######## bcd_display_scan ########
<file path="src/rtl/bcd_display_scan.sv">
// bcd_display_scan: samples asynchronous, ripple-prone BCD digits into the clk domain,
// filters short transients, and scans a multiplexed 7-segment display.
//
// Ports:
//   clk        system clock, rising edge
//   rst        asynchronous active-low reset
//   bcd_in     packed BCD digits (digit 0 = [3:0]), asynchronous
//   blank_in   asynchronous blank request, 1 = display dark
//   seg        registered segments {g,f,e,d,c,b,a}, active-high
//   dig_sel    registered one-hot digit enable, active-high
//   latched    registered filtered snapshot of bcd_in
//   scan_tick  one-cycle pulse in the last cycle of each digit slot
//
// Optional feature macro: LEADING_ZERO_BLANK_EN
//   When defined, digit i>0 shows no segments if it and every higher digit are zero.
module bcd_display_scan #(
  parameter int unsigned NUM_DIGITS = 4,
  parameter int unsigned SCAN_DIV   = 1000
) (
  input  logic                    clk,
  input  logic                    rst,
  input  logic [4*NUM_DIGITS-1:0] bcd_in,
  input  logic                    blank_in,
  output logic [6:0]              seg,
  output logic [NUM_DIGITS-1:0]   dig_sel,
  output logic [4*NUM_DIGITS-1:0] latched,
  output logic                    scan_tick
);

  localparam int unsigned BusW = 4 * NUM_DIGITS;
  localparam int unsigned CntW = (SCAN_DIV > 1) ? $clog2(SCAN_DIV) : 1;
  localparam int unsigned IdxW = (NUM_DIGITS > 1) ? $clog2(NUM_DIGITS) : 1;
  localparam logic [CntW-1:0] CntMax = CntW'(SCAN_DIV - 1);
  localparam logic [IdxW-1:0] IdxMax = IdxW'(NUM_DIGITS - 1);

  function automatic logic [6:0] decode(input logic [3:0] d);
    logic [6:0] s;
    case (d)
      4'd0:    s = 7'b0111111;
      4'd1:    s = 7'b0000110;
      4'd2:    s = 7'b1011011;
      4'd3:    s = 7'b1001111;
      4'd4:    s = 7'b1100110;
      4'd5:    s = 7'b1101101;
      4'd6:    s = 7'b1111101;
      4'd7:    s = 7'b0000111;
      4'd8:    s = 7'b1111111;
      4'd9:    s = 7'b1101111;
      default: s = 7'b1000000;
    endcase
    return s;
  endfunction

  logic [BusW-1:0]       bcd_s1_q, bcd_s1_d;
  logic [BusW-1:0]       bcd_s2_q, bcd_s2_d;
  logic [BusW-1:0]       bcd_s3_q, bcd_s3_d;
  logic                  blank_s1_q, blank_s1_d;
  logic                  blank_s2_q, blank_s2_d;
  logic [BusW-1:0]       latched_q, latched_d;
  logic [CntW-1:0]       cnt_q, cnt_d;
  logic [IdxW-1:0]       idx_q, idx_d;
  logic [6:0]            seg_q, seg_d;
  logic [NUM_DIGITS-1:0] dig_sel_q, dig_sel_d;

  logic [3:0]            cur_digit;
  logic [NUM_DIGITS-1:0] cur_onehot;
  logic [6:0]            cur_seg;
`ifdef LEADING_ZERO_BLANK_EN
  logic                  hi_zero;
  logic                  cur_lz;
`endif

  always_comb begin
    bcd_s1_d   = bcd_in;
    bcd_s2_d   = bcd_s1_q;
    bcd_s3_d   = bcd_s2_q;
    blank_s1_d = blank_in;
    blank_s2_d = blank_s1_q;

    // Only a value seen on two consecutive samples is accepted; ripple never settles that long.
    latched_d = (bcd_s2_q == bcd_s3_q) ? bcd_s2_q : latched_q;

    scan_tick = (cnt_q == CntMax);
    cnt_d     = scan_tick ? '0 : cnt_q + 1'b1;
    idx_d     = idx_q;
    if (scan_tick) begin
      idx_d = (idx_q == IdxMax) ? '0 : idx_q + 1'b1;
    end

    cur_digit  = '0;
    cur_onehot = '0;
`ifdef LEADING_ZERO_BLANK_EN
    hi_zero = 1'b1;
    cur_lz  = 1'b0;
`endif
    // Walk from the MSD down so hi_zero covers digit i and everything above it.
    for (int i = int'(NUM_DIGITS) - 1; i >= 0; i--) begin
`ifdef LEADING_ZERO_BLANK_EN
      hi_zero = hi_zero & (latched_q[4*i +: 4] == 4'd0);
`endif
      if (idx_q == IdxW'(i)) begin
        cur_digit     = latched_q[4*i +: 4];
        cur_onehot[i] = 1'b1;
`ifdef LEADING_ZERO_BLANK_EN
        cur_lz = hi_zero && (i != 0);
`endif
      end
    end

    cur_seg = decode(cur_digit);
`ifdef LEADING_ZERO_BLANK_EN
    if (cur_lz) begin
      cur_seg = '0;
    end
`endif

    // The cycle after scan_tick is dark so the old digit never ghosts onto the new anode.
    if (scan_tick || blank_s2_q) begin
      seg_d     = '0;
      dig_sel_d = '0;
    end else begin
      seg_d     = cur_seg;
      dig_sel_d = cur_onehot;
    end
  end

  always_ff @(posedge clk or negedge rst) begin
    if (!rst) begin
      bcd_s1_q   <= '0;
      bcd_s2_q   <= '0;
      bcd_s3_q   <= '0;
      blank_s1_q <= 1'b0;
      blank_s2_q <= 1'b0;
      latched_q  <= '0;
      cnt_q      <= '0;
      idx_q      <= '0;
      seg_q      <= '0;
      dig_sel_q  <= '0;
    end else begin
      bcd_s1_q   <= bcd_s1_d;
      bcd_s2_q   <= bcd_s2_d;
      bcd_s3_q   <= bcd_s3_d;
      blank_s1_q <= blank_s1_d;
      blank_s2_q <= blank_s2_d;
      latched_q  <= latched_d;
      cnt_q      <= cnt_d;
      idx_q      <= idx_d;
      seg_q      <= seg_d;
      dig_sel_q  <= dig_sel_d;
    end
  end

  assign seg     = seg_q;
  assign dig_sel = dig_sel_q;
  assign latched = latched_q;

endmodule

</file>
<file path="config.mk">
export PLATFORM = sky130hd
export DESIGN_NAME = bcd_display_scan
export DESIGN_NICKNAME = d
export VERILOG_FILES = /design/src/rtl/bcd_display_scan.sv
export SDC_FILE = /design/constraint.sdc
export NUM_CORES = 1
export LEC_CHECK = 0
export ABC_AREA = 1
export CORE_MARGIN = 3
export CORE_UTILIZATION = 45
export DETAILED_ROUTE_END_ITERATION = 12
export PLACE_DENSITY = 0.68
export SKIP_LAST_GASP = 1
export SYNTH_ARGS = -nofsm -noshare
export SYNTH_HDL_FRONTEND = slang
export SYNTH_SLANG_ARGS = --single-unit
</file>
<file path="constraint.sdc">
create_clock -name clk -period 2.9 [get_ports clk]
set_clock_uncertainty 0.1 [all_clocks]
set_input_delay 0.58 -clock clk [delete_from_list [all_inputs] [get_ports clk]]
set_output_delay 0.58 -clock clk [all_outputs]
set_load 0.01 [all_outputs]
</file>
bcd_display_scan, M1 wires:
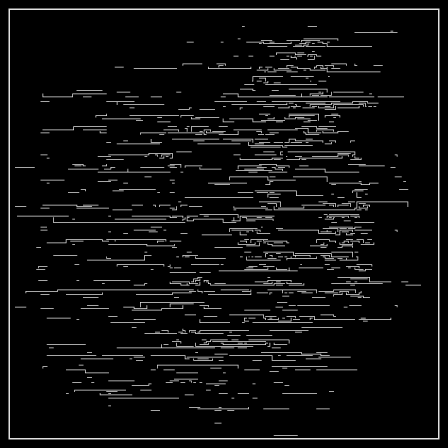
main direction: horizontal
nets with wire on the layer: 337
met1 Usage GRT: 0.1980
overall via count from detail_route: 2208
final wirelength: 5991 microns

==> run_results.csv <==
group,metric,value,unit
outcome,outcome,"completed",
logic_synthesis,mux_share,0,
grt,groute.layer.met3.usage,0.04793,
setup_path,crit-reg2reg-launch,"idx_q[1]",
logic_synthesis,synth-seq-area-share,0.6571,
layout,layout.comb_gates.multi_input,195,
clocking,cts-buffers-inserted,9,
floorplanning,tap_cells,99,
pwr,switching_power,0.5252,mW
setup_path,worstPathBufferInverterCount,2,
placement,placedCellCount,456,
routing,wl_met2,2966,microns
timing,final-hold-violation-count,0,
floorplanning,num_io_pins,47,
timing,final.period_utilization,0.9458,
timing,fin_crit_period,2743,ps
timing,layout_setup_ws,157.2,ps
pwr,seq_power_share,0.574,
pwr,irDropWorstVdd,0.3524,mV
clocking,cts.sink_count,89,
layout,buffers,47,
setup_path,worst-path-max-fanout,8,
routing,routedWlPerCell,12.69,microns
grt,antenna_found_initial,0,
layout,finish.net_count,397,
pwr,comb_cell_power,0.0927,mW

######## uart_autobaud ########
uart_autobaud, M1 wires:
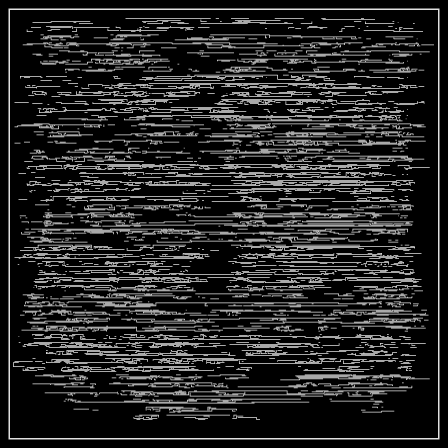
`src/rtl/uart_autobaud.sv`:
```
// uart_autobaud: measures the bit period of a 0x55 sync character on uart_rx and emits a UART divisor (bit period - 1).
// Define UART_AUTOBAUD_TOL_EN to also reject frames whose intervals 2..8 stray more than 25% from the first interval.
module uart_autobaud #(
    parameter int N_SYNC = 2,
    parameter int IV_W   = 17
) (
    input  logic        clk,
    input  logic        rstn,
    input  logic        enable,
    input  logic        arm,
    input  logic        uart_rx,
    output logic [15:0] div_out,
    output logic        div_vld,
    output logic        err,
    output logic        busy
);
    localparam int TOT_W  = IV_W + 3;
    localparam int TOT1_W = TOT_W + 1;
    localparam int BIT_W  = IV_W + 1;
    localparam logic [BIT_W-1:0] ONE_B = BIT_W'(1);

    typedef enum logic [2:0] {
        S_IDLE,
        S_WAIT_IDLE,
        S_WAIT_START,
        S_MEASURE,
        S_STOP_CHK
    } state_t;

    state_t            state;
    logic [N_SYNC-1:0] sync_q;
    logic              rx_s;
    logic              rx_prev;
    logic              edge_det;
    logic [IV_W-1:0]   iv;
    logic [3:0]        hi_cnt;
    logic [3:0]        ne;
    logic [TOT_W-1:0]  total;
    logic [BIT_W-1:0]  bit_r;
    logic              stop_hi;

    logic [BIT_W-1:0]  ivl;
    logic [3:0]        k;
    logic [TOT_W-1:0]  total_nxt;
    logic [TOT1_W-1:0] sum_rnd;
    logic [BIT_W-1:0]  bit_calc;
    logic [BIT_W-1:0]  bit_q;
    logic [BIT_W-1:0]  stop_lo;
    logic [BIT_W:0]    stop_hi_lim;
    logic              pol_ok;
    logic              tol_bad;
    logic              range_bad;
    logic              stop_bad;
    logic              stop_done;
    logic              iv_sat;
    logic              abort;
    logic              finish;

    assign rx_s     = sync_q[N_SYNC-1];
    assign edge_det = rx_s ^ rx_prev;

    // Synchronizer, edge history and interval counter; iv restarts on every edge.
    always_ff @(posedge clk) begin
        if (!rstn) begin
            sync_q  <= '1;
            rx_prev <= 1'b1;
            iv      <= '0;
        end else begin
            sync_q  <= {sync_q[N_SYNC-2:0], uart_rx};
            rx_prev <= rx_s;
            if (edge_det)
                iv <= '0;
            else if (!(&iv))
                iv <= iv + IV_W'(1);
        end
    end

    always_comb begin
        ivl         = {1'b0, iv} + ONE_B;
        k           = ne + 4'd1;
        total_nxt   = total + {2'b00, ivl};
        sum_rnd     = {1'b0, total_nxt} + TOT1_W'(4);
        bit_calc    = BIT_W'(sum_rnd >> 3);
        pol_ok      = (rx_s == k[0]);
        range_bad   = (bit_calc < BIT_W'(4)) || (32'(bit_calc) > 32'd65536);
        bit_q       = bit_r >> 2;
        stop_lo     = bit_r - bit_q;
        stop_hi_lim = {1'b0, bit_r} + {1'b0, bit_q};
        stop_bad    = !rx_s || (ivl < stop_lo) || ({1'b0, ivl} > stop_hi_lim);
        stop_done   = ({1'b0, iv} == bit_r - ONE_B);
        iv_sat      = &iv;
    end

`ifdef UART_AUTOBAUD_TOL_EN
    logic [BIT_W-1:0] iv0;
    logic [BIT_W-1:0] tol_diff;

    always_comb begin
        tol_diff = (ivl >= iv0) ? ivl - iv0 : iv0 - ivl;
        tol_bad  = (k != 4'd1) && (tol_diff > (iv0 >> 2));
    end
`else
    assign tol_bad = 1'b0;
`endif

    // A failing edge or a saturated interval both abort; the stop window ends on its bit-th clean cycle.
    always_comb begin
        abort  = 1'b0;
        finish = 1'b0;
        case (state)
            S_MEASURE: begin
                if (edge_det)
                    abort = !pol_ok || tol_bad || ((k == 4'd8) && range_bad);
                else
                    abort = iv_sat;
            end
            S_STOP_CHK: begin
                if (edge_det)
                    abort = stop_hi || stop_bad;
                else if (stop_hi && stop_done)
                    finish = 1'b1;
                else
                    abort = iv_sat;
            end
            default: ;
        endcase
    end

    always_ff @(posedge clk) begin
        if (!rstn) begin
            state   <= S_IDLE;
            hi_cnt  <= '0;
            ne      <= '0;
            total   <= '0;
            bit_r   <= '0;
            stop_hi <= 1'b0;
            div_out <= 16'd289;
            div_vld <= 1'b0;
            err     <= 1'b0;
            busy    <= 1'b0;
`ifdef UART_AUTOBAUD_TOL_EN
            iv0     <= '0;
`endif
        end else begin
            div_vld <= 1'b0;
            err     <= 1'b0;
            if (!enable) begin
                state <= S_IDLE;
                busy  <= 1'b0;
            end else if (arm) begin
                state  <= S_WAIT_IDLE;
                hi_cnt <= '0;
                busy   <= 1'b1;
            end else if (abort) begin
                state <= S_IDLE;
                err   <= 1'b1;
                busy  <= 1'b0;
            end else if (finish) begin
                state   <= S_IDLE;
                div_out <= 16'(bit_r - ONE_B);
                div_vld <= 1'b1;
                busy    <= 1'b0;
            end else begin
                case (state)
                    S_WAIT_IDLE: begin
                        if (!rx_s)
                            hi_cnt <= '0;
                        else if (hi_cnt == 4'd15)
                            state <= S_WAIT_START;
                        else
                            hi_cnt <= hi_cnt + 4'd1;
                    end
                    S_WAIT_START: begin
                        if (edge_det && !rx_s) begin
                            state <= S_MEASURE;
                            total <= '0;
                            ne    <= '0;
                        end
                    end
                    S_MEASURE: begin
                        if (edge_det) begin
                            total <= total_nxt;
                            ne    <= k;
`ifdef UART_AUTOBAUD_TOL_EN
                            if (k == 4'd1)
                                iv0 <= ivl;
`endif
                            if (k == 4'd8) begin
                                bit_r   <= bit_calc;
                                stop_hi <= 1'b0;
                                state   <= S_STOP_CHK;
                            end
                        end
                    end
                    S_STOP_CHK: begin
                        if (edge_det)
                            stop_hi <= 1'b1;
                    end
                    default: ;
                endcase
            end
        end
    end

endmodule

```
`config.mk`:
```
export PLATFORM = sky130hd
export DESIGN_NAME = uart_autobaud
export DESIGN_NICKNAME = d
export VERILOG_FILES = /design/src/rtl/uart_autobaud.sv
export SDC_FILE = /design/constraint.sdc
export NUM_CORES = 1
export LEC_CHECK = 0
export ABC_AREA = 1
export ABC_CLOCK_PERIOD_IN_PS = 7400
export CORE_UTILIZATION = 45
export CTS_BUF_LIST = sky130_fd_sc_hd__clkbuf_8
export DETAILED_ROUTE_END_ITERATION = 6
export SETUP_SLACK_MARGIN = 0.4
export SLEW_MARGIN = 20
export SYNTH_ARGS = -nofsm -noshare
export SYNTH_HDL_FRONTEND = slang
export SYNTH_SLANG_ARGS = --single-unit
```
`constraint.sdc`:
```
create_clock -name clk -period 7.4 [get_ports clk]
set_input_delay 0.74 -clock clk [delete_from_list [all_inputs] [get_ports clk]]
set_output_delay 0.74 -clock clk [all_outputs]
set_load 0.02 [all_outputs]
```
==> run_results.csv <==
group,metric,value,unit
min_path,worst_hold_path.endpoint,"sync_q[1]",
clocking,cts.sink_count,89,
routing,number_of_drc_violations_after_detailed_routing,0,
clocking,clk_pin_slew_worst_paths,100,ps
layout,final-seq-area,0.001782,sq mm
logic_synthesis,post_synth_fa_ha_maj_area_fraction,0.1352,
timing,worst-slew-pin-transition,795.0,ps
placement,placedCellCount,1758,
logic_synthesis,synthDominantAreaCellType,"dfxtp_1",
timing,setup_repair_after_global_routing_missed_its_margin,"no",
layout,layout.clock.cell_area_share,0.01746,
routing,count_of_routing_violations_after_the_opening_detailed_route_iteration,613,
pwr,power_density,92.34,mW/mm^2
min_path,worst_hold_path_cell_count,1,
outcome,outcome,"completed",
grt,globalRoute.busiestLayer,"met2",
grt,groute.layer.met3.usage,0.02966,
pwr,comb_cell_power,0.0800,mW
placement,gp_congestion,0.9311,
timing,final.period_utilization,0.7519,
pwr,irDropWorstVdd,0.07815,mV
layout,registers_with_the_most_flip_flops,"total x20, bit_r x18, iv x17",
pwr,post-layout-total-power,0.8932,mW
layout,combAreaFraction,0.6577,
setup_path,critical-path-top-delay-family,"simple AND/OR/NAND/NOR gates",
setup_path,worst_ep_required_time,7680,ps
layout,number_of_clock_buffers_in_the_layout,9,
logic_synthesis,mux_share,0,
Notes on 'M1 wires' of uart_autobaud above:
longest straight run: 61.4 microns
nets with wire on the layer: 1523
overall via count from detail_route: 9156
met1 Usage GRT: 0.3811


######## dot_acc_flat ########
dot_acc_flat, M1 wires:
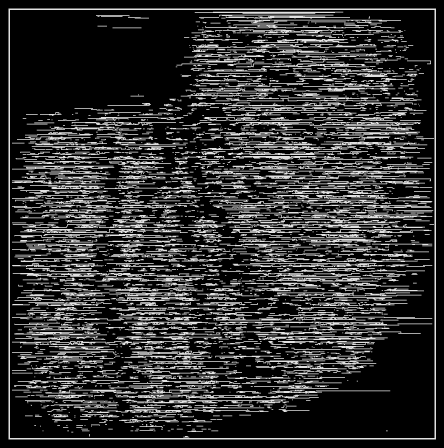
dot_acc_flat, routing congestion map:
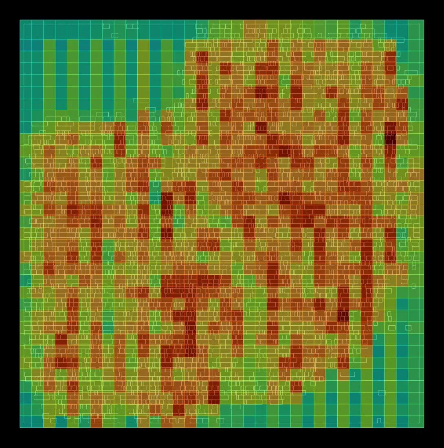
dot_acc_flat, metal 3:
The bar under the picture is 50 microns long. Cells faint in the background.
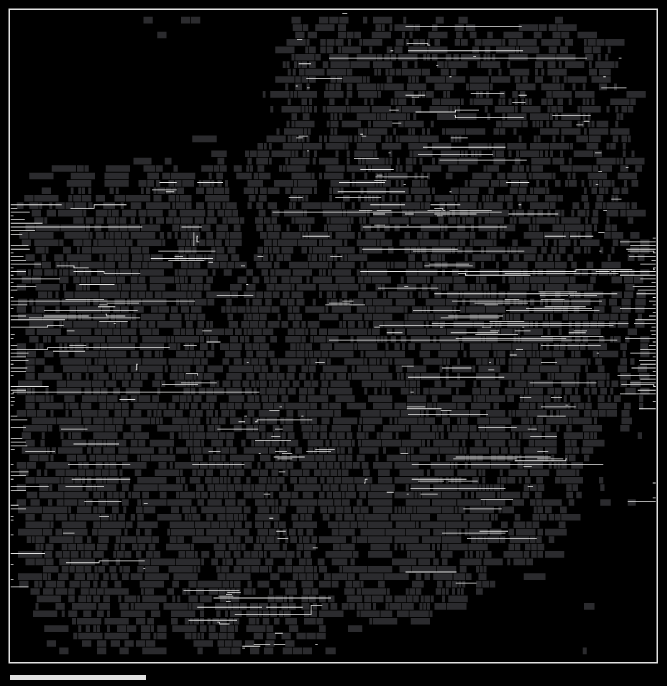
==> src/rtl/relu_pkg.sv <==
// Shared types and width defaults for the masked dot-product / relu pipeline.
package relu_pkg;
  localparam int N_DEF = 32;

  typedef enum logic [1:0] {
    IDLE = 2'd0,
    ACC  = 2'd1,
    DONE = 2'd2
  } state_t;
endpackage

==> src/rtl/dot_acc_if.sv <==
// Beat-in / result-out handshake bundle for dot_acc.
// A transfer happens on a rising edge where valid && ready; the sender holds
// valid and its data stable until that edge, and valid never waits on ready.
interface dot_acc_if #(parameter int N = relu_pkg::N_DEF);
  logic         in_valid;
  logic         in_ready;
  logic [N-1:0] w;
  logic [N-1:0] a;
  logic [N-1:0] bias;
  logic [N-1:0] mask;
  logic         out_valid;
  logic         out_ready;
  logic [N-1:0] o;

  modport master (
    output in_valid, w, a, bias, mask, out_ready,
    input  in_ready, out_valid, o
  );

  modport slave (
    input  in_valid, w, a, bias, mask, out_ready,
    output in_ready, out_valid, o
  );
endinterface

==> src/rtl/mul_lo.sv <==
// Combinational N x N multiplier keeping only the low N bits (mod 2^N).
module mul_lo #(
  parameter int N = 32
) (
  input  logic [N-1:0] x,
  input  logic [N-1:0] y,
  output logic [N-1:0] p
);
  assign p = x * y;
endmodule

==> src/rtl/dot_acc.sv <==
// Accumulates K (w*a) products plus bias mod 2^N, then emits (sum - mask) as
// the evaluator's masked share for the downstream relu stage.
module dot_acc
  import relu_pkg::*;
#(
  parameter int N = N_DEF,
  parameter int K = 8
) (
  input  logic       clk,
  input  logic       rst,
  dot_acc_if.slave   bus,
  output state_t     state_dbg
);
  // One extra bit so K a power of two never wraps the beat counter.
  localparam int CW = $clog2(K) + 1;

  state_t        state, state_nx;
  logic [CW-1:0] cnt, cnt_nx;
  logic [N-1:0]  acc, acc_nx;
  logic [N-1:0]  mask_q, mask_nx;
  logic [N-1:0]  o_q;
  logic [N-1:0]  prod;
  logic          in_ready;
  logic          out_valid;

  mul_lo #(.N(N)) u_mul (
    .x (bus.w),
    .y (bus.a),
    .p (prod)
  );

  always_comb begin
    state_nx  = state;
    cnt_nx    = cnt;
    acc_nx    = acc;
    mask_nx   = mask_q;
    in_ready  = 1'b0;
    out_valid = 1'b0;
    case (state)
      IDLE: begin
        in_ready = 1'b1;
        if (bus.in_valid) begin
          acc_nx   = bus.bias + prod;
          mask_nx  = bus.mask;
          cnt_nx   = CW'(1);
          state_nx = (K == 1) ? DONE : ACC;
        end
      end
      ACC: begin
        in_ready = 1'b1;
        if (bus.in_valid) begin
          acc_nx = acc + prod;
          cnt_nx = cnt + 1'b1;
          if (cnt == CW'(K - 1)) state_nx = DONE;
        end
      end
      DONE: begin
        out_valid = 1'b1;
        if (bus.out_ready) state_nx = IDLE;
      end
      default: state_nx = IDLE;
    endcase
  end

  always_ff @(posedge clk or negedge rst) begin
    if (!rst) begin
      state  <= IDLE;
      cnt    <= '0;
      acc    <= '0;
      mask_q <= '0;
      o_q    <= '0;
    end else begin
      state  <= state_nx;
      cnt    <= cnt_nx;
      acc    <= acc_nx;
      mask_q <= mask_nx;
      // Result register loads only on entry to DONE, so it holds under backpressure.
      if (state != DONE && state_nx == DONE) o_q <= acc_nx - mask_nx;
    end
  end

  assign bus.in_ready  = in_ready;
  assign bus.out_valid = out_valid;
  assign bus.o         = o_q;
  assign state_dbg     = state;
endmodule

==> src/flat_wrapper.sv <==
// flat-port wrapper written by rule: the top's interface ports become plain ports
module dot_acc_flat import relu_pkg::*;
#(
  parameter int N = N_DEF,
  parameter int K = 8
)
  (clk, rst, state_dbg, bus_in_valid, bus_w, bus_a, bus_bias, bus_mask, bus_out_ready, bus_in_ready, bus_out_valid, bus_o);
  dot_acc_if #(.N(N)) bus_i ();
  input  logic clk;
  input  logic rst;
  output state_t state_dbg;
  input wire logic [$bits(bus_i.in_valid)-1:0] bus_in_valid;
  input wire logic [$bits(bus_i.w)-1:0] bus_w;
  input wire logic [$bits(bus_i.a)-1:0] bus_a;
  input wire logic [$bits(bus_i.bias)-1:0] bus_bias;
  input wire logic [$bits(bus_i.mask)-1:0] bus_mask;
  input wire logic [$bits(bus_i.out_ready)-1:0] bus_out_ready;
  output wire logic [$bits(bus_i.in_ready)-1:0] bus_in_ready;
  output wire logic [$bits(bus_i.out_valid)-1:0] bus_out_valid;
  output wire logic [$bits(bus_i.o)-1:0] bus_o;
  assign bus_i.in_valid = bus_in_valid;
  assign bus_i.w = bus_w;
  assign bus_i.a = bus_a;
  assign bus_i.bias = bus_bias;
  assign bus_i.mask = bus_mask;
  assign bus_i.out_ready = bus_out_ready;
  assign bus_in_ready = bus_i.in_ready;
  assign bus_out_valid = bus_i.out_valid;
  assign bus_o = bus_i.o;
  dot_acc #(.N(N), .K(K)) u_core (.clk(clk), .rst(rst), .bus(bus_i), .state_dbg(state_dbg));
endmodule
==> config.mk <==
export PLATFORM = sky130hd
export DESIGN_NAME = dot_acc_flat
export DESIGN_NICKNAME = d
export VERILOG_FILES = /design/src/rtl/relu_pkg.sv /design/src/rtl/dot_acc_if.sv /design/src/rtl/mul_lo.sv /design/src/rtl/dot_acc.sv /design/src/flat_wrapper.sv
export SDC_FILE = /design/constraint.sdc
export NUM_CORES = 2
export LEC_CHECK = 0
export ABC_CLOCK_PERIOD_IN_PS = 6900
export CORE_AREA = 2 2 235 237
export DETAILED_ROUTE_END_ITERATION = 6
export DIE_AREA = 0 0 237 239
export PLACE_DENSITY = 0.66
export SETUP_SLACK_MARGIN = 0.4
export SLEW_MARGIN = 20
export SYNTH_ARGS = -nofsm -noshare
export SYNTH_HDL_FRONTEND = slang
export SYNTH_SLANG_ARGS = --single-unit
==> constraint.sdc <==
create_clock -name clk -period 6.9 [get_ports clk]
set_input_delay 2.07 -clock clk [delete_from_list [all_inputs] [get_ports clk]]
set_output_delay 2.07 -clock clk [all_outputs]
set_load 0.1 [all_outputs]
==> run_results.csv <==
group,metric,value,unit
timing,layout_setup_ws,-4574,ps
setup_path,worst_ep_required_time,7150,ps
routing,routedLengthMet1,32560,microns
outcome,outcome,"finished with violations",
timing,worst-slew-pin-transition,996.6,ps
timing,timing.final.setup_violations,51,
logic_synthesis,ys_ff,102,
setup_path,setup.worst_path.start_class,"input pin",
outcome,failed_checks,"negative setup slack",
layout,layout.comb_gates.multi_input,2039,
logic_synthesis,fraction_of_the_mapped_netlist_area_in_simple_logic_gates,0.1680,
layout,layout.cells.largest_class,"logic gates",
layout,number_of_clock_buffers_in_the_layout,10,
logic_synthesis,post_synth.cell_area_avg,8.883,sq um
job,maxCapViolations,0,
floorplanning,floorplan.die.width,237,microns
layout,layout.clock.cell_area_share,0.009526,
logic_synthesis,synthDistinctLibCells,73,
## Picture notes: 'M1 wires' of dot_acc_flat
wire length on this layer: 32.6 mm
nets with wire on the layer: 3783
main direction: horizontal
share of all routed wire: 43%
final wirelength: 74930 microns
met1 Usage GRT: 0.3605
overall via count from detail_route: 20980

## Picture notes: 'routing congestion map' of dot_acc_flat
combined global-route utilization of all metal layers: 0.2684
met3 usage in global routing: 0.03811
Wirelength per Cell: 18.47 microns

## Picture notes: 'metal 3' of dot_acc_flat
nets with wire on the layer: 303
main direction: horizontal
share of all routed wire: 5.6%


######## z2_cycle_ctrl ########
z2_cycle_ctrl, M1 wires:
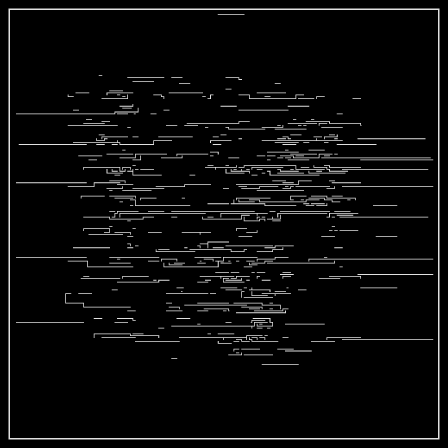
z2_cycle_ctrl, the metal 2 layer:
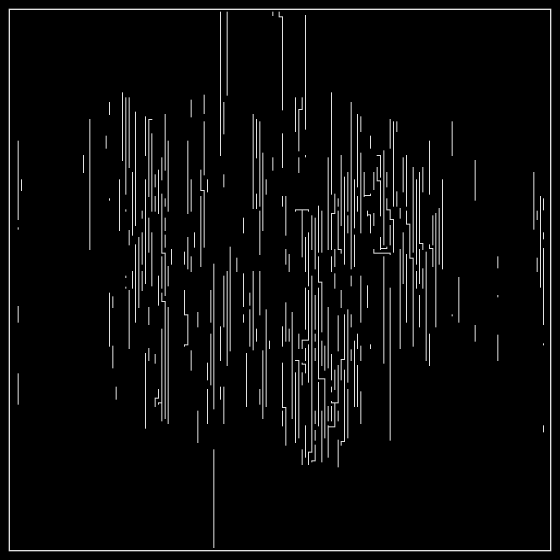
===== config.mk =====
export PLATFORM = sky130hd
export DESIGN_NAME = z2_cycle_ctrl
export DESIGN_NICKNAME = d
export VERILOG_FILES = /design/src/rtl/z2_cycle_ctrl.sv
export SDC_FILE = /design/constraint.sdc
export NUM_CORES = 1
export LEC_CHECK = 0
export CORE_MARGIN = 10
export CORE_UTILIZATION = 50
export CTS_BUF_LIST = sky130_fd_sc_hd__clkbuf_2
export DETAILED_ROUTE_END_ITERATION = 8
export HOLD_SLACK_MARGIN = 0.06
export PLACE_DENSITY = 0.91
export SKIP_CTS_REPAIR_TIMING = 1
export SYNTH_ARGS = -nofsm -noshare
export SYNTH_HDL_FRONTEND = slang
export SYNTH_SLANG_ARGS = --single-unit

===== constraint.sdc =====
create_clock -name MEMCLK -period 5.85 [get_ports MEMCLK]
set_clock_uncertainty 0.2 [all_clocks]
set_input_delay 0.585 -clock MEMCLK [delete_from_list [all_inputs] [get_ports MEMCLK]]
set_output_delay 0.585 -clock MEMCLK [all_outputs]
set_load 0.03 [all_outputs]

===== src/rtl/z2_cycle_ctrl.sv =====
// Zorro II slave bus-cycle controller: strobe synchronisers, fixed-priority target
// arbitration and the IDLE/START/DATA/END cycle FSM with ack, fixed-wait and watchdog completion.
module z2_cycle_ctrl #(
  parameter int                NUM_CH      = 4,
  parameter int                SYNC_STAGES = 2,
  parameter logic [NUM_CH-1:0] ACK_MODE    = NUM_CH'(1),
  parameter int                WAIT_CYCLES = 3,
  parameter int                TIMEOUT     = 63
) (
  input  logic              MEMCLK,
  input  logic              RESET_n,
  input  logic              AS_n,
  input  logic              UDS_n,
  input  logic              LDS_n,
  input  logic              RW,
  input  logic [NUM_CH-1:0] sel,
  input  logic [NUM_CH-1:0] ack,
  output logic              as_n_s,
  output logic              uds_n_s,
  output logic              lds_n_s,
  output logic              rw_s,
  output logic [1:0]        z2_state,
  output logic [NUM_CH-1:0] cyc_sel,
  output logic              data_phase,
  output logic              dtack_req,
  output logic              berr_req,
  output logic [7:0]        timeout_cnt
);

  typedef enum logic [1:0] {
    S_IDLE  = 2'd0,
    S_START = 2'd1,
    S_DATA  = 2'd2,
    S_END   = 2'd3
  } state_t;

  localparam logic [7:0] L_WAIT_LAST = 8'(WAIT_CYCLES - 1);
  localparam logic [7:0] L_TO_LAST   = 8'(TIMEOUT - 1);
  localparam logic [7:0] L_TO_MAX    = 8'(TIMEOUT);

  logic [SYNC_STAGES-1:0] r_as_sync;
  logic [SYNC_STAGES-1:0] r_uds_sync;
  logic [SYNC_STAGES-1:0] r_lds_sync;
  logic [SYNC_STAGES-1:0] r_rw_sync;

  state_t            r_state;
  logic [NUM_CH-1:0] r_cyc_sel;
  logic [7:0]        r_cnt;
  logic              r_dtack;
  logic              r_berr;
  logic [7:0]        r_timeout_cnt;

  logic              w_as_n_s;
  logic              w_ds_active;
  logic [NUM_CH-1:0] w_grant;
  logic              w_ack_done;
  logic              w_wait_done;
  logic              w_timeout;

  // All strobes idle high out of reset so the FSM never sees a phantom cycle start.
  always_ff @(posedge MEMCLK or negedge RESET_n) begin
    if (!RESET_n) begin
      r_as_sync  <= '1;
      r_uds_sync <= '1;
      r_lds_sync <= '1;
      r_rw_sync  <= '1;
    end else begin
      r_as_sync  <= {r_as_sync[SYNC_STAGES-2:0],  AS_n};
      r_uds_sync <= {r_uds_sync[SYNC_STAGES-2:0], UDS_n};
      r_lds_sync <= {r_lds_sync[SYNC_STAGES-2:0], LDS_n};
      r_rw_sync  <= {r_rw_sync[SYNC_STAGES-2:0],  RW};
    end
  end

  assign w_as_n_s    = r_as_sync[SYNC_STAGES-1];
  assign w_ds_active = !r_uds_sync[SYNC_STAGES-1] || !r_lds_sync[SYNC_STAGES-1];

  // Isolate the lowest set bit of sel: fixed priority, channel 0 wins.
  assign w_grant = sel & (~sel + NUM_CH'(1));

  // Target handshake: a target sees its cyc_sel bit with data_phase high and may
  // answer with a one-cycle-or-longer ack; ack only counts for the granted
  // handshake-mode channel while in DATA. The cycle then ends with exactly one of
  // dtack_req/berr_req held high until the master drops AS.
  assign w_ack_done  = |(r_cyc_sel & ACK_MODE & ack);
  assign w_wait_done = (|(r_cyc_sel & ~ACK_MODE)) && (r_cnt == L_WAIT_LAST);
  assign w_timeout   = (r_cnt == L_TO_LAST);

  always_ff @(posedge MEMCLK or negedge RESET_n) begin
    if (!RESET_n) begin
      r_state       <= S_IDLE;
      r_cyc_sel     <= '0;
      r_cnt         <= '0;
      r_dtack       <= 1'b0;
      r_berr        <= 1'b0;
      r_timeout_cnt <= '0;
    end else begin
      case (r_state)
        S_IDLE: begin
          if (!w_as_n_s && (|sel)) begin
            r_state   <= S_START;
            r_cyc_sel <= w_grant;
            r_cnt     <= '0;
          end
        end
        S_START: begin
          if (w_as_n_s) begin
            r_state   <= S_IDLE;
            r_cyc_sel <= '0;
          end else if (w_ds_active) begin
            r_state <= S_DATA;
          end
        end
        S_DATA: begin
          if (w_as_n_s) begin
            r_state   <= S_IDLE;
            r_cyc_sel <= '0;
            r_cnt     <= '0;
          end else begin
            if (r_cnt != L_TO_MAX) begin
              r_cnt <= r_cnt + 8'd1;
            end
            if (w_ack_done) begin
              r_state <= S_END;
              r_dtack <= 1'b1;
            end else if (w_wait_done) begin
              r_state <= S_END;
              r_dtack <= 1'b1;
            end else if (w_timeout) begin
              r_state <= S_END;
              r_berr  <= 1'b1;
              if (r_timeout_cnt != 8'hFF) begin
                r_timeout_cnt <= r_timeout_cnt + 8'd1;
              end
            end
          end
        end
        S_END: begin
          if (w_as_n_s) begin
            r_state   <= S_IDLE;
            r_cyc_sel <= '0;
            r_dtack   <= 1'b0;
            r_berr    <= 1'b0;
          end
        end
        default: begin
          r_state <= S_IDLE;
        end
      endcase
    end
  end

  assign as_n_s      = w_as_n_s;
  assign uds_n_s     = r_uds_sync[SYNC_STAGES-1];
  assign lds_n_s     = r_lds_sync[SYNC_STAGES-1];
  assign rw_s        = r_rw_sync[SYNC_STAGES-1];
  assign z2_state    = r_state;
  assign cyc_sel     = r_cyc_sel;
  assign data_phase  = (r_state == S_DATA);
  assign dtack_req   = r_dtack;
  assign berr_req    = r_berr;
  assign timeout_cnt = r_timeout_cnt;

  a_no_dtack_and_berr: assert property (@(posedge MEMCLK) disable iff (!RESET_n)
    !(r_dtack && r_berr));
  a_grant_onehot0: assert property (@(posedge MEMCLK) disable iff (!RESET_n)
    $onehot0(r_cyc_sel));

endmodule

==> run_results.csv <==
group,metric,value,unit
floorplanning,tap_cells,44,
logic_synthesis,synthMostInstantiatedCell,"dfrtp_1",
outcome,outcome,"completed",
layout,number_of_clock_buffers_in_the_layout,7,
min_path,hold_class,"reg -> reg",
setup_path,reg2reg_depth,4,
setup_path,worst-path-max-fanout,16,
clocking,htree_num_levels,2,
logic_synthesis,synthTopLogicFamily,"simple AND/OR/NAND/NOR gates",
setup_path,worstPathBufferInverterCount,1,
logic_synthesis,synth_top_flop_cell,"dfrtp_1",
grt,grtUsageTotal,0.1264,
layout,fin_cells,226,
layout,final-seq-area,810.8,sq um
floorplanning,floorplan.core_area,0.003028,sq mm
logic_synthesis,fraction_of_the_mapped_netlist_area_in_simple_logic_gates,0.2091,
About 'M1 wires' of z2_cycle_ctrl:
nets with wire on the layer: 172
longest straight run: 22.1 microns
main direction: horizontal
wire length on this layer: 1500 microns
share of all routed wire: 44%
overall via count from detail_route: 1258
met1 Usage GRT: 0.1432

About 'the metal 2 layer' of z2_cycle_ctrl:
longest straight run: 24.8 microns
share of all routed wire: 47%
main direction: vertical
wire length on this layer: 1610 microns
met2 Resource Use GR: 0.1990
final wirelength: 3406 microns


######## hid_key_scheduler ########
[src/rtl/hid_key_scheduler.sv]
// hid_key_scheduler
// Keystroke scheduler for the USB HID keyboard IN endpoint (EP 0x81).
// Two requesters are arbitrated round-robin into a small FIFO; each queued
// keystroke is played out as an 8-byte press report followed by an 8-byte
// all-zero release report, with an optional idle gap after each report so
// the host's interrupt poll samples both reports.
//
// Ports:
//   clk, usb_rstn           core clock, async active-low reset
//   a_key/a_valid/a_ready   requester A ({modifiers, keycode}), ready = accepted
//   b_key/b_valid/b_ready   requester B, same format
//   ep81_data/valid/ready   byte stream to the USB core EP81
//   fifo_count              registered FIFO occupancy
//   busy                    FSM active or keystrokes pending
module hid_key_scheduler #(
  parameter int FIFO_AW    = 3,
  parameter int GAP_CYCLES = 600000
) (
  input  logic               clk,
  input  logic               usb_rstn,
  input  logic [15:0]        a_key,
  input  logic               a_valid,
  output logic               a_ready,
  input  logic [15:0]        b_key,
  input  logic               b_valid,
  output logic               b_ready,
  output logic [7:0]         ep81_data,
  output logic               ep81_valid,
  input  logic               ep81_ready,
  output logic [FIFO_AW:0]   fifo_count,
  output logic               busy
);

  localparam int              DEPTH   = 1 << FIFO_AW;
  localparam logic [FIFO_AW:0] DEPTH_C = (FIFO_AW + 1)'(DEPTH);
  localparam logic [23:0]     GAP_C   = 24'(GAP_CYCLES);

  localparam logic [2:0] S_IDLE    = 3'd0;
  localparam logic [2:0] S_PRESS   = 3'd1;
  localparam logic [2:0] S_GAP1    = 3'd2;
  localparam logic [2:0] S_RELEASE = 3'd3;
  localparam logic [2:0] S_GAP2    = 3'd4;

  logic [15:0]        mem_q [DEPTH];
  logic [FIFO_AW-1:0] wptr_q, rptr_q;
  logic [FIFO_AW:0]   count_q, count_d;
  logic               last_grant_q;   // 1 = B was granted last
  logic [2:0]         state_q, state_d;
  logic [15:0]        key_q, key_d;
  logic [2:0]         idx_q, idx_d;
  logic [23:0]        gap_q, gap_d;

  logic        full, grant_a, grant_b, push, pop;
  logic [15:0] push_key;

  // Arbiter: a tie goes to whoever did not win last time.
  assign full     = (count_q == DEPTH_C);
  assign grant_a  = ~full & a_valid & (~b_valid | last_grant_q);
  assign grant_b  = ~full & b_valid & (~a_valid | ~last_grant_q);
  assign push     = grant_a | grant_b;
  assign push_key = grant_a ? a_key : b_key;
  assign a_ready  = grant_a;
  assign b_ready  = grant_b;

  always_comb begin
    case ({push, pop})
      2'b10:   count_d = count_q + 1'b1;
      2'b01:   count_d = count_q - 1'b1;
      default: count_d = count_q;
    endcase
  end

  // Storage carries no reset; occupancy and pointers define what is valid.
  always_ff @(posedge clk) begin
    if (push) mem_q[wptr_q] <= push_key;
  end

  always_ff @(posedge clk or negedge usb_rstn) begin
    if (!usb_rstn) begin
      wptr_q       <= '0;
      rptr_q       <= '0;
      count_q      <= '0;
      last_grant_q <= 1'b1;
    end else begin
      if (push) begin
        wptr_q       <= wptr_q + 1'b1;
        last_grant_q <= grant_b;
      end
      if (pop) rptr_q <= rptr_q + 1'b1;
      count_q <= count_d;
    end
  end

  always_comb begin
    state_d = state_q;
    key_d   = key_q;
    idx_d   = idx_q;
    gap_d   = gap_q;
    pop     = 1'b0;
    case (state_q)
      S_IDLE: begin
        if (count_q != '0) begin
          pop     = 1'b1;
          key_d   = mem_q[rptr_q];
          idx_d   = 3'd0;
          state_d = S_PRESS;
        end
      end
      S_PRESS: begin
        if (ep81_ready) begin
          idx_d = idx_q + 3'd1;   // wraps to 0 after byte 7
          if (idx_q == 3'd7) begin
            gap_d   = GAP_C;
            state_d = (GAP_CYCLES != 0) ? S_GAP1 : S_RELEASE;
          end
        end
      end
      S_GAP1: begin
        if (gap_q == 24'd1) begin
          idx_d   = 3'd0;
          state_d = S_RELEASE;
        end else begin
          gap_d = gap_q - 24'd1;
        end
      end
      S_RELEASE: begin
        if (ep81_ready) begin
          idx_d = idx_q + 3'd1;
          if (idx_q == 3'd7) begin
            gap_d   = GAP_C;
            state_d = (GAP_CYCLES != 0) ? S_GAP2 : S_IDLE;
          end
        end
      end
      S_GAP2: begin
        if (gap_q == 24'd1) state_d = S_IDLE;
        else                gap_d   = gap_q - 24'd1;
      end
      default: state_d = S_IDLE;
    endcase
  end

  always_ff @(posedge clk or negedge usb_rstn) begin
    if (!usb_rstn) begin
      state_q <= S_IDLE;
      key_q   <= '0;
      idx_q   <= '0;
      gap_q   <= '0;
    end else begin
      state_q <= state_d;
      key_q   <= key_d;
      idx_q   <= idx_d;
      gap_q   <= gap_d;
    end
  end

  // Press report layout: modifiers, reserved, keycode, five empty key slots.
  assign ep81_valid = (state_q == S_PRESS) || (state_q == S_RELEASE);
  always_comb begin
    ep81_data = 8'h00;
    if (state_q == S_PRESS) begin
      if (idx_q == 3'd0)      ep81_data = key_q[15:8];
      else if (idx_q == 3'd2) ep81_data = key_q[7:0];
    end
  end

  assign fifo_count = count_q;
  assign busy       = (state_q != S_IDLE) || (count_q != '0);

endmodule

[config.mk]
export PLATFORM = sky130hd
export DESIGN_NAME = hid_key_scheduler
export DESIGN_NICKNAME = d
export VERILOG_FILES = /design/src/rtl/hid_key_scheduler.sv
export SDC_FILE = /design/constraint.sdc
export NUM_CORES = 1
export LEC_CHECK = 0
export CORE_ASPECT_RATIO = 0.75
export CORE_MARGIN = 2
export CORE_UTILIZATION = 50
export CTS_CLUSTER_DIAMETER = 150
export DETAILED_ROUTE_END_ITERATION = 10
export DONT_BUFFER_PORTS = 1
export PLACE_DENSITY = 0.66
export SYNTH_ARGS = -nofsm -noshare
export SYNTH_HDL_FRONTEND = slang
export SYNTH_SLANG_ARGS = --single-unit
[constraint.sdc]
create_clock -name clk -period 3.6 [get_ports clk]
set_input_delay 1.08 -clock clk [delete_from_list [all_inputs] [get_ports clk]]
set_output_delay 1.08 -clock clk [all_outputs]
set_load 0.005 [all_outputs]
hid_key_scheduler, metal 3:
The bar under the picture is 50 microns long. Cells faint in the background.
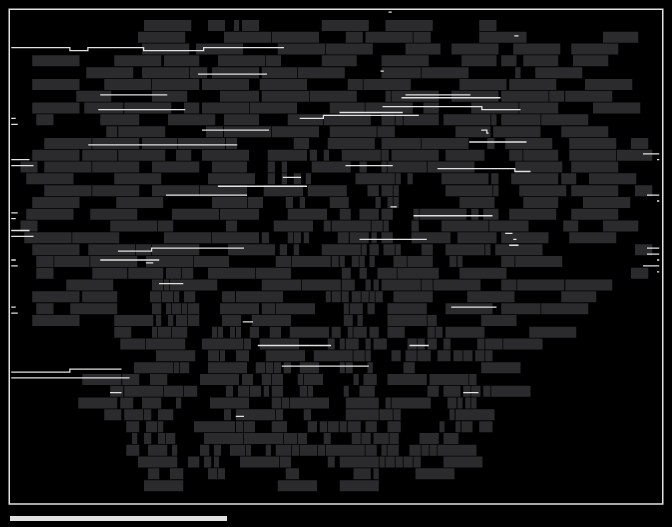
nets with wire on the layer: 41
longest straight run: 34.0 microns
main direction: horizontal
share of all routed wire: 3.8%
overall via count from detail_route: 4464
final wirelength: 16000 microns
met3 usage in global routing: 0.04680

==> run_results.csv <==
group,metric,value,unit
pwr,irDropWorstVdd,0.4203,mV
floorplanning,num_io_pins,53,
setup_path,worst_ep_required_time,2520,ps
outcome,outcome,"completed",
clocking,cts_hold_repair.buffers,0,
grt,groute.layer.met2.usage,0.3155,
clocking,clk_pin_slew_worst_paths,70,ps
timing,setup_repair_after_global_routing_missed_its_margin,"no",
layout,finish.instance_area,0.008841,sq mm
floorplanning,tap_cells,210,
placement,placed_area,0.008264,sq mm
pwr,seq_power_share,0.487,
logic_synthesis,synth.cellmix.xorXnorShare,0.01309,
timing,layout_setup_ws,444.7,ps
pwr,post-layout-total-power,7.129,mW
routing,routed.top_layer,"met4",
routing,routedWlPerCell,21.17,microns
pwr,comb_cell_power,1.86,mW
routing,routed_via_density,5.905,
floorplanning,die.size.y,113.7,microns
logic_synthesis,synth_stat.cells,528,
logic_synthesis,post_synth.cell_area_avg,15.20,sq um
setup_path,cp_data_arrival_time,2080,ps
grt,grtUsageTotal,0.2021,
timing,final.period_utilization,0.8765,
logic_synthesis,synthArstFlopShare,0.3081,
timing,fin_crit_period,3155,ps
logic_synthesis,mux_share,0.1400,
job,maxCapViolations,0,

######## helper_nvm_writer ########
===== src/rtl/helper_nvm_writer_pkg.sv =====
// Shared constants and types for the helper-data NVM writer.
// Frame = magic word, FE_BLOCKS helper words, then a mod-2^32 checksum word.
package helper_nvm_writer_pkg;

    localparam int          HND_FE_BLOCKS = 22;
    localparam logic [31:0] HND_MAGIC     = 32'h48445A01;
    localparam int          HND_FRAME_N   = HND_FE_BLOCKS + 2;

    typedef enum logic [2:0] {
        ST_IDLE  = 3'd0,
        ST_REQ   = 3'd1,
        ST_GAP   = 3'd2,
        ST_DONE  = 3'd3,
        ST_ERROR = 3'd4
    } hnd_state_e;

    // Bits needed to index every word of a frame_n-word frame.
    function automatic int hnd_widx_w(input int frame_n);
        return (frame_n > 2) ? $clog2(frame_n) : 1;
    endfunction

endpackage


===== src/rtl/helper_nvm_writer_frame_mux.sv =====
// Selects the frame word for a word index: magic, shadowed helper block or checksum.
module helper_frame_mux #(
    parameter int          FE_BLOCKS = 22,
    parameter int          WIDX_W    = 5,
    parameter logic [31:0] MAGIC     = 32'h48445A01
) (
    input  logic [WIDX_W-1:0]       widx_i,
    input  logic [FE_BLOCKS*32-1:0] shadow_i,
    input  logic [31:0]             csum_i,
    output logic [31:0]             word_o
);

    always_comb begin
        word_o = MAGIC;
        if (widx_i == WIDX_W'(FE_BLOCKS + 1)) begin
            word_o = csum_i;
        end else begin
            for (int i = 0; i < FE_BLOCKS; i++) begin
                if (int'(widx_i) == i + 1) begin
                    word_o = shadow_i[32*i +: 32];
                end
            end
        end
    end

endmodule


===== src/rtl/helper_nvm_writer.sv =====
// Snapshots each new helper-data vector and writes it to NVM as a framed,
// checksummed sequence of words over a req/ack handshake with retry and timeout.
//
// state    | meaning
// ---------+-------------------------------------------------------------
// IDLE     | waiting for a rising edge of helper_data_valid while armed
// REQ      | nvm_req high, addr/wdata held, counting towards ack timeout
// GAP      | one-cycle request-low gap; loads addr/wdata for next attempt
// DONE     | frame written; sets stored, clears busy
// ERROR    | retries exhausted; sets error, clears busy
module helper_nvm_writer
    import helper_nvm_writer_pkg::*;
#(
    parameter int          FE_BLOCKS   = HND_FE_BLOCKS,
    parameter int          NVM_AW      = 8,
    parameter int          BASE_ADDR   = 0,
    parameter logic [31:0] MAGIC       = HND_MAGIC,
    parameter int          MAX_RETRY   = 3,
    parameter int          ACK_TIMEOUT = 255
) (
    input  logic                              clk,
    input  logic                              rst_n,
    input  logic [FE_BLOCKS*32-1:0]           helper_data,
    input  logic                              helper_data_valid,
    input  logic                              store_en,
    output logic                              nvm_req,
    output logic [NVM_AW-1:0]                 nvm_addr,
    output logic [31:0]                       nvm_wdata,
    input  logic                              nvm_ack,
    input  logic                              nvm_err,
    output logic                              busy,
    output logic                              stored,
    output logic                              error,
    output logic [$clog2(FE_BLOCKS+2)-1:0]    fail_idx
);

    localparam int FRAME_N = FE_BLOCKS + 2;
    localparam int WIDX_W  = hnd_widx_w(FRAME_N);
    localparam int FI_W    = $clog2(FE_BLOCKS + 2);
    localparam int TC_W    = (ACK_TIMEOUT > 0) ? $clog2(ACK_TIMEOUT + 1) : 1;
    localparam int RC_W    = (MAX_RETRY > 0) ? $clog2(MAX_RETRY + 1) : 1;

    localparam logic [WIDX_W-1:0] LAST_IDX = WIDX_W'(FRAME_N - 1);

    hnd_state_e               state_q;
    logic                     valid_q;
    logic [FE_BLOCKS*32-1:0]  shadow_q;
    logic [WIDX_W-1:0]        widx_q;
    logic [TC_W-1:0]          tcnt_q;
    logic [RC_W-1:0]          rcnt_q;
    logic [31:0]              csum_q;
    logic                     req_q;
    logic [NVM_AW-1:0]        addr_q;
    logic [31:0]              wdata_q;
    logic                     busy_q;
    logic                     stored_q;
    logic                     error_q;
    logic [FI_W-1:0]          fail_q;

    logic                     trig;
    logic [31:0]              word_d;
    logic [NVM_AW-1:0]        addr_d;

    assign trig   = helper_data_valid & ~valid_q & store_en & (state_q == ST_IDLE);
    assign addr_d = NVM_AW'(BASE_ADDR) + NVM_AW'(widx_q);

    helper_frame_mux #(
        .FE_BLOCKS (FE_BLOCKS),
        .WIDX_W    (WIDX_W),
        .MAGIC     (MAGIC)
    ) u_frame_mux (
        .widx_i   (widx_q),
        .shadow_i (shadow_q),
        .csum_i   (csum_q),
        .word_o   (word_d)
    );

    always_ff @(posedge clk) begin
        if (!rst_n) begin
            state_q  <= ST_IDLE;
            valid_q  <= 1'b0;
            shadow_q <= '0;
            widx_q   <= '0;
            tcnt_q   <= '0;
            rcnt_q   <= '0;
            csum_q   <= '0;
            req_q    <= 1'b0;
            addr_q   <= '0;
            wdata_q  <= '0;
            busy_q   <= 1'b0;
            stored_q <= 1'b0;
            error_q  <= 1'b0;
            fail_q   <= '0;
        end else begin
            valid_q <= helper_data_valid;
            case (state_q)
                ST_IDLE: begin
                    if (trig) begin
                        shadow_q <= helper_data;
                        stored_q <= 1'b0;
                        error_q  <= 1'b0;
                        busy_q   <= 1'b1;
                        widx_q   <= '0;
                        tcnt_q   <= '0;
                        rcnt_q   <= '0;
                        csum_q   <= MAGIC;
                        req_q    <= 1'b1;
                        addr_q   <= NVM_AW'(BASE_ADDR);
                        wdata_q  <= MAGIC;
                        state_q  <= ST_REQ;
                    end
                end
                ST_REQ: begin
                    tcnt_q <= tcnt_q + TC_W'(1);
                    // ack is checked before timeout so a late ack still counts
                    if (nvm_ack && !nvm_err) begin
                        req_q <= 1'b0;
                        if (widx_q == LAST_IDX) begin
                            state_q <= ST_DONE;
                        end else begin
                            // magic already seeds the sum, so only data words accumulate
                            if (widx_q != '0) begin
                                csum_q <= csum_q + wdata_q;
                            end
                            widx_q  <= widx_q + WIDX_W'(1);
                            rcnt_q  <= '0;
                            state_q <= ST_GAP;
                        end
                    end else if (nvm_ack || (tcnt_q == TC_W'(ACK_TIMEOUT))) begin
                        req_q <= 1'b0;
                        if (rcnt_q < RC_W'(MAX_RETRY)) begin
                            rcnt_q  <= rcnt_q + RC_W'(1);
                            state_q <= ST_GAP;
                        end else begin
                            fail_q  <= FI_W'(widx_q);
                            state_q <= ST_ERROR;
                        end
                    end
                end
                ST_GAP: begin
                    tcnt_q  <= '0;
                    req_q   <= 1'b1;
                    addr_q  <= addr_d;
                    wdata_q <= word_d;
                    state_q <= ST_REQ;
                end
                ST_DONE: begin
                    stored_q <= 1'b1;
                    busy_q   <= 1'b0;
                    state_q  <= ST_IDLE;
                end
                ST_ERROR: begin
                    error_q <= 1'b1;
                    busy_q  <= 1'b0;
                    state_q <= ST_IDLE;
                end
                default: begin
                    req_q   <= 1'b0;
                    busy_q  <= 1'b0;
                    state_q <= ST_IDLE;
                end
            endcase
        end
    end

    assign nvm_req   = req_q;
    assign nvm_addr  = addr_q;
    assign nvm_wdata = wdata_q;
    assign busy      = busy_q;
    assign stored    = stored_q;
    assign error     = error_q;
    assign fail_idx  = fail_q;

endmodule


===== config.mk =====
export PLATFORM = sky130hd
export DESIGN_NAME = helper_nvm_writer
export DESIGN_NICKNAME = d
export VERILOG_FILES = /design/src/rtl/helper_nvm_writer_pkg.sv /design/src/rtl/helper_nvm_writer_frame_mux.sv /design/src/rtl/helper_nvm_writer.sv
export SDC_FILE = /design/constraint.sdc
export NUM_CORES = 2
export LEC_CHECK = 0
export CAP_MARGIN = 10
export CELL_PAD_IN_SITES_DETAIL_PLACEMENT = 1
export CELL_PAD_IN_SITES_GLOBAL_PLACEMENT = 2
export CORE_MARGIN = 10
export CORE_UTILIZATION = 27
export CTS_CLUSTER_DIAMETER = 200
export CTS_CLUSTER_SIZE = 30
export DETAILED_ROUTE_END_ITERATION = 7
export PLACE_DENSITY = 0.76
export SETUP_SLACK_MARGIN = 0.15
export SLEW_MARGIN = 0
export SYNTH_ARGS = -nofsm -noshare
export SYNTH_HDL_FRONTEND = slang
export SYNTH_SLANG_ARGS = --single-unit

===== constraint.sdc =====
create_clock -name clk -period 3 [get_ports clk]
set_clock_uncertainty 0.05 [all_clocks]
set_input_delay 0.3 -clock clk [delete_from_list [all_inputs] [get_ports clk]]
set_output_delay 0.3 -clock clk [all_outputs]
set_load 0.005 [all_outputs]

helper_nvm_writer, M1 wires:
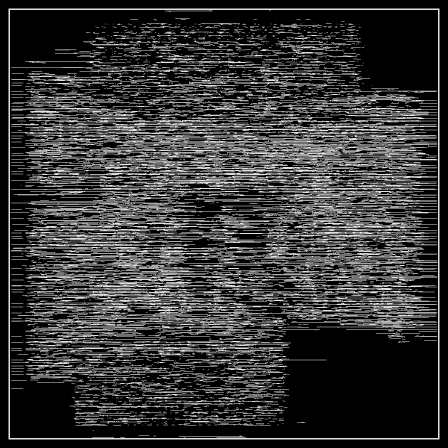
nets with wire on the layer: 6191
share of all routed wire: 42%
wire length on this layer: 93.0 mm
overall via count from detail_route: 40510
met1 Usage GRT: 0.3364
final wirelength: 221600 microns

helper_nvm_writer, the metal 2 layer:
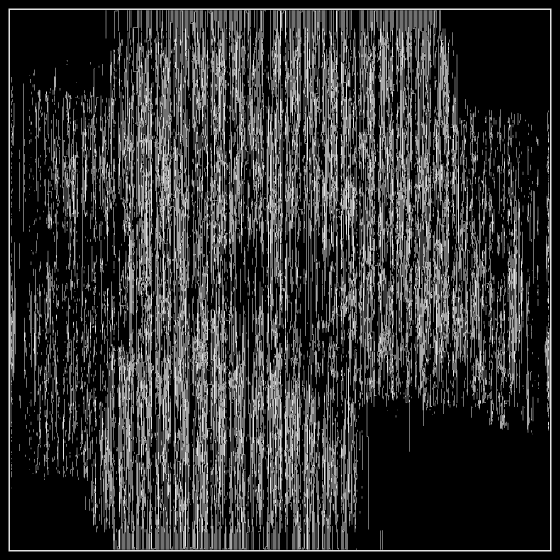
longest straight run: 127 microns
wire length on this layer: 103 mm
share of all routed wire: 47%
met2 Resource Use GR: 0.4417

==> run_results.csv <==
group,metric,value,unit
placement,gp_congestion,0.9701,
setup_path,cp_cell_sequence,"buf_6 > ha_4 > buf_6 > buf_4 > or2_4 > a21oi_4 > o21ai_1 > o31a_1 > o211ai_1 > nand3_1 > o2bb2ai_4 > o21a_1 > o21ai_1",
outcome,failed_checks,"negative setup slack",
logic_synthesis,synthMostInstantiatedCell,"nand2_1",
setup_path,worst_ep_required_time,3580,ps
timing,timing.final.setup_violations,18,
layout,layout.sequential_cells,801,
outcome,outcome,"finished with violations",
timing,setup_repair_after_global_routing_missed_its_margin,"yes",
logic_synthesis,synth_top_flop_cell,"dfxtp_1",
routing,routed_via_density,5.252,
timing,layout_setup_ws,-188.9,ps
setup_path,crit-reg2reg-launch,"widx_q[1]",
clocking,cts-buffers-inserted,30,
logic_synthesis,synth.area.top_cells,"dfxtp_1, nand2_1, a21boi_0",
pwr,share_clk_of_total_power,0.278,
floorplanning,floorplan.core_area,0.1395,sq mm
layout,fin_cells,7713,
timing,fmaxAchievable,313.6,MHz
layout,layout.clock.cell_area_share,0.01469,
helper_nvm_writer, metal 3:
The bar under the picture is 100 microns long. Cells faint in the background.
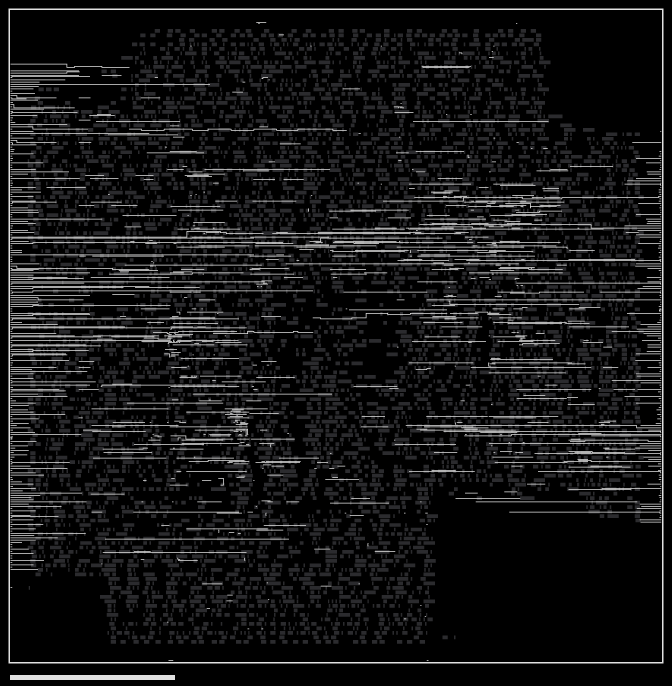
main direction: horizontal
share of all routed wire: 7.7%
wire length on this layer: 17000 microns
nets with wire on the layer: 783
met3 usage in global routing: 0.06553


######## pipe_stage_reg ########
[src/rtl/pipe_pkg.sv]
// Shared pipeline-boundary types and constants for the CPU stage registers.
// Optional statistics in pipe_stage_reg are enabled by defining PIPE_STAGE_STATS_EN.
package pipe_pkg;

  localparam int PC_W    = 32;
  localparam int INSTR_W = 32;

  localparam logic [INSTR_W-1:0] NOP_INSTR = 32'h0000_0000;

  // IF/ID payload: program counter in the upper half, instruction word below.
  typedef struct packed {
    logic [PC_W-1:0]    pc;
    logic [INSTR_W-1:0] instr;
  } if_id_t;

  // Occupancy view of the stage, encoded as {skid_v, main_v}.
  typedef enum logic [1:0] {
    EMPTY = 2'b00,
    FULL  = 2'b01,
    SKID  = 2'b11
  } pipe_state_e;

endpackage

[src/rtl/pipe_stage_reg.sv]
// Elastic pipeline register with a 2-entry skid buffer between two CPU stages.
// in_ready is taken straight from a flop, so no combinational ready path
// crosses the stage boundary. Flush empties the stage and presents NOP_DATA.
// Define PIPE_STAGE_STATS_EN to add the stall_cnt / flush_cnt statistics ports.
module pipe_stage_reg
  import pipe_pkg::*;
#(
  parameter int                 DATA_W   = PC_W + INSTR_W,
  parameter logic [DATA_W-1:0]  NOP_DATA = '0
) (
  input  logic              clk,
  input  logic              rst,
  input  logic              flush,
  input  logic              in_valid,
  output logic              in_ready,
  input  logic [DATA_W-1:0] in_data,
  output logic              out_valid,
  input  logic              out_ready,
  output logic [DATA_W-1:0] out_data
`ifdef PIPE_STAGE_STATS_EN
  ,
  output logic [31:0]       stall_cnt,
  output logic [31:0]       flush_cnt
`endif
);

  logic              main_v;
  logic              skid_v;
  logic [DATA_W-1:0] main_data_p1;
  logic [DATA_W-1:0] skid_data_p1;
  pipe_state_e       state;

  // Saturating +1 used by the statistics counters.
  function automatic logic [31:0] sat_inc(input logic [31:0] v);
    return (v == 32'hFFFF_FFFF) ? v : v + 32'd1;
  endfunction

  assign state = pipe_state_e'({skid_v, main_v});

  // ---- stage boundary: registered entries drive the downstream side ----
  assign out_valid = main_v;
  assign out_data  = main_v ? main_data_p1 : NOP_DATA;
  assign in_ready  = !skid_v;

  // Occupancy flags and entry payloads; payload flops carry no reset because
  // they are only ever observed through the valid flags.
  always_ff @(posedge clk) begin
    if (rst || flush) begin
      main_v <= 1'b0;
      skid_v <= 1'b0;
    end else begin
      case (state)
        EMPTY: begin
          if (in_valid) begin
            main_v       <= 1'b1;
            main_data_p1 <= in_data;
          end
        end
        FULL: begin
          if (out_ready) begin
            if (in_valid) main_data_p1 <= in_data;
            else          main_v       <= 1'b0;
          end else if (in_valid) begin
            // Downstream stalled while a beat was in flight: park it.
            skid_v       <= 1'b1;
            skid_data_p1 <= in_data;
          end
        end
        SKID: begin
          if (out_ready) begin
            main_data_p1 <= skid_data_p1;
            skid_v       <= 1'b0;
          end
        end
        default: begin
          // {skid_v, main_v} = 2'b10 is unreachable; recover to EMPTY.
          main_v <= 1'b0;
          skid_v <= 1'b0;
        end
      endcase
    end
  end

`ifdef PIPE_STAGE_STATS_EN
  logic kill;

  // A flush kills an entry unless that entry is leaving downstream this cycle.
  assign kill = flush && (skid_v || (main_v && !out_ready));

  // Stall and flush statistics; cleared only by rst, saturating at all-ones.
  always_ff @(posedge clk) begin
    if (rst) begin
      stall_cnt <= '0;
      flush_cnt <= '0;
    end else begin
      if (main_v && !out_ready) stall_cnt <= sat_inc(stall_cnt);
      if (kill)                 flush_cnt <= sat_inc(flush_cnt);
    end
  end
`endif

endmodule
[config.mk]
export PLATFORM = sky130hd
export DESIGN_NAME = pipe_stage_reg
export DESIGN_NICKNAME = d
export VERILOG_FILES = /design/src/rtl/pipe_pkg.sv /design/src/rtl/pipe_stage_reg.sv
export SDC_FILE = /design/constraint.sdc
export NUM_CORES = 1
export LEC_CHECK = 0
export ABC_AREA = 1
export CORE_UTILIZATION = 29
export DETAILED_ROUTE_END_ITERATION = 6
export PLACE_DENSITY = 0.54
export SLEW_MARGIN = 25
export SYNTH_ARGS = -nofsm -noshare
export SYNTH_HDL_FRONTEND = slang
export SYNTH_SLANG_ARGS = --single-unit
[constraint.sdc]
create_clock -name clk -period 4.16 [get_ports clk]
set_input_delay 0.624 -clock clk [delete_from_list [all_inputs] [get_ports clk]]
set_output_delay 0.624 -clock clk [all_outputs]
set_load 0.01 [all_outputs]
==> run_results.csv <==
group,metric,value,unit
outcome,outcome,"finished with violations",
outcome,failed_checks,"design-rule violations",
routing,routedWlPerCell,12.93,microns
pwr,irDropWorstVdd,0.2566,mV
layout,layout.cells.largest_class,"registers",
routing,number_of_drc_violations_after_detailed_routing,5,
placement,gp_congestion,0.7267,
setup_path,cp_cell_sequence,"buf_16 > nand2_1 > inv_1 > clkdlybuf4s50_1",
timing,final.period_utilization,0.6430,
min_path,worst_hold_path_cell_count,2,
floorplanning,std_cell_rows,49,
pwr,share_clk_of_total_power,0.442,
pwr,leak_pwr,3.198,nW
grt,largest_net_degree_at_the_start_of_global_routing,102,
clocking,cts-buffers-inserted,17,
pipe_stage_reg, M1 wires:
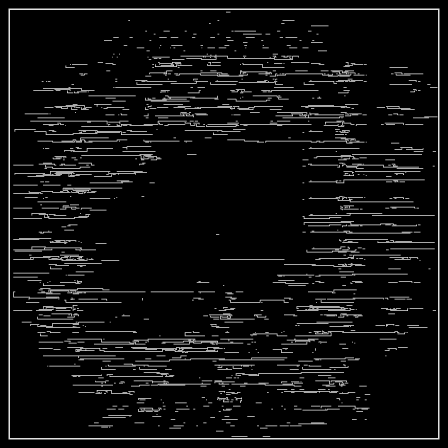
share of all routed wire: 44%
wire length on this layer: 4880 microns
overall via count from detail_route: 3655
met1 Usage GRT: 0.1498

pipe_stage_reg, the metal 2 layer:
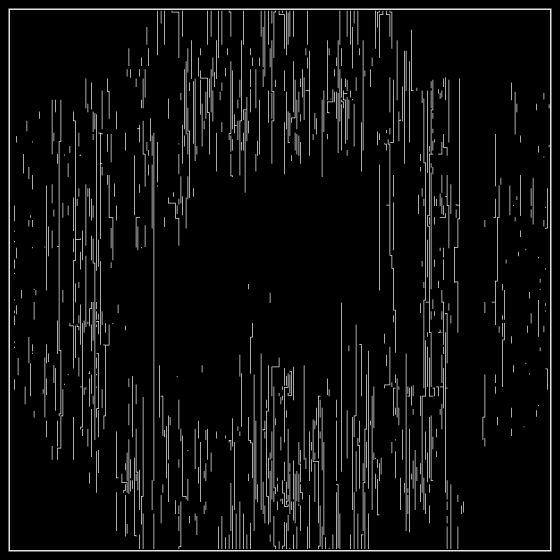
wire length on this layer: 5540 microns
longest straight run: 89.4 microns
main direction: vertical
final wirelength: 11200 microns
met2 Resource Use GR: 0.1975


######## hex_keypad_emulator_flat ########
hex_keypad_emulator_flat, M1 wires:
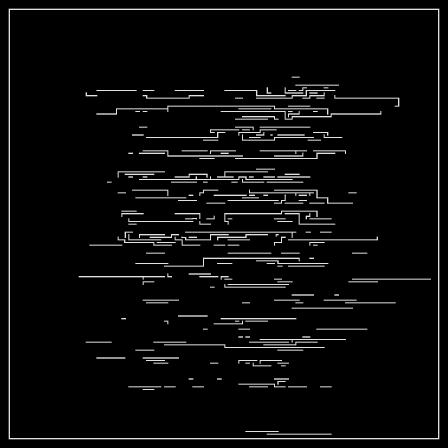
hex_keypad_emulator_flat, the metal 2 layer:
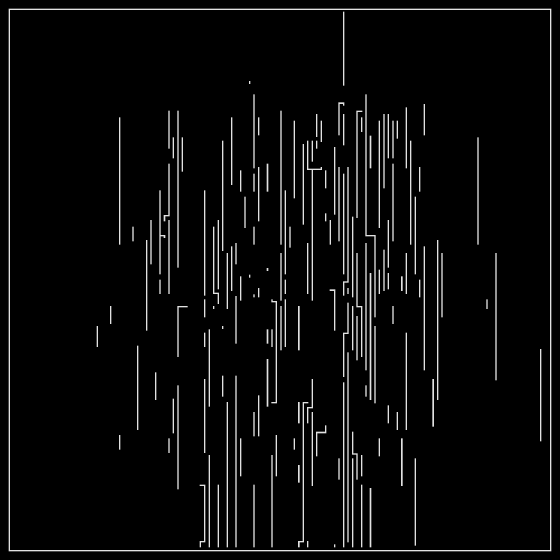
$ cat src/rtl/hex_keypad_pkg.sv
// Shared definitions for the hex keypad emulator and the scanner that talks to it.
package hex_keypad_pkg;

  // Matrix geometry of the 4x4 keypad.
  localparam int ROWS = 4;
  localparam int COLS = 4;

  // Press sequencing states of the emulator.
  typedef enum logic [2:0] {
    KP_IDLE    = 3'd0,
    KP_BNC_IN  = 3'd1,
    KP_HOLD    = 3'd2,
    KP_BNC_OUT = 3'd3,
    KP_GAP     = 3'd4
  } kp_state_e;

  // Column drive values used by the scanner: one column at a time, or all at once.
  localparam logic [COLS-1:0] COL_SCAN_0 = 4'b0001;
  localparam logic [COLS-1:0] COL_SCAN_1 = 4'b0010;
  localparam logic [COLS-1:0] COL_SCAN_2 = 4'b0100;
  localparam logic [COLS-1:0] COL_SCAN_3 = 4'b1000;
  localparam logic [COLS-1:0] COL_ALL    = 4'b1111;
  localparam logic [COLS-1:0] COL_NONE   = 4'b0000;

  // Row index of a key code (upper two bits).
  function automatic logic [1:0] code_row(input logic [3:0] code);
    return code[3:2];
  endfunction

  // Column index of a key code (lower two bits).
  function automatic logic [1:0] code_col(input logic [3:0] code);
    return code[1:0];
  endfunction

  // Largest of three timing parameters; sizes the shared down-counter.
  function automatic int max3(input int a, input int b, input int c);
    int m;
    m = a;
    if (b > m) m = b;
    if (c > m) m = c;
    return m;
  endfunction

endpackage

$ cat src/rtl/hex_keypad_emulator_if.sv
// Request/acknowledge handshake plus the Col/Row matrix lines between a
// requester/scanner (master) and the keypad emulator (slave).
interface hex_keypad_emulator_if;

  logic       key_req;
  logic [3:0] key_code;
  logic       key_ack;
  logic       busy;
  logic       done;
  logic [3:0] Col;
  logic [3:0] Row;

  // Requester and scanner side.
  modport master (
    output key_req,
    output key_code,
    output Col,
    input  key_ack,
    input  busy,
    input  done,
    input  Row
  );

  // Emulated keypad side.
  modport slave (
    input  key_req,
    input  key_code,
    input  Col,
    output key_ack,
    output busy,
    output done,
    output Row
  );

endinterface

$ cat src/rtl/hex_keypad_row_drive.sv
// Combinational contact matrix: with the latched key closed, the row of that
// key follows the column line of that key. Purely combinational because the
// scanner samples Row in the same cycle it drives Col.
module hex_keypad_row_drive
  import hex_keypad_pkg::*;
(
  input  logic            contact,
  input  logic [3:0]      code,
  input  logic [COLS-1:0] col,
  output logic [ROWS-1:0] row
);

  logic       col_hit;
  logic [1:0] key_row;

  // The key's column is being driven by the scanner.
  assign col_hit = col[code_col(code)];
  assign key_row = code_row(code);

  // Only the key's own row can ever be pulled, so row is zero or one-hot.
  for (genvar gi = 0; gi < ROWS; gi++) begin : g_row
    assign row[gi] = contact && (key_row == 2'(gi)) && col_hit;
  end

endmodule

$ cat src/rtl/hex_keypad_emulator.sv
// Keypad stand-in for scanner verification: accepts one press request at a
// time and plays it out as bounce-in, solid hold, bounce-out and release gap.
module hex_keypad_emulator
  import hex_keypad_pkg::*;
#(
  parameter int HOLD_CYCLES   = 16,
  parameter int BOUNCE_CYCLES = 4,
  parameter int GAP_CYCLES    = 8
) (
  input  logic                 clk,
  input  logic                 reset_n,
  hex_keypad_emulator_if.slave kp
);

  localparam int MAX_CYCLES = max3(HOLD_CYCLES, BOUNCE_CYCLES, GAP_CYCLES);
  localparam int CNT_W      = $clog2(MAX_CYCLES + 1);

  // Reload values; each phase counts down to zero in its last cycle.
  localparam logic [CNT_W-1:0] BNC_LOAD  = (BOUNCE_CYCLES > 0) ? CNT_W'(BOUNCE_CYCLES - 1) : '0;
  localparam logic [CNT_W-1:0] HOLD_LOAD = CNT_W'(HOLD_CYCLES - 1);
  localparam logic [CNT_W-1:0] GAP_LOAD  = CNT_W'(GAP_CYCLES - 1);
  localparam logic [CNT_W-1:0] CNT_ONE   = CNT_W'(1);

  kp_state_e        state_q, state_d;
  logic [CNT_W-1:0] cnt_q, cnt_d;
  logic             contact_q, contact_d;
  logic [3:0]       code_q, code_d;

  logic             key_ack;
  logic             done;
  logic             busy;
  logic             cnt_zero;

  assign cnt_zero = (cnt_q == '0);

  // Next-state, counter, contact and code computation; handshake decodes.
  always_comb begin
    state_d   = state_q;
    cnt_d     = cnt_q;
    contact_d = contact_q;
    code_d    = code_q;
    key_ack   = 1'b0;
    done      = 1'b0;

    unique case (state_q)
      KP_IDLE: begin
        contact_d = 1'b0;
        if (kp.key_req) begin
          key_ack   = 1'b1;
          code_d    = kp.key_code;
          // Contact closes in the cycle right after the accept, whether
          // or not the make is bouncy.
          contact_d = 1'b1;
          if (BOUNCE_CYCLES > 0) begin
            state_d = KP_BNC_IN;
            cnt_d   = BNC_LOAD;
          end else begin
            state_d = KP_HOLD;
            cnt_d   = HOLD_LOAD;
          end
        end
      end

      KP_BNC_IN: begin
        if (cnt_zero) begin
          state_d   = KP_HOLD;
          cnt_d     = HOLD_LOAD;
          contact_d = 1'b1;
        end else begin
          cnt_d     = cnt_q - CNT_ONE;
          contact_d = ~contact_q;
        end
      end

      KP_HOLD: begin
        contact_d = 1'b1;
        if (cnt_zero) begin
          // Break starts open, either as the first chatter cycle or the gap.
          contact_d = 1'b0;
          if (BOUNCE_CYCLES > 0) begin
            state_d = KP_BNC_OUT;
            cnt_d   = BNC_LOAD;
          end else begin
            state_d = KP_GAP;
            cnt_d   = GAP_LOAD;
          end
        end else begin
          cnt_d = cnt_q - CNT_ONE;
        end
      end

      KP_BNC_OUT: begin
        if (cnt_zero) begin
          state_d   = KP_GAP;
          cnt_d     = GAP_LOAD;
          contact_d = 1'b0;
        end else begin
          cnt_d     = cnt_q - CNT_ONE;
          contact_d = ~contact_q;
        end
      end

      KP_GAP: begin
        contact_d = 1'b0;
        if (cnt_zero) begin
          done    = 1'b1;
          state_d = KP_IDLE;
          cnt_d   = '0;
        end else begin
          cnt_d = cnt_q - CNT_ONE;
        end
      end

      default: begin
        state_d   = KP_IDLE;
        cnt_d     = '0;
        contact_d = 1'b0;
      end
    endcase
  end

  // Busy covers every cycle of a press after the accept.
  always_comb begin
    busy = (state_q != KP_IDLE);
  end

  // State register; reset drops the contact immediately, even mid-press.
  always_ff @(posedge clk or negedge reset_n) begin
    if (!reset_n) begin
      state_q   <= KP_IDLE;
      cnt_q     <= '0;
      contact_q <= 1'b0;
      code_q    <= '0;
    end else begin
      state_q   <= state_d;
      cnt_q     <= cnt_d;
      contact_q <= contact_d;
      code_q    <= code_d;
    end
  end

  assign kp.key_ack = key_ack;
  assign kp.busy    = busy;
  assign kp.done    = done;

  hex_keypad_row_drive u_row_drive (
    .contact (contact_q),
    .code    (code_q),
    .col     (kp.Col),
    .row     (kp.Row)
  );

endmodule
$ cat src/flat_wrapper.sv
// flat-port wrapper written by rule: the top's interface ports become plain ports
module hex_keypad_emulator_flat import hex_keypad_pkg::*;
#(
  parameter int HOLD_CYCLES   = 16,
  parameter int BOUNCE_CYCLES = 4,
  parameter int GAP_CYCLES    = 8
)
  (clk, reset_n, kp_key_req, kp_key_code, kp_Col, kp_key_ack, kp_busy, kp_done, kp_Row);
  hex_keypad_emulator_if kp_i ();
  input  logic clk;
  input  logic reset_n;
  input wire logic [$bits(kp_i.key_req)-1:0] kp_key_req;
  input wire logic [$bits(kp_i.key_code)-1:0] kp_key_code;
  input wire logic [$bits(kp_i.Col)-1:0] kp_Col;
  output wire logic [$bits(kp_i.key_ack)-1:0] kp_key_ack;
  output wire logic [$bits(kp_i.busy)-1:0] kp_busy;
  output wire logic [$bits(kp_i.done)-1:0] kp_done;
  output wire logic [$bits(kp_i.Row)-1:0] kp_Row;
  assign kp_i.key_req = kp_key_req;
  assign kp_i.key_code = kp_key_code;
  assign kp_i.Col = kp_Col;
  assign kp_key_ack = kp_i.key_ack;
  assign kp_busy = kp_i.busy;
  assign kp_done = kp_i.done;
  assign kp_Row = kp_i.Row;
  hex_keypad_emulator #(.HOLD_CYCLES(HOLD_CYCLES), .BOUNCE_CYCLES(BOUNCE_CYCLES), .GAP_CYCLES(GAP_CYCLES)) u_core (.clk(clk), .reset_n(reset_n), .kp(kp_i));
endmodule
$ cat config.mk
export PLATFORM = sky130hd
export DESIGN_NAME = hex_keypad_emulator_flat
export DESIGN_NICKNAME = d
export VERILOG_FILES = /design/src/rtl/hex_keypad_pkg.sv /design/src/rtl/hex_keypad_emulator_if.sv /design/src/rtl/hex_keypad_row_drive.sv /design/src/rtl/hex_keypad_emulator.sv /design/src/flat_wrapper.sv
export SDC_FILE = /design/constraint.sdc
export NUM_CORES = 1
export LEC_CHECK = 0
export CORE_MARGIN = 5
export CORE_UTILIZATION = 40
export DETAILED_ROUTE_END_ITERATION = 10
export PLACE_DENSITY_LB_ADDON = 0.3
export SLEW_MARGIN = 20
export SYNTH_ARGS = -nofsm -noshare
export SYNTH_HDL_FRONTEND = slang
export SYNTH_SLANG_ARGS = --single-unit
$ cat constraint.sdc
create_clock -name clk -period 2.3 [get_ports clk]
set_input_delay 0.345 -clock clk [delete_from_list [all_inputs] [get_ports clk]]
set_output_delay 0.345 -clock clk [all_outputs]
set_load 0.05 [all_outputs]
==> run_results.csv <==
group,metric,value,unit
layout,utilization,0.5376,
setup_path,worst-setup-path-type,"in -> out",
layout,mi_logic_area,439.2,sq um
placement,dp_hpwl,1393,microns
layout,layout.non_clock_inverters,5,
pwr,clock_net_power,0.141,mW
layout,synthToLayoutAreaGrowth,27.53,%
job,stage_log_warnings,26,
grt,first_pass_grt_wire_length,3229,microns
layout,finish.net_count,115,
layout,combAreaFraction,0.4164,
clocking,clock_tree.buffer_depth,2,
floorplanning,std_cell_rows,16,
outcome,outcome,"completed",
logic_synthesis,synthMostInstantiatedCell,"dfrtp_1",
pwr,power_density,1216,mW/mm^2
## Picture notes: 'M1 wires' of hex_keypad_emulator_flat
wire length on this layer: 822 microns
nets with wire on the layer: 102
met1 Usage GRT: 0.1652
overall via count from detail_route: 710
final wirelength: 1820 microns

## Picture notes: 'the metal 2 layer' of hex_keypad_emulator_flat
longest straight run: 19.4 microns
wire length on this layer: 887 microns
main direction: vertical
share of all routed wire: 49%
nets with wire on the layer: 97
met2 Resource Use GR: 0.2196


######## nonrestoring_divider_w_flat ########
nonrestoring_divider_w_flat, M1 wires:
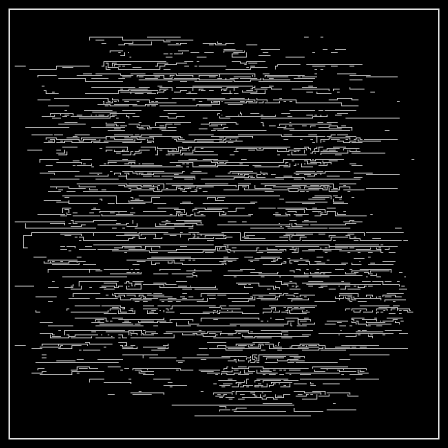
nonrestoring_divider_w_flat, the metal 2 layer:
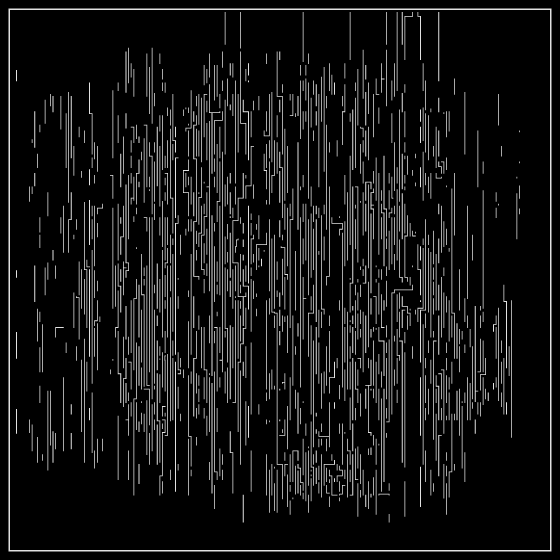
[src/rtl/nonrestoring_divider_w_if.sv]
// Operand/result bundle for the sequential non-restoring divider.
// The master side issues operations; the slave side is the divider itself.
interface nonrestoring_divider_w_if #(
    parameter int WIDTH = 8
);
    logic             start;
    logic             signed_mode;
    logic [WIDTH-1:0] dividend;
    logic [WIDTH-1:0] divisor;
    logic             busy;
    logic             done;
    logic [WIDTH-1:0] quotient;
    logic [WIDTH-1:0] remainder;
    logic             div_by_zero;
    logic             overflow;

    modport master (
        output start, signed_mode, dividend, divisor,
        input  busy, done, quotient, remainder, div_by_zero, overflow
    );

    modport slave (
        input  start, signed_mode, dividend, divisor,
        output busy, done, quotient, remainder, div_by_zero, overflow
    );
endinterface

[src/rtl/nonrestoring_divider_w.sv]
// Parametrised sequential non-restoring divider (quotient + remainder).
// Signed operation divides magnitudes and fixes signs afterwards, so the
// quotient truncates toward zero and the remainder follows the dividend.
module nonrestoring_divider_w #(
    parameter int WIDTH = 8,
    parameter int CNT_W = $clog2(WIDTH + 1)
) (
    input  logic                     clk,
    input  logic                     rst,
    nonrestoring_divider_w_if.slave  bus
);

    typedef enum logic [2:0] {
        IDLE    = 3'd0,
        LOAD    = 3'd1,
        ITER    = 3'd2,
        CORRECT = 3'd3,
        FIX     = 3'd4
    } state_t;

    state_t           state_r;
    logic [WIDTH-1:0] dividend_r;
    logic [WIDTH-1:0] divisor_r;
    logic             signed_r;
    logic [WIDTH:0]   a_r;        // partial remainder, two's complement
    logic [WIDTH-1:0] q_r;        // dividend magnitude shifting into quotient
    logic [WIDTH-1:0] m_r;        // divisor magnitude
    logic [CNT_W-1:0] cnt_r;
    logic             q_neg_r;
    logic             r_neg_r;

    logic [WIDTH:0]   shift_s;
    logic [WIDTH:0]   a_step_s;
    logic [WIDTH-1:0] q_step_s;
    logic             ovf_s;

    // Magnitude as an unsigned WIDTH-bit value; -2^(WIDTH-1) maps to 2^(WIDTH-1).
    function automatic logic [WIDTH-1:0] magnitude(input logic [WIDTH-1:0] value,
                                                   input logic             is_signed);
        logic [WIDTH-1:0] result;
        if (is_signed && value[WIDTH-1]) begin
            result = -value;
        end else begin
            result = value;
        end
        return result;
    endfunction

    // One non-restoring step: shift {A,Q}, then subtract or add M by A's sign.
    always_comb begin
        shift_s = {a_r[WIDTH-1:0], q_r[WIDTH-1]};
        if (!a_r[WIDTH]) begin
            a_step_s = shift_s - {1'b0, m_r};
        end else begin
            a_step_s = shift_s + {1'b0, m_r};
        end
        q_step_s = {q_r[WIDTH-2:0], ~a_step_s[WIDTH]};
    end

    // Most-negative / -1 is the only signed quotient that cannot be represented.
    always_comb begin
        if (signed_r && (dividend_r == {1'b1, {(WIDTH-1){1'b0}}}) && (&divisor_r)) begin
            ovf_s = 1'b1;
        end else begin
            ovf_s = 1'b0;
        end
    end

    // Control FSM, datapath registers and registered result outputs.
    always_ff @(posedge clk or negedge rst) begin
        if (!rst) begin
            state_r         <= IDLE;
            dividend_r      <= '0;
            divisor_r       <= '0;
            signed_r        <= 1'b0;
            a_r             <= '0;
            q_r             <= '0;
            m_r             <= '0;
            cnt_r           <= '0;
            q_neg_r         <= 1'b0;
            r_neg_r         <= 1'b0;
            bus.busy        <= 1'b0;
            bus.done        <= 1'b0;
            bus.quotient    <= '0;
            bus.remainder   <= '0;
            bus.div_by_zero <= 1'b0;
            bus.overflow    <= 1'b0;
        end else begin
            case (state_r)
                IDLE: begin
                    bus.done <= 1'b0;
                    if (bus.start) begin
                        dividend_r <= bus.dividend;
                        divisor_r  <= bus.divisor;
                        signed_r   <= bus.signed_mode;
                        bus.busy   <= 1'b1;
                        state_r    <= LOAD;
                    end
                end
                LOAD: begin
                    if (divisor_r == '0) begin
                        // Divide by zero finishes here without iterating.
                        bus.quotient    <= '1;
                        bus.remainder   <= dividend_r;
                        bus.div_by_zero <= 1'b1;
                        bus.overflow    <= 1'b0;
                        bus.done        <= 1'b1;
                        bus.busy        <= 1'b0;
                        state_r         <= IDLE;
                    end else begin
                        a_r     <= '0;
                        q_r     <= magnitude(dividend_r, signed_r);
                        m_r     <= magnitude(divisor_r, signed_r);
                        cnt_r   <= '0;
                        q_neg_r <= signed_r & (dividend_r[WIDTH-1] ^ divisor_r[WIDTH-1]);
                        r_neg_r <= signed_r & dividend_r[WIDTH-1];
                        state_r <= ITER;
                    end
                end
                ITER: begin
                    a_r   <= a_step_s;
                    q_r   <= q_step_s;
                    cnt_r <= cnt_r + CNT_W'(1);
                    if (cnt_r == CNT_W'(WIDTH - 1)) begin
                        state_r <= CORRECT;
                    end
                end
                CORRECT: begin
                    // A negative final partial remainder is restored once.
                    if (a_r[WIDTH]) begin
                        a_r <= a_r + {1'b0, m_r};
                    end
                    state_r <= FIX;
                end
                FIX: begin
                    if (ovf_s) begin
                        bus.quotient  <= {1'b1, {(WIDTH-1){1'b0}}};
                        bus.remainder <= '0;
                        bus.overflow  <= 1'b1;
                    end else begin
                        bus.quotient  <= q_neg_r ? -q_r : q_r;
                        bus.remainder <= r_neg_r ? -a_r[WIDTH-1:0] : a_r[WIDTH-1:0];
                        bus.overflow  <= 1'b0;
                    end
                    bus.div_by_zero <= 1'b0;
                    bus.done        <= 1'b1;
                    bus.busy        <= 1'b0;
                    state_r         <= IDLE;
                end
                default: begin
                    bus.done <= 1'b0;
                    bus.busy <= 1'b0;
                    state_r  <= IDLE;
                end
            endcase
        end
    end

endmodule

[src/flat_wrapper.sv]
// flat-port wrapper written by rule: the top's interface ports become plain ports
module nonrestoring_divider_w_flat 
#(
    parameter int WIDTH = 8,
    parameter int CNT_W = $clog2(WIDTH + 1)
)
  (clk, rst, bus_start, bus_signed_mode, bus_dividend, bus_divisor, bus_busy, bus_done, bus_quotient, bus_remainder, bus_div_by_zero, bus_overflow);
  nonrestoring_divider_w_if #(.WIDTH(WIDTH)) bus_i ();
  input  logic clk;
  input  logic rst;
  input wire logic [$bits(bus_i.start)-1:0] bus_start;
  input wire logic [$bits(bus_i.signed_mode)-1:0] bus_signed_mode;
  input wire logic [$bits(bus_i.dividend)-1:0] bus_dividend;
  input wire logic [$bits(bus_i.divisor)-1:0] bus_divisor;
  output wire logic [$bits(bus_i.busy)-1:0] bus_busy;
  output wire logic [$bits(bus_i.done)-1:0] bus_done;
  output wire logic [$bits(bus_i.quotient)-1:0] bus_quotient;
  output wire logic [$bits(bus_i.remainder)-1:0] bus_remainder;
  output wire logic [$bits(bus_i.div_by_zero)-1:0] bus_div_by_zero;
  output wire logic [$bits(bus_i.overflow)-1:0] bus_overflow;
  assign bus_i.start = bus_start;
  assign bus_i.signed_mode = bus_signed_mode;
  assign bus_i.dividend = bus_dividend;
  assign bus_i.divisor = bus_divisor;
  assign bus_busy = bus_i.busy;
  assign bus_done = bus_i.done;
  assign bus_quotient = bus_i.quotient;
  assign bus_remainder = bus_i.remainder;
  assign bus_div_by_zero = bus_i.div_by_zero;
  assign bus_overflow = bus_i.overflow;
  nonrestoring_divider_w #(.WIDTH(WIDTH), .CNT_W(CNT_W)) u_core (.clk(clk), .rst(rst), .bus(bus_i));
endmodule
[config.mk]
export PLATFORM = sky130hd
export DESIGN_NAME = nonrestoring_divider_w_flat
export DESIGN_NICKNAME = d
export VERILOG_FILES = /design/src/rtl/nonrestoring_divider_w_if.sv /design/src/rtl/nonrestoring_divider_w.sv /design/src/flat_wrapper.sv
export SDC_FILE = /design/constraint.sdc
export NUM_CORES = 1
export LEC_CHECK = 0
export ABC_AREA = 1
export CAP_MARGIN = 25
export CORE_MARGIN = 3
export CORE_UTILIZATION = 58
export CTS_CLUSTER_DIAMETER = 40
export DETAILED_ROUTE_END_ITERATION = 6
export PLACE_DENSITY = 0.84
export SLEW_MARGIN = 15
export SYNTH_ARGS = -nofsm -noshare
export SYNTH_HDL_FRONTEND = slang
export SYNTH_SLANG_ARGS = --single-unit
[constraint.sdc]
create_clock -name clk -period 3.5 [get_ports clk]
set_input_delay 0.875 -clock clk [delete_from_list [all_inputs] [get_ports clk]]
set_output_delay 0.875 -clock clk [all_outputs]
set_load 0.05 [all_outputs]
==> run_results.csv <==
group,metric,value,unit
logic_synthesis,post_synth_fa_ha_maj_area_fraction,0.07087,
logic_synthesis,synthDistinctLibCells,42,
timing,timing.final.setup_violations,0,
logic_synthesis,synth.area.top_cells,"dfrtp_1, nand2_1, ha_1",
setup_path,worst-path-stages,1,
layout,layout.clock.cell_area_share,0.04598,
pwr,leak_pwr,2.605,nW
setup_path,worst-setup-path-type,"reg -> out",
pwr,post-layout-total-power,5.868,mW
layout,final-seq-area,0.001777,sq mm
clocking,cts-buffers-inserted,9,
routing,ant_nets,0,
grt,first_global_vias,4048,
setup_path,startpoint,"u_core.bus.remainder[1]",
outcome,outcome,"completed",
pwr,seq_power_share,0.277,
logic_synthesis,enable_flop_cells,0,
setup_path,worst_ep_required_time,2620,ps
min_path,worst_hold_path.endpoint,"u_core.bus.div_by_zero",
setup_path,reg2reg_to,"u_core.q_r[0]",
setup_path,timing.critical_path.slowest_cell_delay,810,ps
layout,synthToLayoutAreaGrowth,14.12,%
timing,layout_setup_ws,1081,ps
job,maxCapViolations,0,
logic_synthesis,synthArstFlopShare,1.000,
pwr,share_comb_of_total_power,0.583,
Notes on 'M1 wires' of nonrestoring_divider_w_flat above:
nets with wire on the layer: 615
main direction: horizontal
overall via count from detail_route: 4315
final wirelength: 11830 microns
met1 Usage GRT: 0.3693

Notes on 'the metal 2 layer' of nonrestoring_divider_w_flat above:
longest straight run: 38.8 microns
share of all routed wire: 46%
met2 Resource Use GR: 0.4391


######## mips_id_ctl_stage ########
mips_id_ctl_stage, M1 wires:
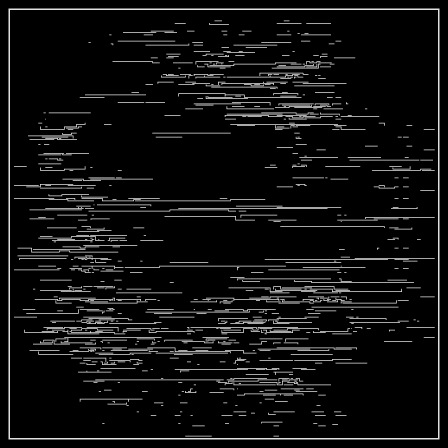
mips_id_ctl_stage, the metal 2 layer:
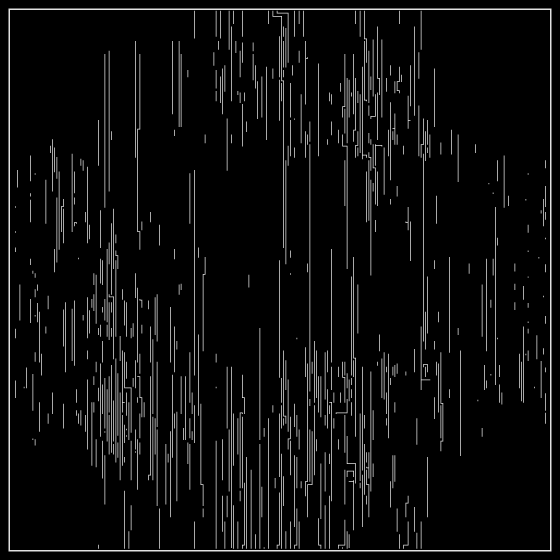
mips_id_ctl_stage, metal 3:
The bar under the picture is 20 microns long. Cells faint in the background.
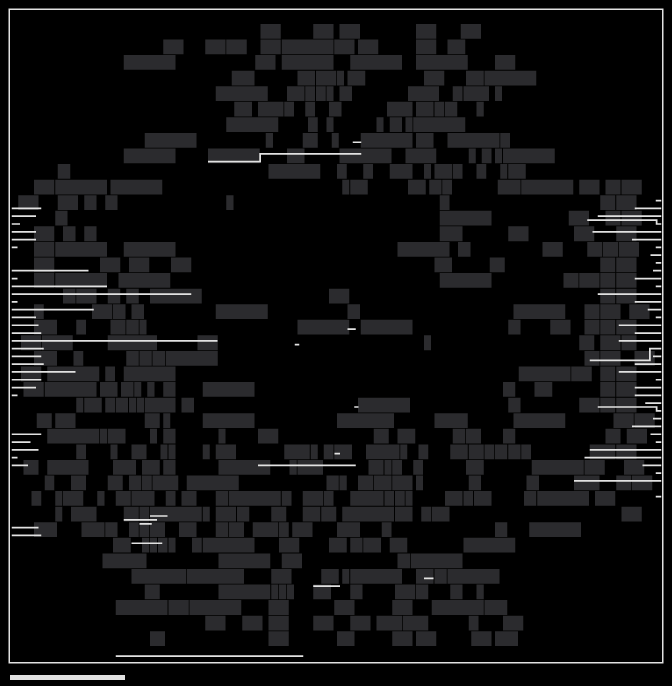
===== config.mk =====
export PLATFORM = sky130hd
export DESIGN_NAME = mips_id_ctl_stage
export DESIGN_NICKNAME = d
export VERILOG_FILES = /design/src/rtl/mips_id_ctl_stage.sv
export SDC_FILE = /design/constraint.sdc
export NUM_CORES = 1
export LEC_CHECK = 0
export CAP_MARGIN = 20
export CELL_PAD_IN_SITES_DETAIL_PLACEMENT = 0
export CELL_PAD_IN_SITES_GLOBAL_PLACEMENT = 2
export CORE_MARGIN = 1
export CORE_UTILIZATION = 23
export DETAILED_ROUTE_END_ITERATION = 8
export GPL_TIMING_DRIVEN = 0
export PLACE_DENSITY = 0.88
export SLEW_MARGIN = 20
export SYNTH_ARGS = -nofsm -noshare
export SYNTH_HDL_FRONTEND = slang
export SYNTH_SLANG_ARGS = --single-unit
export TNS_END_PERCENT = 5

===== constraint.sdc =====
create_clock -name clk -period 4 [get_ports clk]
set_clock_uncertainty 0.05 [all_clocks]
set_input_delay 1.2 -clock clk [delete_from_list [all_inputs] [get_ports clk]]
set_output_delay 1.2 -clock clk [all_outputs]
set_load 0.01 [all_outputs]

===== src/rtl/mips_id_ctl_stage.sv =====
// rtl/mips_id_ctl_stage.sv - MIPS decode control, ID/EX control register, load-use/JR hazard stall, stall counter
// Optional immediate-logic opcodes (ANDI/ORI/XORI/SLTI) enabled by defining MIPS_IMM_LOGIC_EN.
module mips_id_ctl_stage #(
  parameter int DATA_W      = 32,
  parameter int STALL_CNT_W = 16
) (
  input  logic                   clk,
  input  logic                   reset_n,
  input  logic [31:0]            instr_d,
  input  logic                   valid_d,
  input  logic                   flush_e,
  output logic                   stall_f,
  output logic                   stall_d,
  output logic                   jump_d,
  output logic                   jr_d,
  output logic                   jal_d,
  output logic                   regwrite_e,
  output logic                   memtoreg_e,
  output logic                   memwrite_e,
  output logic                   alusrc_e,
  output logic                   branch_e,
  output logic                   bne_e,
  output logic [1:0]             regdst_e,
  output logic [2:0]             alucontrol_e,
  output logic [4:0]             rs_e,
  output logic [4:0]             rt_e,
  output logic [4:0]             rd_e,
  output logic [DATA_W-1:0]      imm_e,
  output logic                   valid_e,
  output logic                   illegal_e,
  output logic [STALL_CNT_W-1:0] stall_count
);

  localparam logic [5:0] OP_RTYPE  = 6'd0;
  localparam logic [5:0] OP_REGIMM = 6'd1;
  localparam logic [5:0] OP_J      = 6'd2;
  localparam logic [5:0] OP_JAL    = 6'd3;
  localparam logic [5:0] OP_BEQ    = 6'd4;
  localparam logic [5:0] OP_BNE    = 6'd5;
  localparam logic [5:0] OP_ADDI   = 6'd8;
  localparam logic [5:0] OP_LW     = 6'd35;
  localparam logic [5:0] OP_SW     = 6'd43;
`ifdef MIPS_IMM_LOGIC_EN
  localparam logic [5:0] OP_SLTI   = 6'd10;
  localparam logic [5:0] OP_ANDI   = 6'd12;
  localparam logic [5:0] OP_ORI    = 6'd13;
  localparam logic [5:0] OP_XORI   = 6'd14;
`endif

  localparam logic [5:0] F_JR  = 6'h08;
  localparam logic [5:0] F_ADD = 6'h20;
  localparam logic [5:0] F_SUB = 6'h22;
  localparam logic [5:0] F_AND = 6'h24;
  localparam logic [5:0] F_OR  = 6'h25;
  localparam logic [5:0] F_XOR = 6'h26;
  localparam logic [5:0] F_NOR = 6'h27;
  localparam logic [5:0] F_SLT = 6'h2A;

  localparam logic [2:0] ALU_AND = 3'b000;
  localparam logic [2:0] ALU_OR  = 3'b001;
  localparam logic [2:0] ALU_ADD = 3'b010;
  localparam logic [2:0] ALU_XOR = 3'b011;
  localparam logic [2:0] ALU_NOR = 3'b100;
  localparam logic [2:0] ALU_SUB = 3'b110;
  localparam logic [2:0] ALU_SLT = 3'b111;

  localparam logic [1:0] RD_RT = 2'b00;
  localparam logic [1:0] RD_RD = 2'b01;
  localparam logic [1:0] RD_RA = 2'b10;

  logic [5:0] opcode, funct;
  logic [4:0] rs_d, rt_d, rd_d;

  assign opcode = instr_d[31:26];
  assign funct  = instr_d[5:0];
  assign rs_d   = instr_d[25:21];
  assign rt_d   = instr_d[20:16];
  assign rd_d   = instr_d[15:11];

  logic       dec_regwrite, dec_memtoreg, dec_memwrite, dec_alusrc;
  logic       dec_branch, dec_bne, dec_jump, dec_jr, dec_jal;
  logic       dec_illegal, dec_reads_rt, dec_zext;
  logic [1:0] dec_regdst;
  logic [2:0] dec_alu;

  always_comb begin
    dec_regwrite = 1'b0;
    dec_memtoreg = 1'b0;
    dec_memwrite = 1'b0;
    dec_alusrc   = 1'b0;
    dec_branch   = 1'b0;
    dec_bne      = 1'b0;
    dec_jump     = 1'b0;
    dec_jr       = 1'b0;
    dec_jal      = 1'b0;
    dec_illegal  = 1'b0;
    dec_reads_rt = 1'b0;
    dec_zext     = 1'b0;
    dec_regdst   = RD_RT;
    dec_alu      = ALU_ADD;
    case (opcode)
      OP_RTYPE: begin
        dec_regwrite = 1'b1;
        dec_regdst   = RD_RD;
        dec_reads_rt = 1'b1;
        case (funct)
          F_ADD: dec_alu = ALU_ADD;
          F_SUB: dec_alu = ALU_SUB;
          F_AND: dec_alu = ALU_AND;
          F_OR:  dec_alu = ALU_OR;
          F_XOR: dec_alu = ALU_XOR;
          F_NOR: dec_alu = ALU_NOR;
          F_SLT: dec_alu = ALU_SLT;
          F_JR: begin
            dec_regwrite = 1'b0;
            dec_regdst   = RD_RT;
            dec_reads_rt = 1'b0;
            dec_jr       = 1'b1;
          end
          default: dec_illegal = 1'b1;
        endcase
      end
      OP_ADDI: begin
        dec_regwrite = 1'b1;
        dec_alusrc   = 1'b1;
      end
      OP_LW: begin
        dec_regwrite = 1'b1;
        dec_alusrc   = 1'b1;
        dec_memtoreg = 1'b1;
      end
      OP_SW: begin
        dec_memwrite = 1'b1;
        dec_alusrc   = 1'b1;
        dec_reads_rt = 1'b1;
      end
      OP_BEQ, OP_BNE: begin
        dec_branch   = 1'b1;
        dec_bne      = (opcode == OP_BNE);
        dec_alu      = ALU_SUB;
        dec_reads_rt = 1'b1;
      end
      // BLTZ/BGEZ share the opcode; rt[0] is consumed by the branch comparator in EX
      OP_REGIMM: begin
        dec_branch = 1'b1;
        dec_alu    = ALU_SLT;
      end
      OP_J: dec_jump = 1'b1;
      OP_JAL: begin
        dec_jal      = 1'b1;
        dec_regwrite = 1'b1;
        dec_regdst   = RD_RA;
      end
`ifdef MIPS_IMM_LOGIC_EN
      OP_ANDI, OP_ORI, OP_XORI: begin
        dec_regwrite = 1'b1;
        dec_alusrc   = 1'b1;
        dec_zext     = 1'b1;
        dec_alu      = (opcode == OP_ANDI) ? ALU_AND :
                       (opcode == OP_ORI)  ? ALU_OR  : ALU_XOR;
      end
      OP_SLTI: begin
        dec_regwrite = 1'b1;
        dec_alusrc   = 1'b1;
        dec_alu      = ALU_SLT;
      end
`endif
      default: dec_illegal = 1'b1;
    endcase
    if (dec_illegal) begin
      dec_regwrite = 1'b0;
      dec_memtoreg = 1'b0;
      dec_memwrite = 1'b0;
      dec_alusrc   = 1'b0;
      dec_branch   = 1'b0;
      dec_bne      = 1'b0;
      dec_jump     = 1'b0;
      dec_jr       = 1'b0;
      dec_jal      = 1'b0;
      dec_reads_rt = 1'b0;
      dec_zext     = 1'b0;
      dec_regdst   = RD_RT;
      dec_alu      = ALU_AND;
    end
  end

  logic [DATA_W-1:0] imm_ext;
  assign imm_ext = dec_zext ? {{(DATA_W-16){1'b0}}, instr_d[15:0]}
                            : {{(DATA_W-16){instr_d[15]}}, instr_d[15:0]};

  assign jump_d = valid_d & dec_jump;
  assign jr_d   = valid_d & dec_jr;
  assign jal_d  = valid_d & dec_jal;

  logic [4:0] dest_e;
  always_comb begin
    dest_e = rt_e;
    case (regdst_e)
      RD_RD:   dest_e = rd_e;
      RD_RA:   dest_e = 5'd31;
      default: dest_e = rt_e;
    endcase
  end

  logic load_use, jr_hazard;
  assign load_use  = valid_e & memtoreg_e & (rt_e != 5'd0) & valid_d &
                     ((rt_e == rs_d) | (dec_reads_rt & (rt_e == rt_d)));
  // JR resolves in decode, so it must wait for any in-flight write to its source
  assign jr_hazard = jr_d & valid_e & regwrite_e & (dest_e != 5'd0) & (dest_e == rs_d);

  assign stall_d = load_use | jr_hazard;
  assign stall_f = stall_d;

  logic bubble;
  assign bubble = flush_e | stall_d | ~valid_d;

  always_ff @(posedge clk or negedge reset_n) begin
    if (!reset_n) begin
      regwrite_e   <= 1'b0;
      memtoreg_e   <= 1'b0;
      memwrite_e   <= 1'b0;
      alusrc_e     <= 1'b0;
      branch_e     <= 1'b0;
      bne_e        <= 1'b0;
      regdst_e     <= 2'b00;
      alucontrol_e <= 3'b000;
      rs_e         <= 5'd0;
      rt_e         <= 5'd0;
      rd_e         <= 5'd0;
      imm_e        <= '0;
      valid_e      <= 1'b0;
      illegal_e    <= 1'b0;
    end else if (bubble) begin
      regwrite_e   <= 1'b0;
      memtoreg_e   <= 1'b0;
      memwrite_e   <= 1'b0;
      alusrc_e     <= 1'b0;
      branch_e     <= 1'b0;
      bne_e        <= 1'b0;
      regdst_e     <= 2'b00;
      alucontrol_e <= 3'b000;
      rs_e         <= 5'd0;
      rt_e         <= 5'd0;
      rd_e         <= 5'd0;
      imm_e        <= '0;
      valid_e      <= 1'b0;
      illegal_e    <= 1'b0;
    end else begin
      regwrite_e   <= dec_regwrite;
      memtoreg_e   <= dec_memtoreg;
      memwrite_e   <= dec_memwrite;
      alusrc_e     <= dec_alusrc;
      branch_e     <= dec_branch;
      bne_e        <= dec_bne;
      regdst_e     <= dec_regdst;
      alucontrol_e <= dec_alu;
      rs_e         <= rs_d;
      rt_e         <= rt_d;
      rd_e         <= rd_d;
      imm_e        <= imm_ext;
      valid_e      <= 1'b1;
      illegal_e    <= dec_illegal;
    end
  end

  always_ff @(posedge clk or negedge reset_n) begin
    if (!reset_n) begin
      stall_count <= '0;
    end else if (stall_d && (stall_count != {STALL_CNT_W{1'b1}})) begin
      stall_count <= stall_count + {{(STALL_CNT_W-1){1'b0}}, 1'b1};
    end
  end

endmodule


==> run_results.csv <==
group,metric,value,unit
outcome,outcome,"completed",
floorplanning,num_io_pins,117,
setup_path,worst-path-stages,10,
logic_synthesis,fraction_of_the_mapped_netlist_area_in_simple_logic_gates,0.2542,
layout,buf_share,0.3215,
timing,drv_slew,0,
logic_synthesis,post_synth.cell_area_avg,10.07,sq um
layout,lay_top_cells,"clkdlybuf4s50_1, dfrtp_1, buf_4, and3_1, nand2_1",
logic_synthesis,synthTopLogicFamily,"simple AND/OR/NAND/NOR gates",
floorplanning,tap_cells,168,
pwr,seq_power_share,0.482,
logic_synthesis,synthDominantAreaCellType,"dfrtp_1",
layout,lay_top_count,"clkdlybuf4s50_1",
routing,routed.top_layer,"met4",
pwr,leak_pwr,2.067,nW
min_path,worst_hold_path.endpoint,"stall_count[11]",
setup_path,startpoint,"instr_d[31]",
grt,first_global_vias,2639,
min_path,hold_class,"reg -> reg",
placement,io_buffer_count,112,
layout,buffers,158,
layout,finish.net_count,456,
Notes on 'M1 wires' of mips_id_ctl_stage above:
wire length on this layer: 3950 microns
share of all routed wire: 46%
main direction: horizontal
longest straight run: 39.6 microns
nets with wire on the layer: 385
overall via count from detail_route: 2554
final wirelength: 8573 microns

Notes on 'the metal 2 layer' of mips_id_ctl_stage above:
share of all routed wire: 47%
longest straight run: 52.0 microns
wire length on this layer: 3990 microns
met2 Resource Use GR: 0.2220

Notes on 'metal 3' of mips_id_ctl_stage above:
main direction: horizontal
longest straight run: 35.6 microns
wire length on this layer: 500 microns
share of all routed wire: 5.8%
met3 usage in global routing: 0.03135


######## fir_mac_ctrl_flat ########
fir_mac_ctrl_flat, M1 wires:
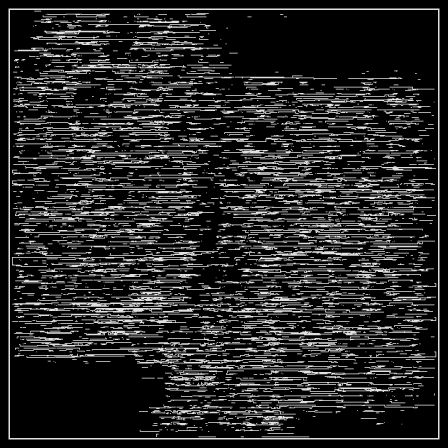
fir_mac_ctrl_flat, the metal 2 layer:
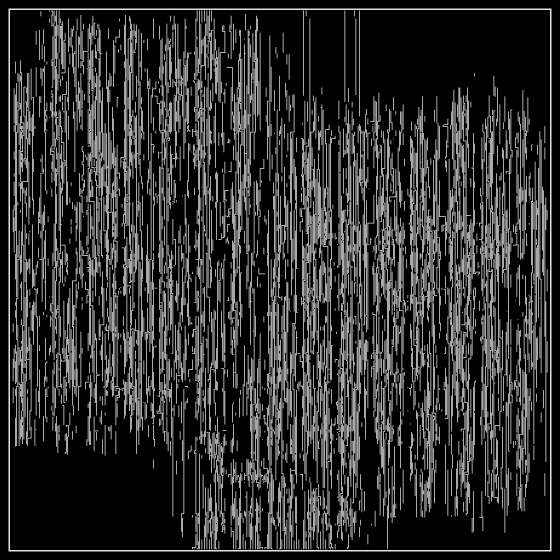
fir_mac_ctrl_flat, metal 3:
The bar under the picture is 50 microns long. Cells faint in the background.
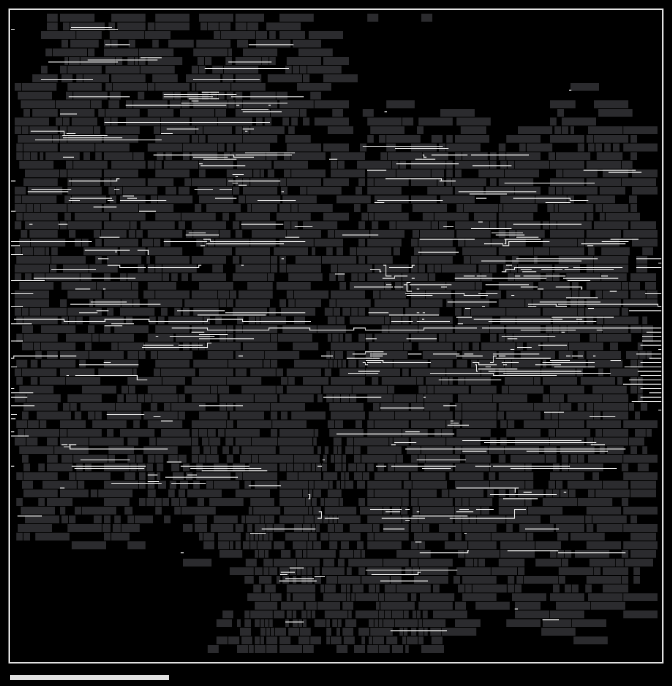
File: src/rtl/fir_mac_ctrl_if.sv
// ----------------------------------------------------------------------------
// fir_mac_ctrl_if
// Bundles every bus around the FIR MAC sequencer:
//   sample stream in   : s_valid, s_ready, s_data (Q1.15)
//   coefficient write  : coef_we, coef_addr, coef_data (Q1.15)
//   status             : busy
//   ALU initiator side : alu_a, alu_b, alu_en_mac, alu_clr_acc, alu_y, alu_sat
//   result stream out  : m_valid, m_ready, m_data (Q7.9), m_sat
// Modports:
//   master : the sequencer (fir_mac_ctrl)
//   slave  : its environment (sample source, coefficient loader, ALU, sink)
// ----------------------------------------------------------------------------
interface fir_mac_ctrl_if #(
    parameter int AW = 8
) ();
    logic          s_valid;
    logic          s_ready;
    logic [15:0]   s_data;

    logic          coef_we;
    logic [AW-1:0] coef_addr;
    logic [15:0]   coef_data;

    logic          busy;

    logic [15:0]   alu_a;
    logic [15:0]   alu_b;
    logic          alu_en_mac;
    logic          alu_clr_acc;
    logic [15:0]   alu_y;
    logic          alu_sat;

    logic          m_valid;
    logic          m_ready;
    logic [15:0]   m_data;
    logic          m_sat;

    modport master (
        input  s_valid, s_data,
        input  coef_we, coef_addr, coef_data,
        input  alu_y, alu_sat,
        input  m_ready,
        output s_ready, busy,
        output alu_a, alu_b, alu_en_mac, alu_clr_acc,
        output m_valid, m_data, m_sat
    );

    modport slave (
        output s_valid, s_data,
        output coef_we, coef_addr, coef_data,
        output alu_y, alu_sat,
        output m_ready,
        input  s_ready, busy,
        input  alu_a, alu_b, alu_en_mac, alu_clr_acc,
        input  m_valid, m_data, m_sat
    );
endinterface

File: src/rtl/fir_mac_ctrl.sv
// ----------------------------------------------------------------------------
// fir_mac_ctrl
// Sequencer for the FIR MAC ALU. Accepts one Q1.15 sample at a time into a
// circular delay line, clears the ALU accumulator, issues one MAC per tap
// (x[n-k] * h[k]), waits one settle cycle, then presents the ALU's Q7.9
// result on an output valid/ready stream. No arithmetic is done here.
//
// Ports:
//   clk      : clock
//   rst      : synchronous, active-high reset
//   tap_num  : [AW:0] active tap count, sampled on sample accept
//              (only with FIR_MAC_CTRL_TAPCNT_EN defined)
//   bus      : fir_mac_ctrl_if.master (sample in, coefficient write, busy,
//              ALU operands/controls/result, result out)
//
// Optional feature macro: FIR_MAC_CTRL_TAPCNT_EN
//   Defined   -> tap_num port exists; MAC runs clamp(tap_num, 1, NTAPS) cycles.
//   Undefined -> MAC always runs NTAPS cycles.
//
// Timing with m_ready high: accept in cycle 0, CLR in cycle 1, MAC in cycles
// 2..T+1, CAPT in T+2, m_valid high from cycle T+3 (T = active taps).
// ----------------------------------------------------------------------------
module fir_mac_ctrl #(
    parameter int NTAPS = 16,
    parameter int AW    = 8
) (
    input  logic            clk,
    input  logic            rst,
`ifdef FIR_MAC_CTRL_TAPCNT_EN
    input  logic [AW:0]     tap_num,
`endif
    fir_mac_ctrl_if.master  bus
);
    // Pointer/tap-index width; one extra bit is used for the wrap arithmetic.
    localparam int            PW       = (NTAPS > 1) ? $clog2(NTAPS) : 1;
    localparam logic [PW:0]   NTAPS_W  = (PW+1)'(NTAPS);
    localparam logic [PW-1:0] LAST_TAP = PW'(NTAPS - 1);

    typedef enum logic [2:0] {
        S_IDLE,
        S_CLR,
        S_MAC,
        S_CAPT,
        S_OUT
    } state_t;

    state_t        state_q, state_d;
    logic [PW-1:0] wptr_q, wptr_d;      // slot holding the newest sample
    logic [PW-1:0] k_q, k_d;            // current tap index during MAC
    logic [PW-1:0] last_k_q, last_k_d;  // final tap index for this sample
    logic          m_valid_q, m_valid_d;
    logic [15:0]   m_data_q, m_data_d;
    logic          m_sat_q, m_sat_d;

    logic [15:0]   dline_q [NTAPS];
    logic [15:0]   coef_q  [NTAPS];

    logic          accept;
    logic          coef_wr;
    logic [PW-1:0] taps_last;
    logic [PW:0]   rd_sum;
    logic [PW-1:0] rd_idx;

    // Last tap index for the next sample, after clamping the requested count.
`ifdef FIR_MAC_CTRL_TAPCNT_EN
    always_comb begin
        if (tap_num == '0) begin
            taps_last = '0;
        end else if (int'(tap_num) > NTAPS) begin
            taps_last = LAST_TAP;
        end else begin
            taps_last = PW'(int'(tap_num) - 1);
        end
    end
`else
    assign taps_last = LAST_TAP;
`endif

    // x[n-k] lives at (wptr - k) mod NTAPS. Adding NTAPS before subtracting
    // keeps the sum non-negative, so a single conditional subtract wraps it
    // and NTAPS does not have to be a power of two.
    assign rd_sum = {1'b0, wptr_q} + NTAPS_W - {1'b0, k_q};
    assign rd_idx = (rd_sum >= NTAPS_W) ? PW'(rd_sum - NTAPS_W) : PW'(rd_sum);

    assign bus.m_valid = m_valid_q;
    assign bus.m_data  = m_data_q;
    assign bus.m_sat   = m_sat_q;

    // NOTE: every signal written in this block gets a default first, so no
    // path through the case can leave one unassigned and infer a latch.
    always_comb begin
        state_d         = state_q;
        wptr_d          = wptr_q;
        k_d             = k_q;
        last_k_d        = last_k_q;
        m_valid_d       = m_valid_q;
        m_data_d        = m_data_q;
        m_sat_d         = m_sat_q;
        accept          = 1'b0;
        coef_wr         = 1'b0;
        bus.s_ready     = 1'b0;
        bus.busy        = 1'b1;
        bus.alu_a       = '0;
        bus.alu_b       = '0;
        bus.alu_en_mac  = 1'b0;
        bus.alu_clr_acc = 1'b0;

        case (state_q)
            S_IDLE: begin
                bus.s_ready = 1'b1;
                bus.busy    = 1'b0;
                // Out-of-range tap indices are dropped rather than aliased.
                coef_wr     = bus.coef_we && (int'(bus.coef_addr) < NTAPS);
                if (bus.s_valid) begin
                    accept   = 1'b1;
                    last_k_d = taps_last;
                    state_d  = S_CLR;
                end
            end
            S_CLR: begin
                bus.alu_clr_acc = 1'b1;
                k_d             = '0;
                state_d         = S_MAC;
            end
            S_MAC: begin
                bus.alu_en_mac = 1'b1;
                bus.alu_a      = dline_q[rd_idx];
                bus.alu_b      = coef_q[k_q];
                if (k_q == last_k_q) begin
                    state_d = S_CAPT;
                end else begin
                    k_d = PW'(k_q + 1'b1);
                end
            end
            S_CAPT: begin
                // The last MAC has landed in the accumulator; alu_y is final.
                m_data_d  = bus.alu_y;
                m_sat_d   = bus.alu_sat;
                m_valid_d = 1'b1;
                state_d   = S_OUT;
            end
            S_OUT: begin
                if (bus.m_ready) begin
                    m_valid_d = 1'b0;
                    wptr_d    = (wptr_q == LAST_TAP) ? '0 : PW'(wptr_q + 1'b1);
                    state_d   = S_IDLE;
                end
            end
            default: begin
                state_d = S_IDLE;
            end
        endcase
    end

    // NOTE: state is updated only with non-blocking assignments so every
    // register samples the pre-edge value of every other register.
    always_ff @(posedge clk) begin
        if (rst) begin
            state_q   <= S_IDLE;
            wptr_q    <= '0;
            k_q       <= '0;
            last_k_q  <= LAST_TAP;
            m_valid_q <= 1'b0;
            m_data_q  <= '0;
            m_sat_q   <= 1'b0;
            // NOTE: the delay line and coefficient bank are cleared on reset
            // on purpose: an aborted computation must leave no stale history,
            // which costs a reset mux per storage bit.
            for (int i = 0; i < NTAPS; i++) begin
                dline_q[i] <= '0;
                coef_q[i]  <= '0;
            end
        end else begin
            state_q   <= state_d;
            wptr_q    <= wptr_d;
            k_q       <= k_d;
            last_k_q  <= last_k_d;
            m_valid_q <= m_valid_d;
            m_data_q  <= m_data_d;
            m_sat_q   <= m_sat_d;
            if (accept) begin
                dline_q[wptr_q] <= bus.s_data;
            end
            if (coef_wr) begin
                coef_q[bus.coef_addr[PW-1:0]] <= bus.coef_data;
            end
        end
    end

endmodule

File: src/flat_wrapper.sv
// flat-port wrapper written by rule: the top's interface ports become plain ports
module fir_mac_ctrl_flat 
#(
    parameter int NTAPS = 16,
    parameter int AW    = 8
)
  (clk, rst, bus_s_valid, bus_s_data, bus_coef_we, bus_coef_addr, bus_coef_data, bus_alu_y, bus_alu_sat, bus_m_ready, bus_s_ready, bus_busy, bus_alu_a, bus_alu_b, bus_alu_en_mac, bus_alu_clr_acc, bus_m_valid, bus_m_data, bus_m_sat);
  fir_mac_ctrl_if #(.AW(AW)) bus_i ();
  input  logic clk;
  input  logic rst;
  input wire logic [$bits(bus_i.s_valid)-1:0] bus_s_valid;
  input wire logic [$bits(bus_i.s_data)-1:0] bus_s_data;
  input wire logic [$bits(bus_i.coef_we)-1:0] bus_coef_we;
  input wire logic [$bits(bus_i.coef_addr)-1:0] bus_coef_addr;
  input wire logic [$bits(bus_i.coef_data)-1:0] bus_coef_data;
  input wire logic [$bits(bus_i.alu_y)-1:0] bus_alu_y;
  input wire logic [$bits(bus_i.alu_sat)-1:0] bus_alu_sat;
  input wire logic [$bits(bus_i.m_ready)-1:0] bus_m_ready;
  output wire logic [$bits(bus_i.s_ready)-1:0] bus_s_ready;
  output wire logic [$bits(bus_i.busy)-1:0] bus_busy;
  output wire logic [$bits(bus_i.alu_a)-1:0] bus_alu_a;
  output wire logic [$bits(bus_i.alu_b)-1:0] bus_alu_b;
  output wire logic [$bits(bus_i.alu_en_mac)-1:0] bus_alu_en_mac;
  output wire logic [$bits(bus_i.alu_clr_acc)-1:0] bus_alu_clr_acc;
  output wire logic [$bits(bus_i.m_valid)-1:0] bus_m_valid;
  output wire logic [$bits(bus_i.m_data)-1:0] bus_m_data;
  output wire logic [$bits(bus_i.m_sat)-1:0] bus_m_sat;
  assign bus_i.s_valid = bus_s_valid;
  assign bus_i.s_data = bus_s_data;
  assign bus_i.coef_we = bus_coef_we;
  assign bus_i.coef_addr = bus_coef_addr;
  assign bus_i.coef_data = bus_coef_data;
  assign bus_i.alu_y = bus_alu_y;
  assign bus_i.alu_sat = bus_alu_sat;
  assign bus_i.m_ready = bus_m_ready;
  assign bus_s_ready = bus_i.s_ready;
  assign bus_busy = bus_i.busy;
  assign bus_alu_a = bus_i.alu_a;
  assign bus_alu_b = bus_i.alu_b;
  assign bus_alu_en_mac = bus_i.alu_en_mac;
  assign bus_alu_clr_acc = bus_i.alu_clr_acc;
  assign bus_m_valid = bus_i.m_valid;
  assign bus_m_data = bus_i.m_data;
  assign bus_m_sat = bus_i.m_sat;
  fir_mac_ctrl #(.NTAPS(NTAPS), .AW(AW)) u_core (.clk(clk), .rst(rst), .bus(bus_i));
endmodule
File: config.mk
export PLATFORM = sky130hd
export DESIGN_NAME = fir_mac_ctrl_flat
export DESIGN_NICKNAME = d
export VERILOG_FILES = /design/src/rtl/fir_mac_ctrl_if.sv /design/src/rtl/fir_mac_ctrl.sv /design/src/flat_wrapper.sv
export SDC_FILE = /design/constraint.sdc
export NUM_CORES = 1
export LEC_CHECK = 0
export CAP_MARGIN = 25
export CORE_UTILIZATION = 60
export CTS_BUF_LIST = sky130_fd_sc_hd__clkbuf_16
export DETAILED_ROUTE_END_ITERATION = 8
export PLACE_DENSITY = 0.84
export SYNTH_ARGS = -nofsm -noshare
export SYNTH_HDL_FRONTEND = slang
export SYNTH_SLANG_ARGS = --single-unit
File: constraint.sdc
create_clock -name clk -period 3.75 [get_ports clk]
set_input_delay 0.75 -clock clk [delete_from_list [all_inputs] [get_ports clk]]
set_output_delay 0.75 -clock clk [all_outputs]
set_load 0.01 [all_outputs]
==> run_results.csv <==
group,metric,value,unit
setup_path,reg2reg_depth,5,
timing,layout_setup_ws,-420.6,ps
clocking,clockRootBuffer,"clkbuf_16",
layout,fin_cells,2318,
layout,layout.sequential_cells,545,
min_path,worst_hold_path.endpoint,"u_core.bus.m_data[13]",
floorplanning,die.size.y,205.1,microns
logic_synthesis,post-synth-top-area-fraction,0.6214,
logic_synthesis,enable_flop_cells,512,
layout,buffers,192,
outcome,outcome,"finished with violations",
timing,timing.final.setup_violations,16,
setup_path,worst_ep_required_time,3000,ps
clocking,cts_tree,"yes",
logic_synthesis,synthDominantAreaCellType,"edfxtp_1",
pwr,share_comb_of_total_power,0.236,
routing,routed_via_density,6.137,
outcome,failed_checks,"negative setup slack",
min_path,hold_class,"reg -> reg",
About 'M1 wires' of fir_mac_ctrl_flat:
nets with wire on the layer: 1747
wire length on this layer: 21.1 mm
longest straight run: 43.7 microns
overall via count from detail_route: 14230
met1 Usage GRT: 0.3471

About 'the metal 2 layer' of fir_mac_ctrl_flat:
longest straight run: 73.2 microns
wire length on this layer: 30.5 mm
met2 Resource Use GR: 0.5069
final wirelength: 57690 microns

About 'metal 3' of fir_mac_ctrl_flat:
nets with wire on the layer: 225
main direction: horizontal
longest straight run: 69.0 microns
share of all routed wire: 7.3%
wire length on this layer: 4190 microns
met3 usage in global routing: 0.04073



## Gallery

Routing congestion map.
image #1
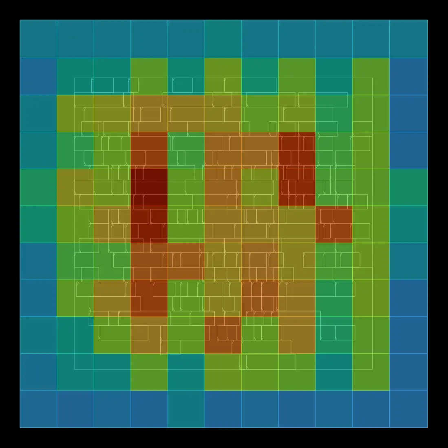
image #2
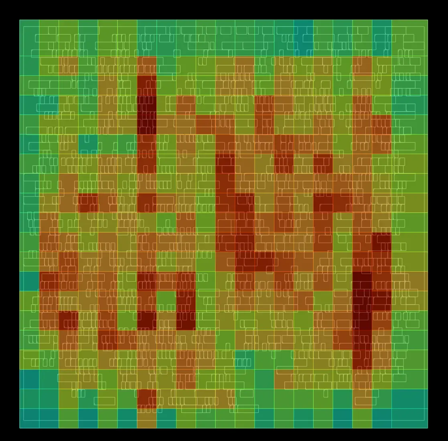
image #3
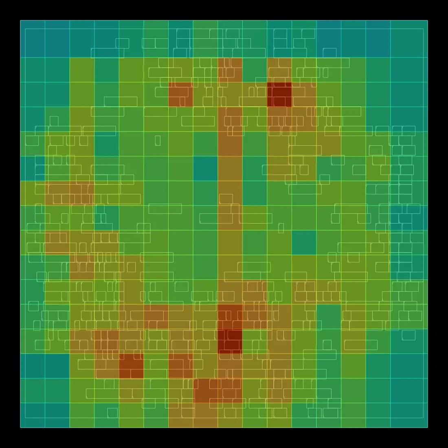
image #4
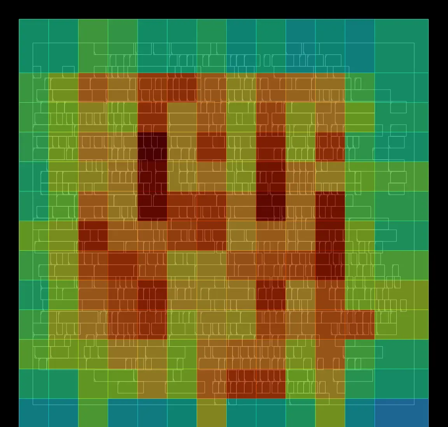
image #5
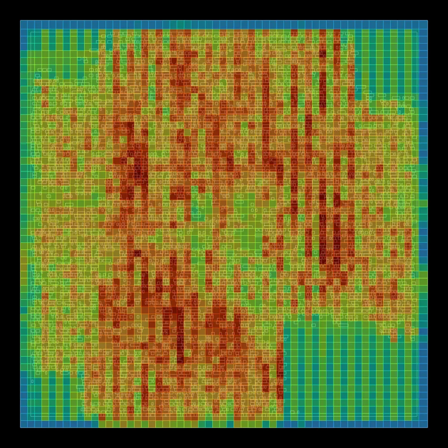
image #6
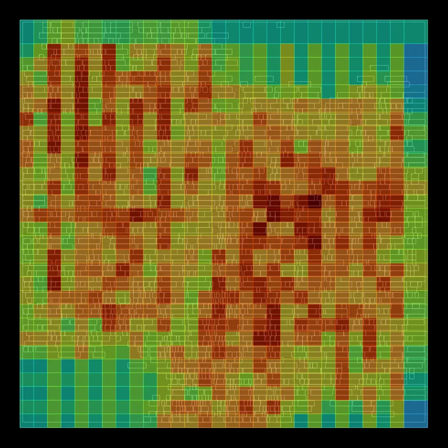
nonrestoring_divider_w_flat is image #4.
uart_autobaud is image #2.
helper_nvm_writer is image #5.
fir_mac_ctrl_flat is image #6.
z2_cycle_ctrl is image #1.
mips_id_ctl_stage is image #3.


## Gallery

The metal 2 layer.
(a)
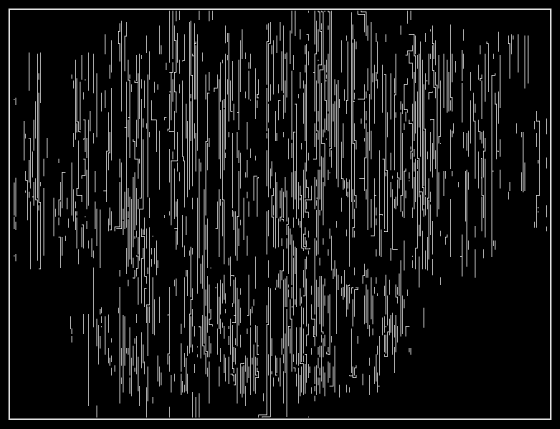
(b)
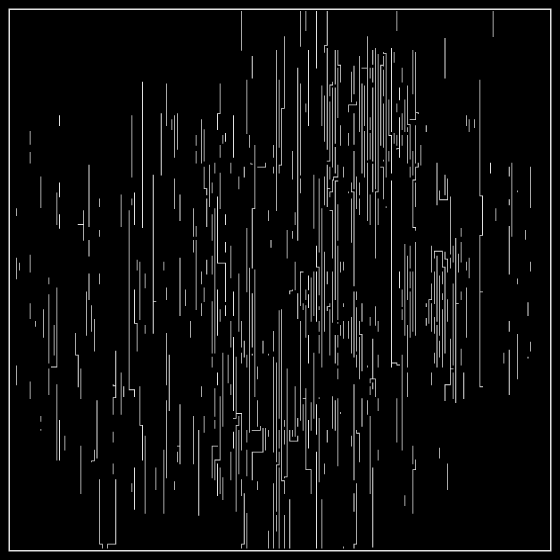
(c)
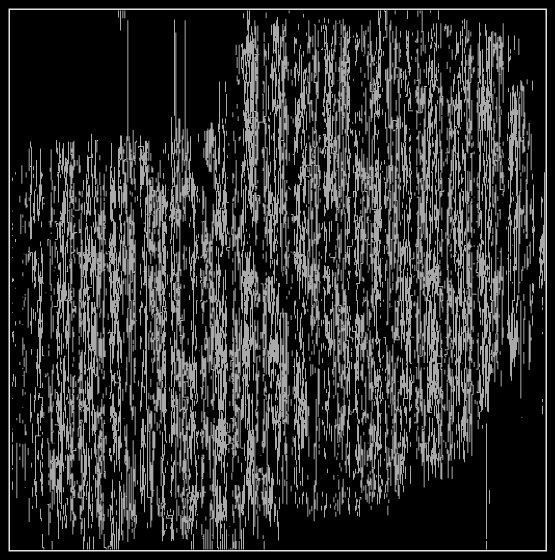
(d)
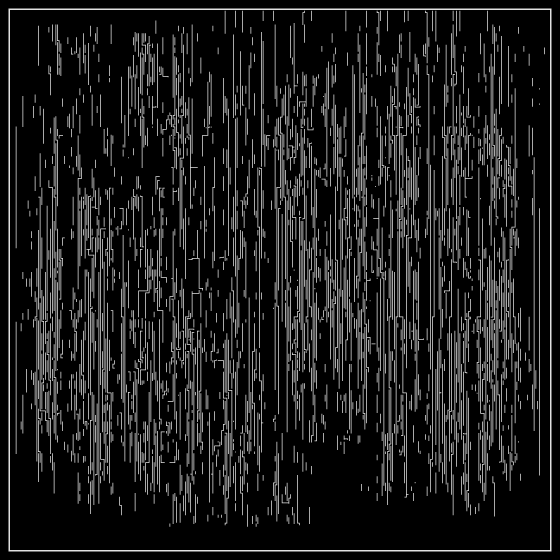
(d) is uart_autobaud.
(b) is bcd_display_scan.
(a) is hid_key_scheduler.
(c) is dot_acc_flat.

Key to (a):
wire length on this layer: 7900 microns
nets with wire on the layer: 515

Power is estimated from default activity; no workload was simulated.
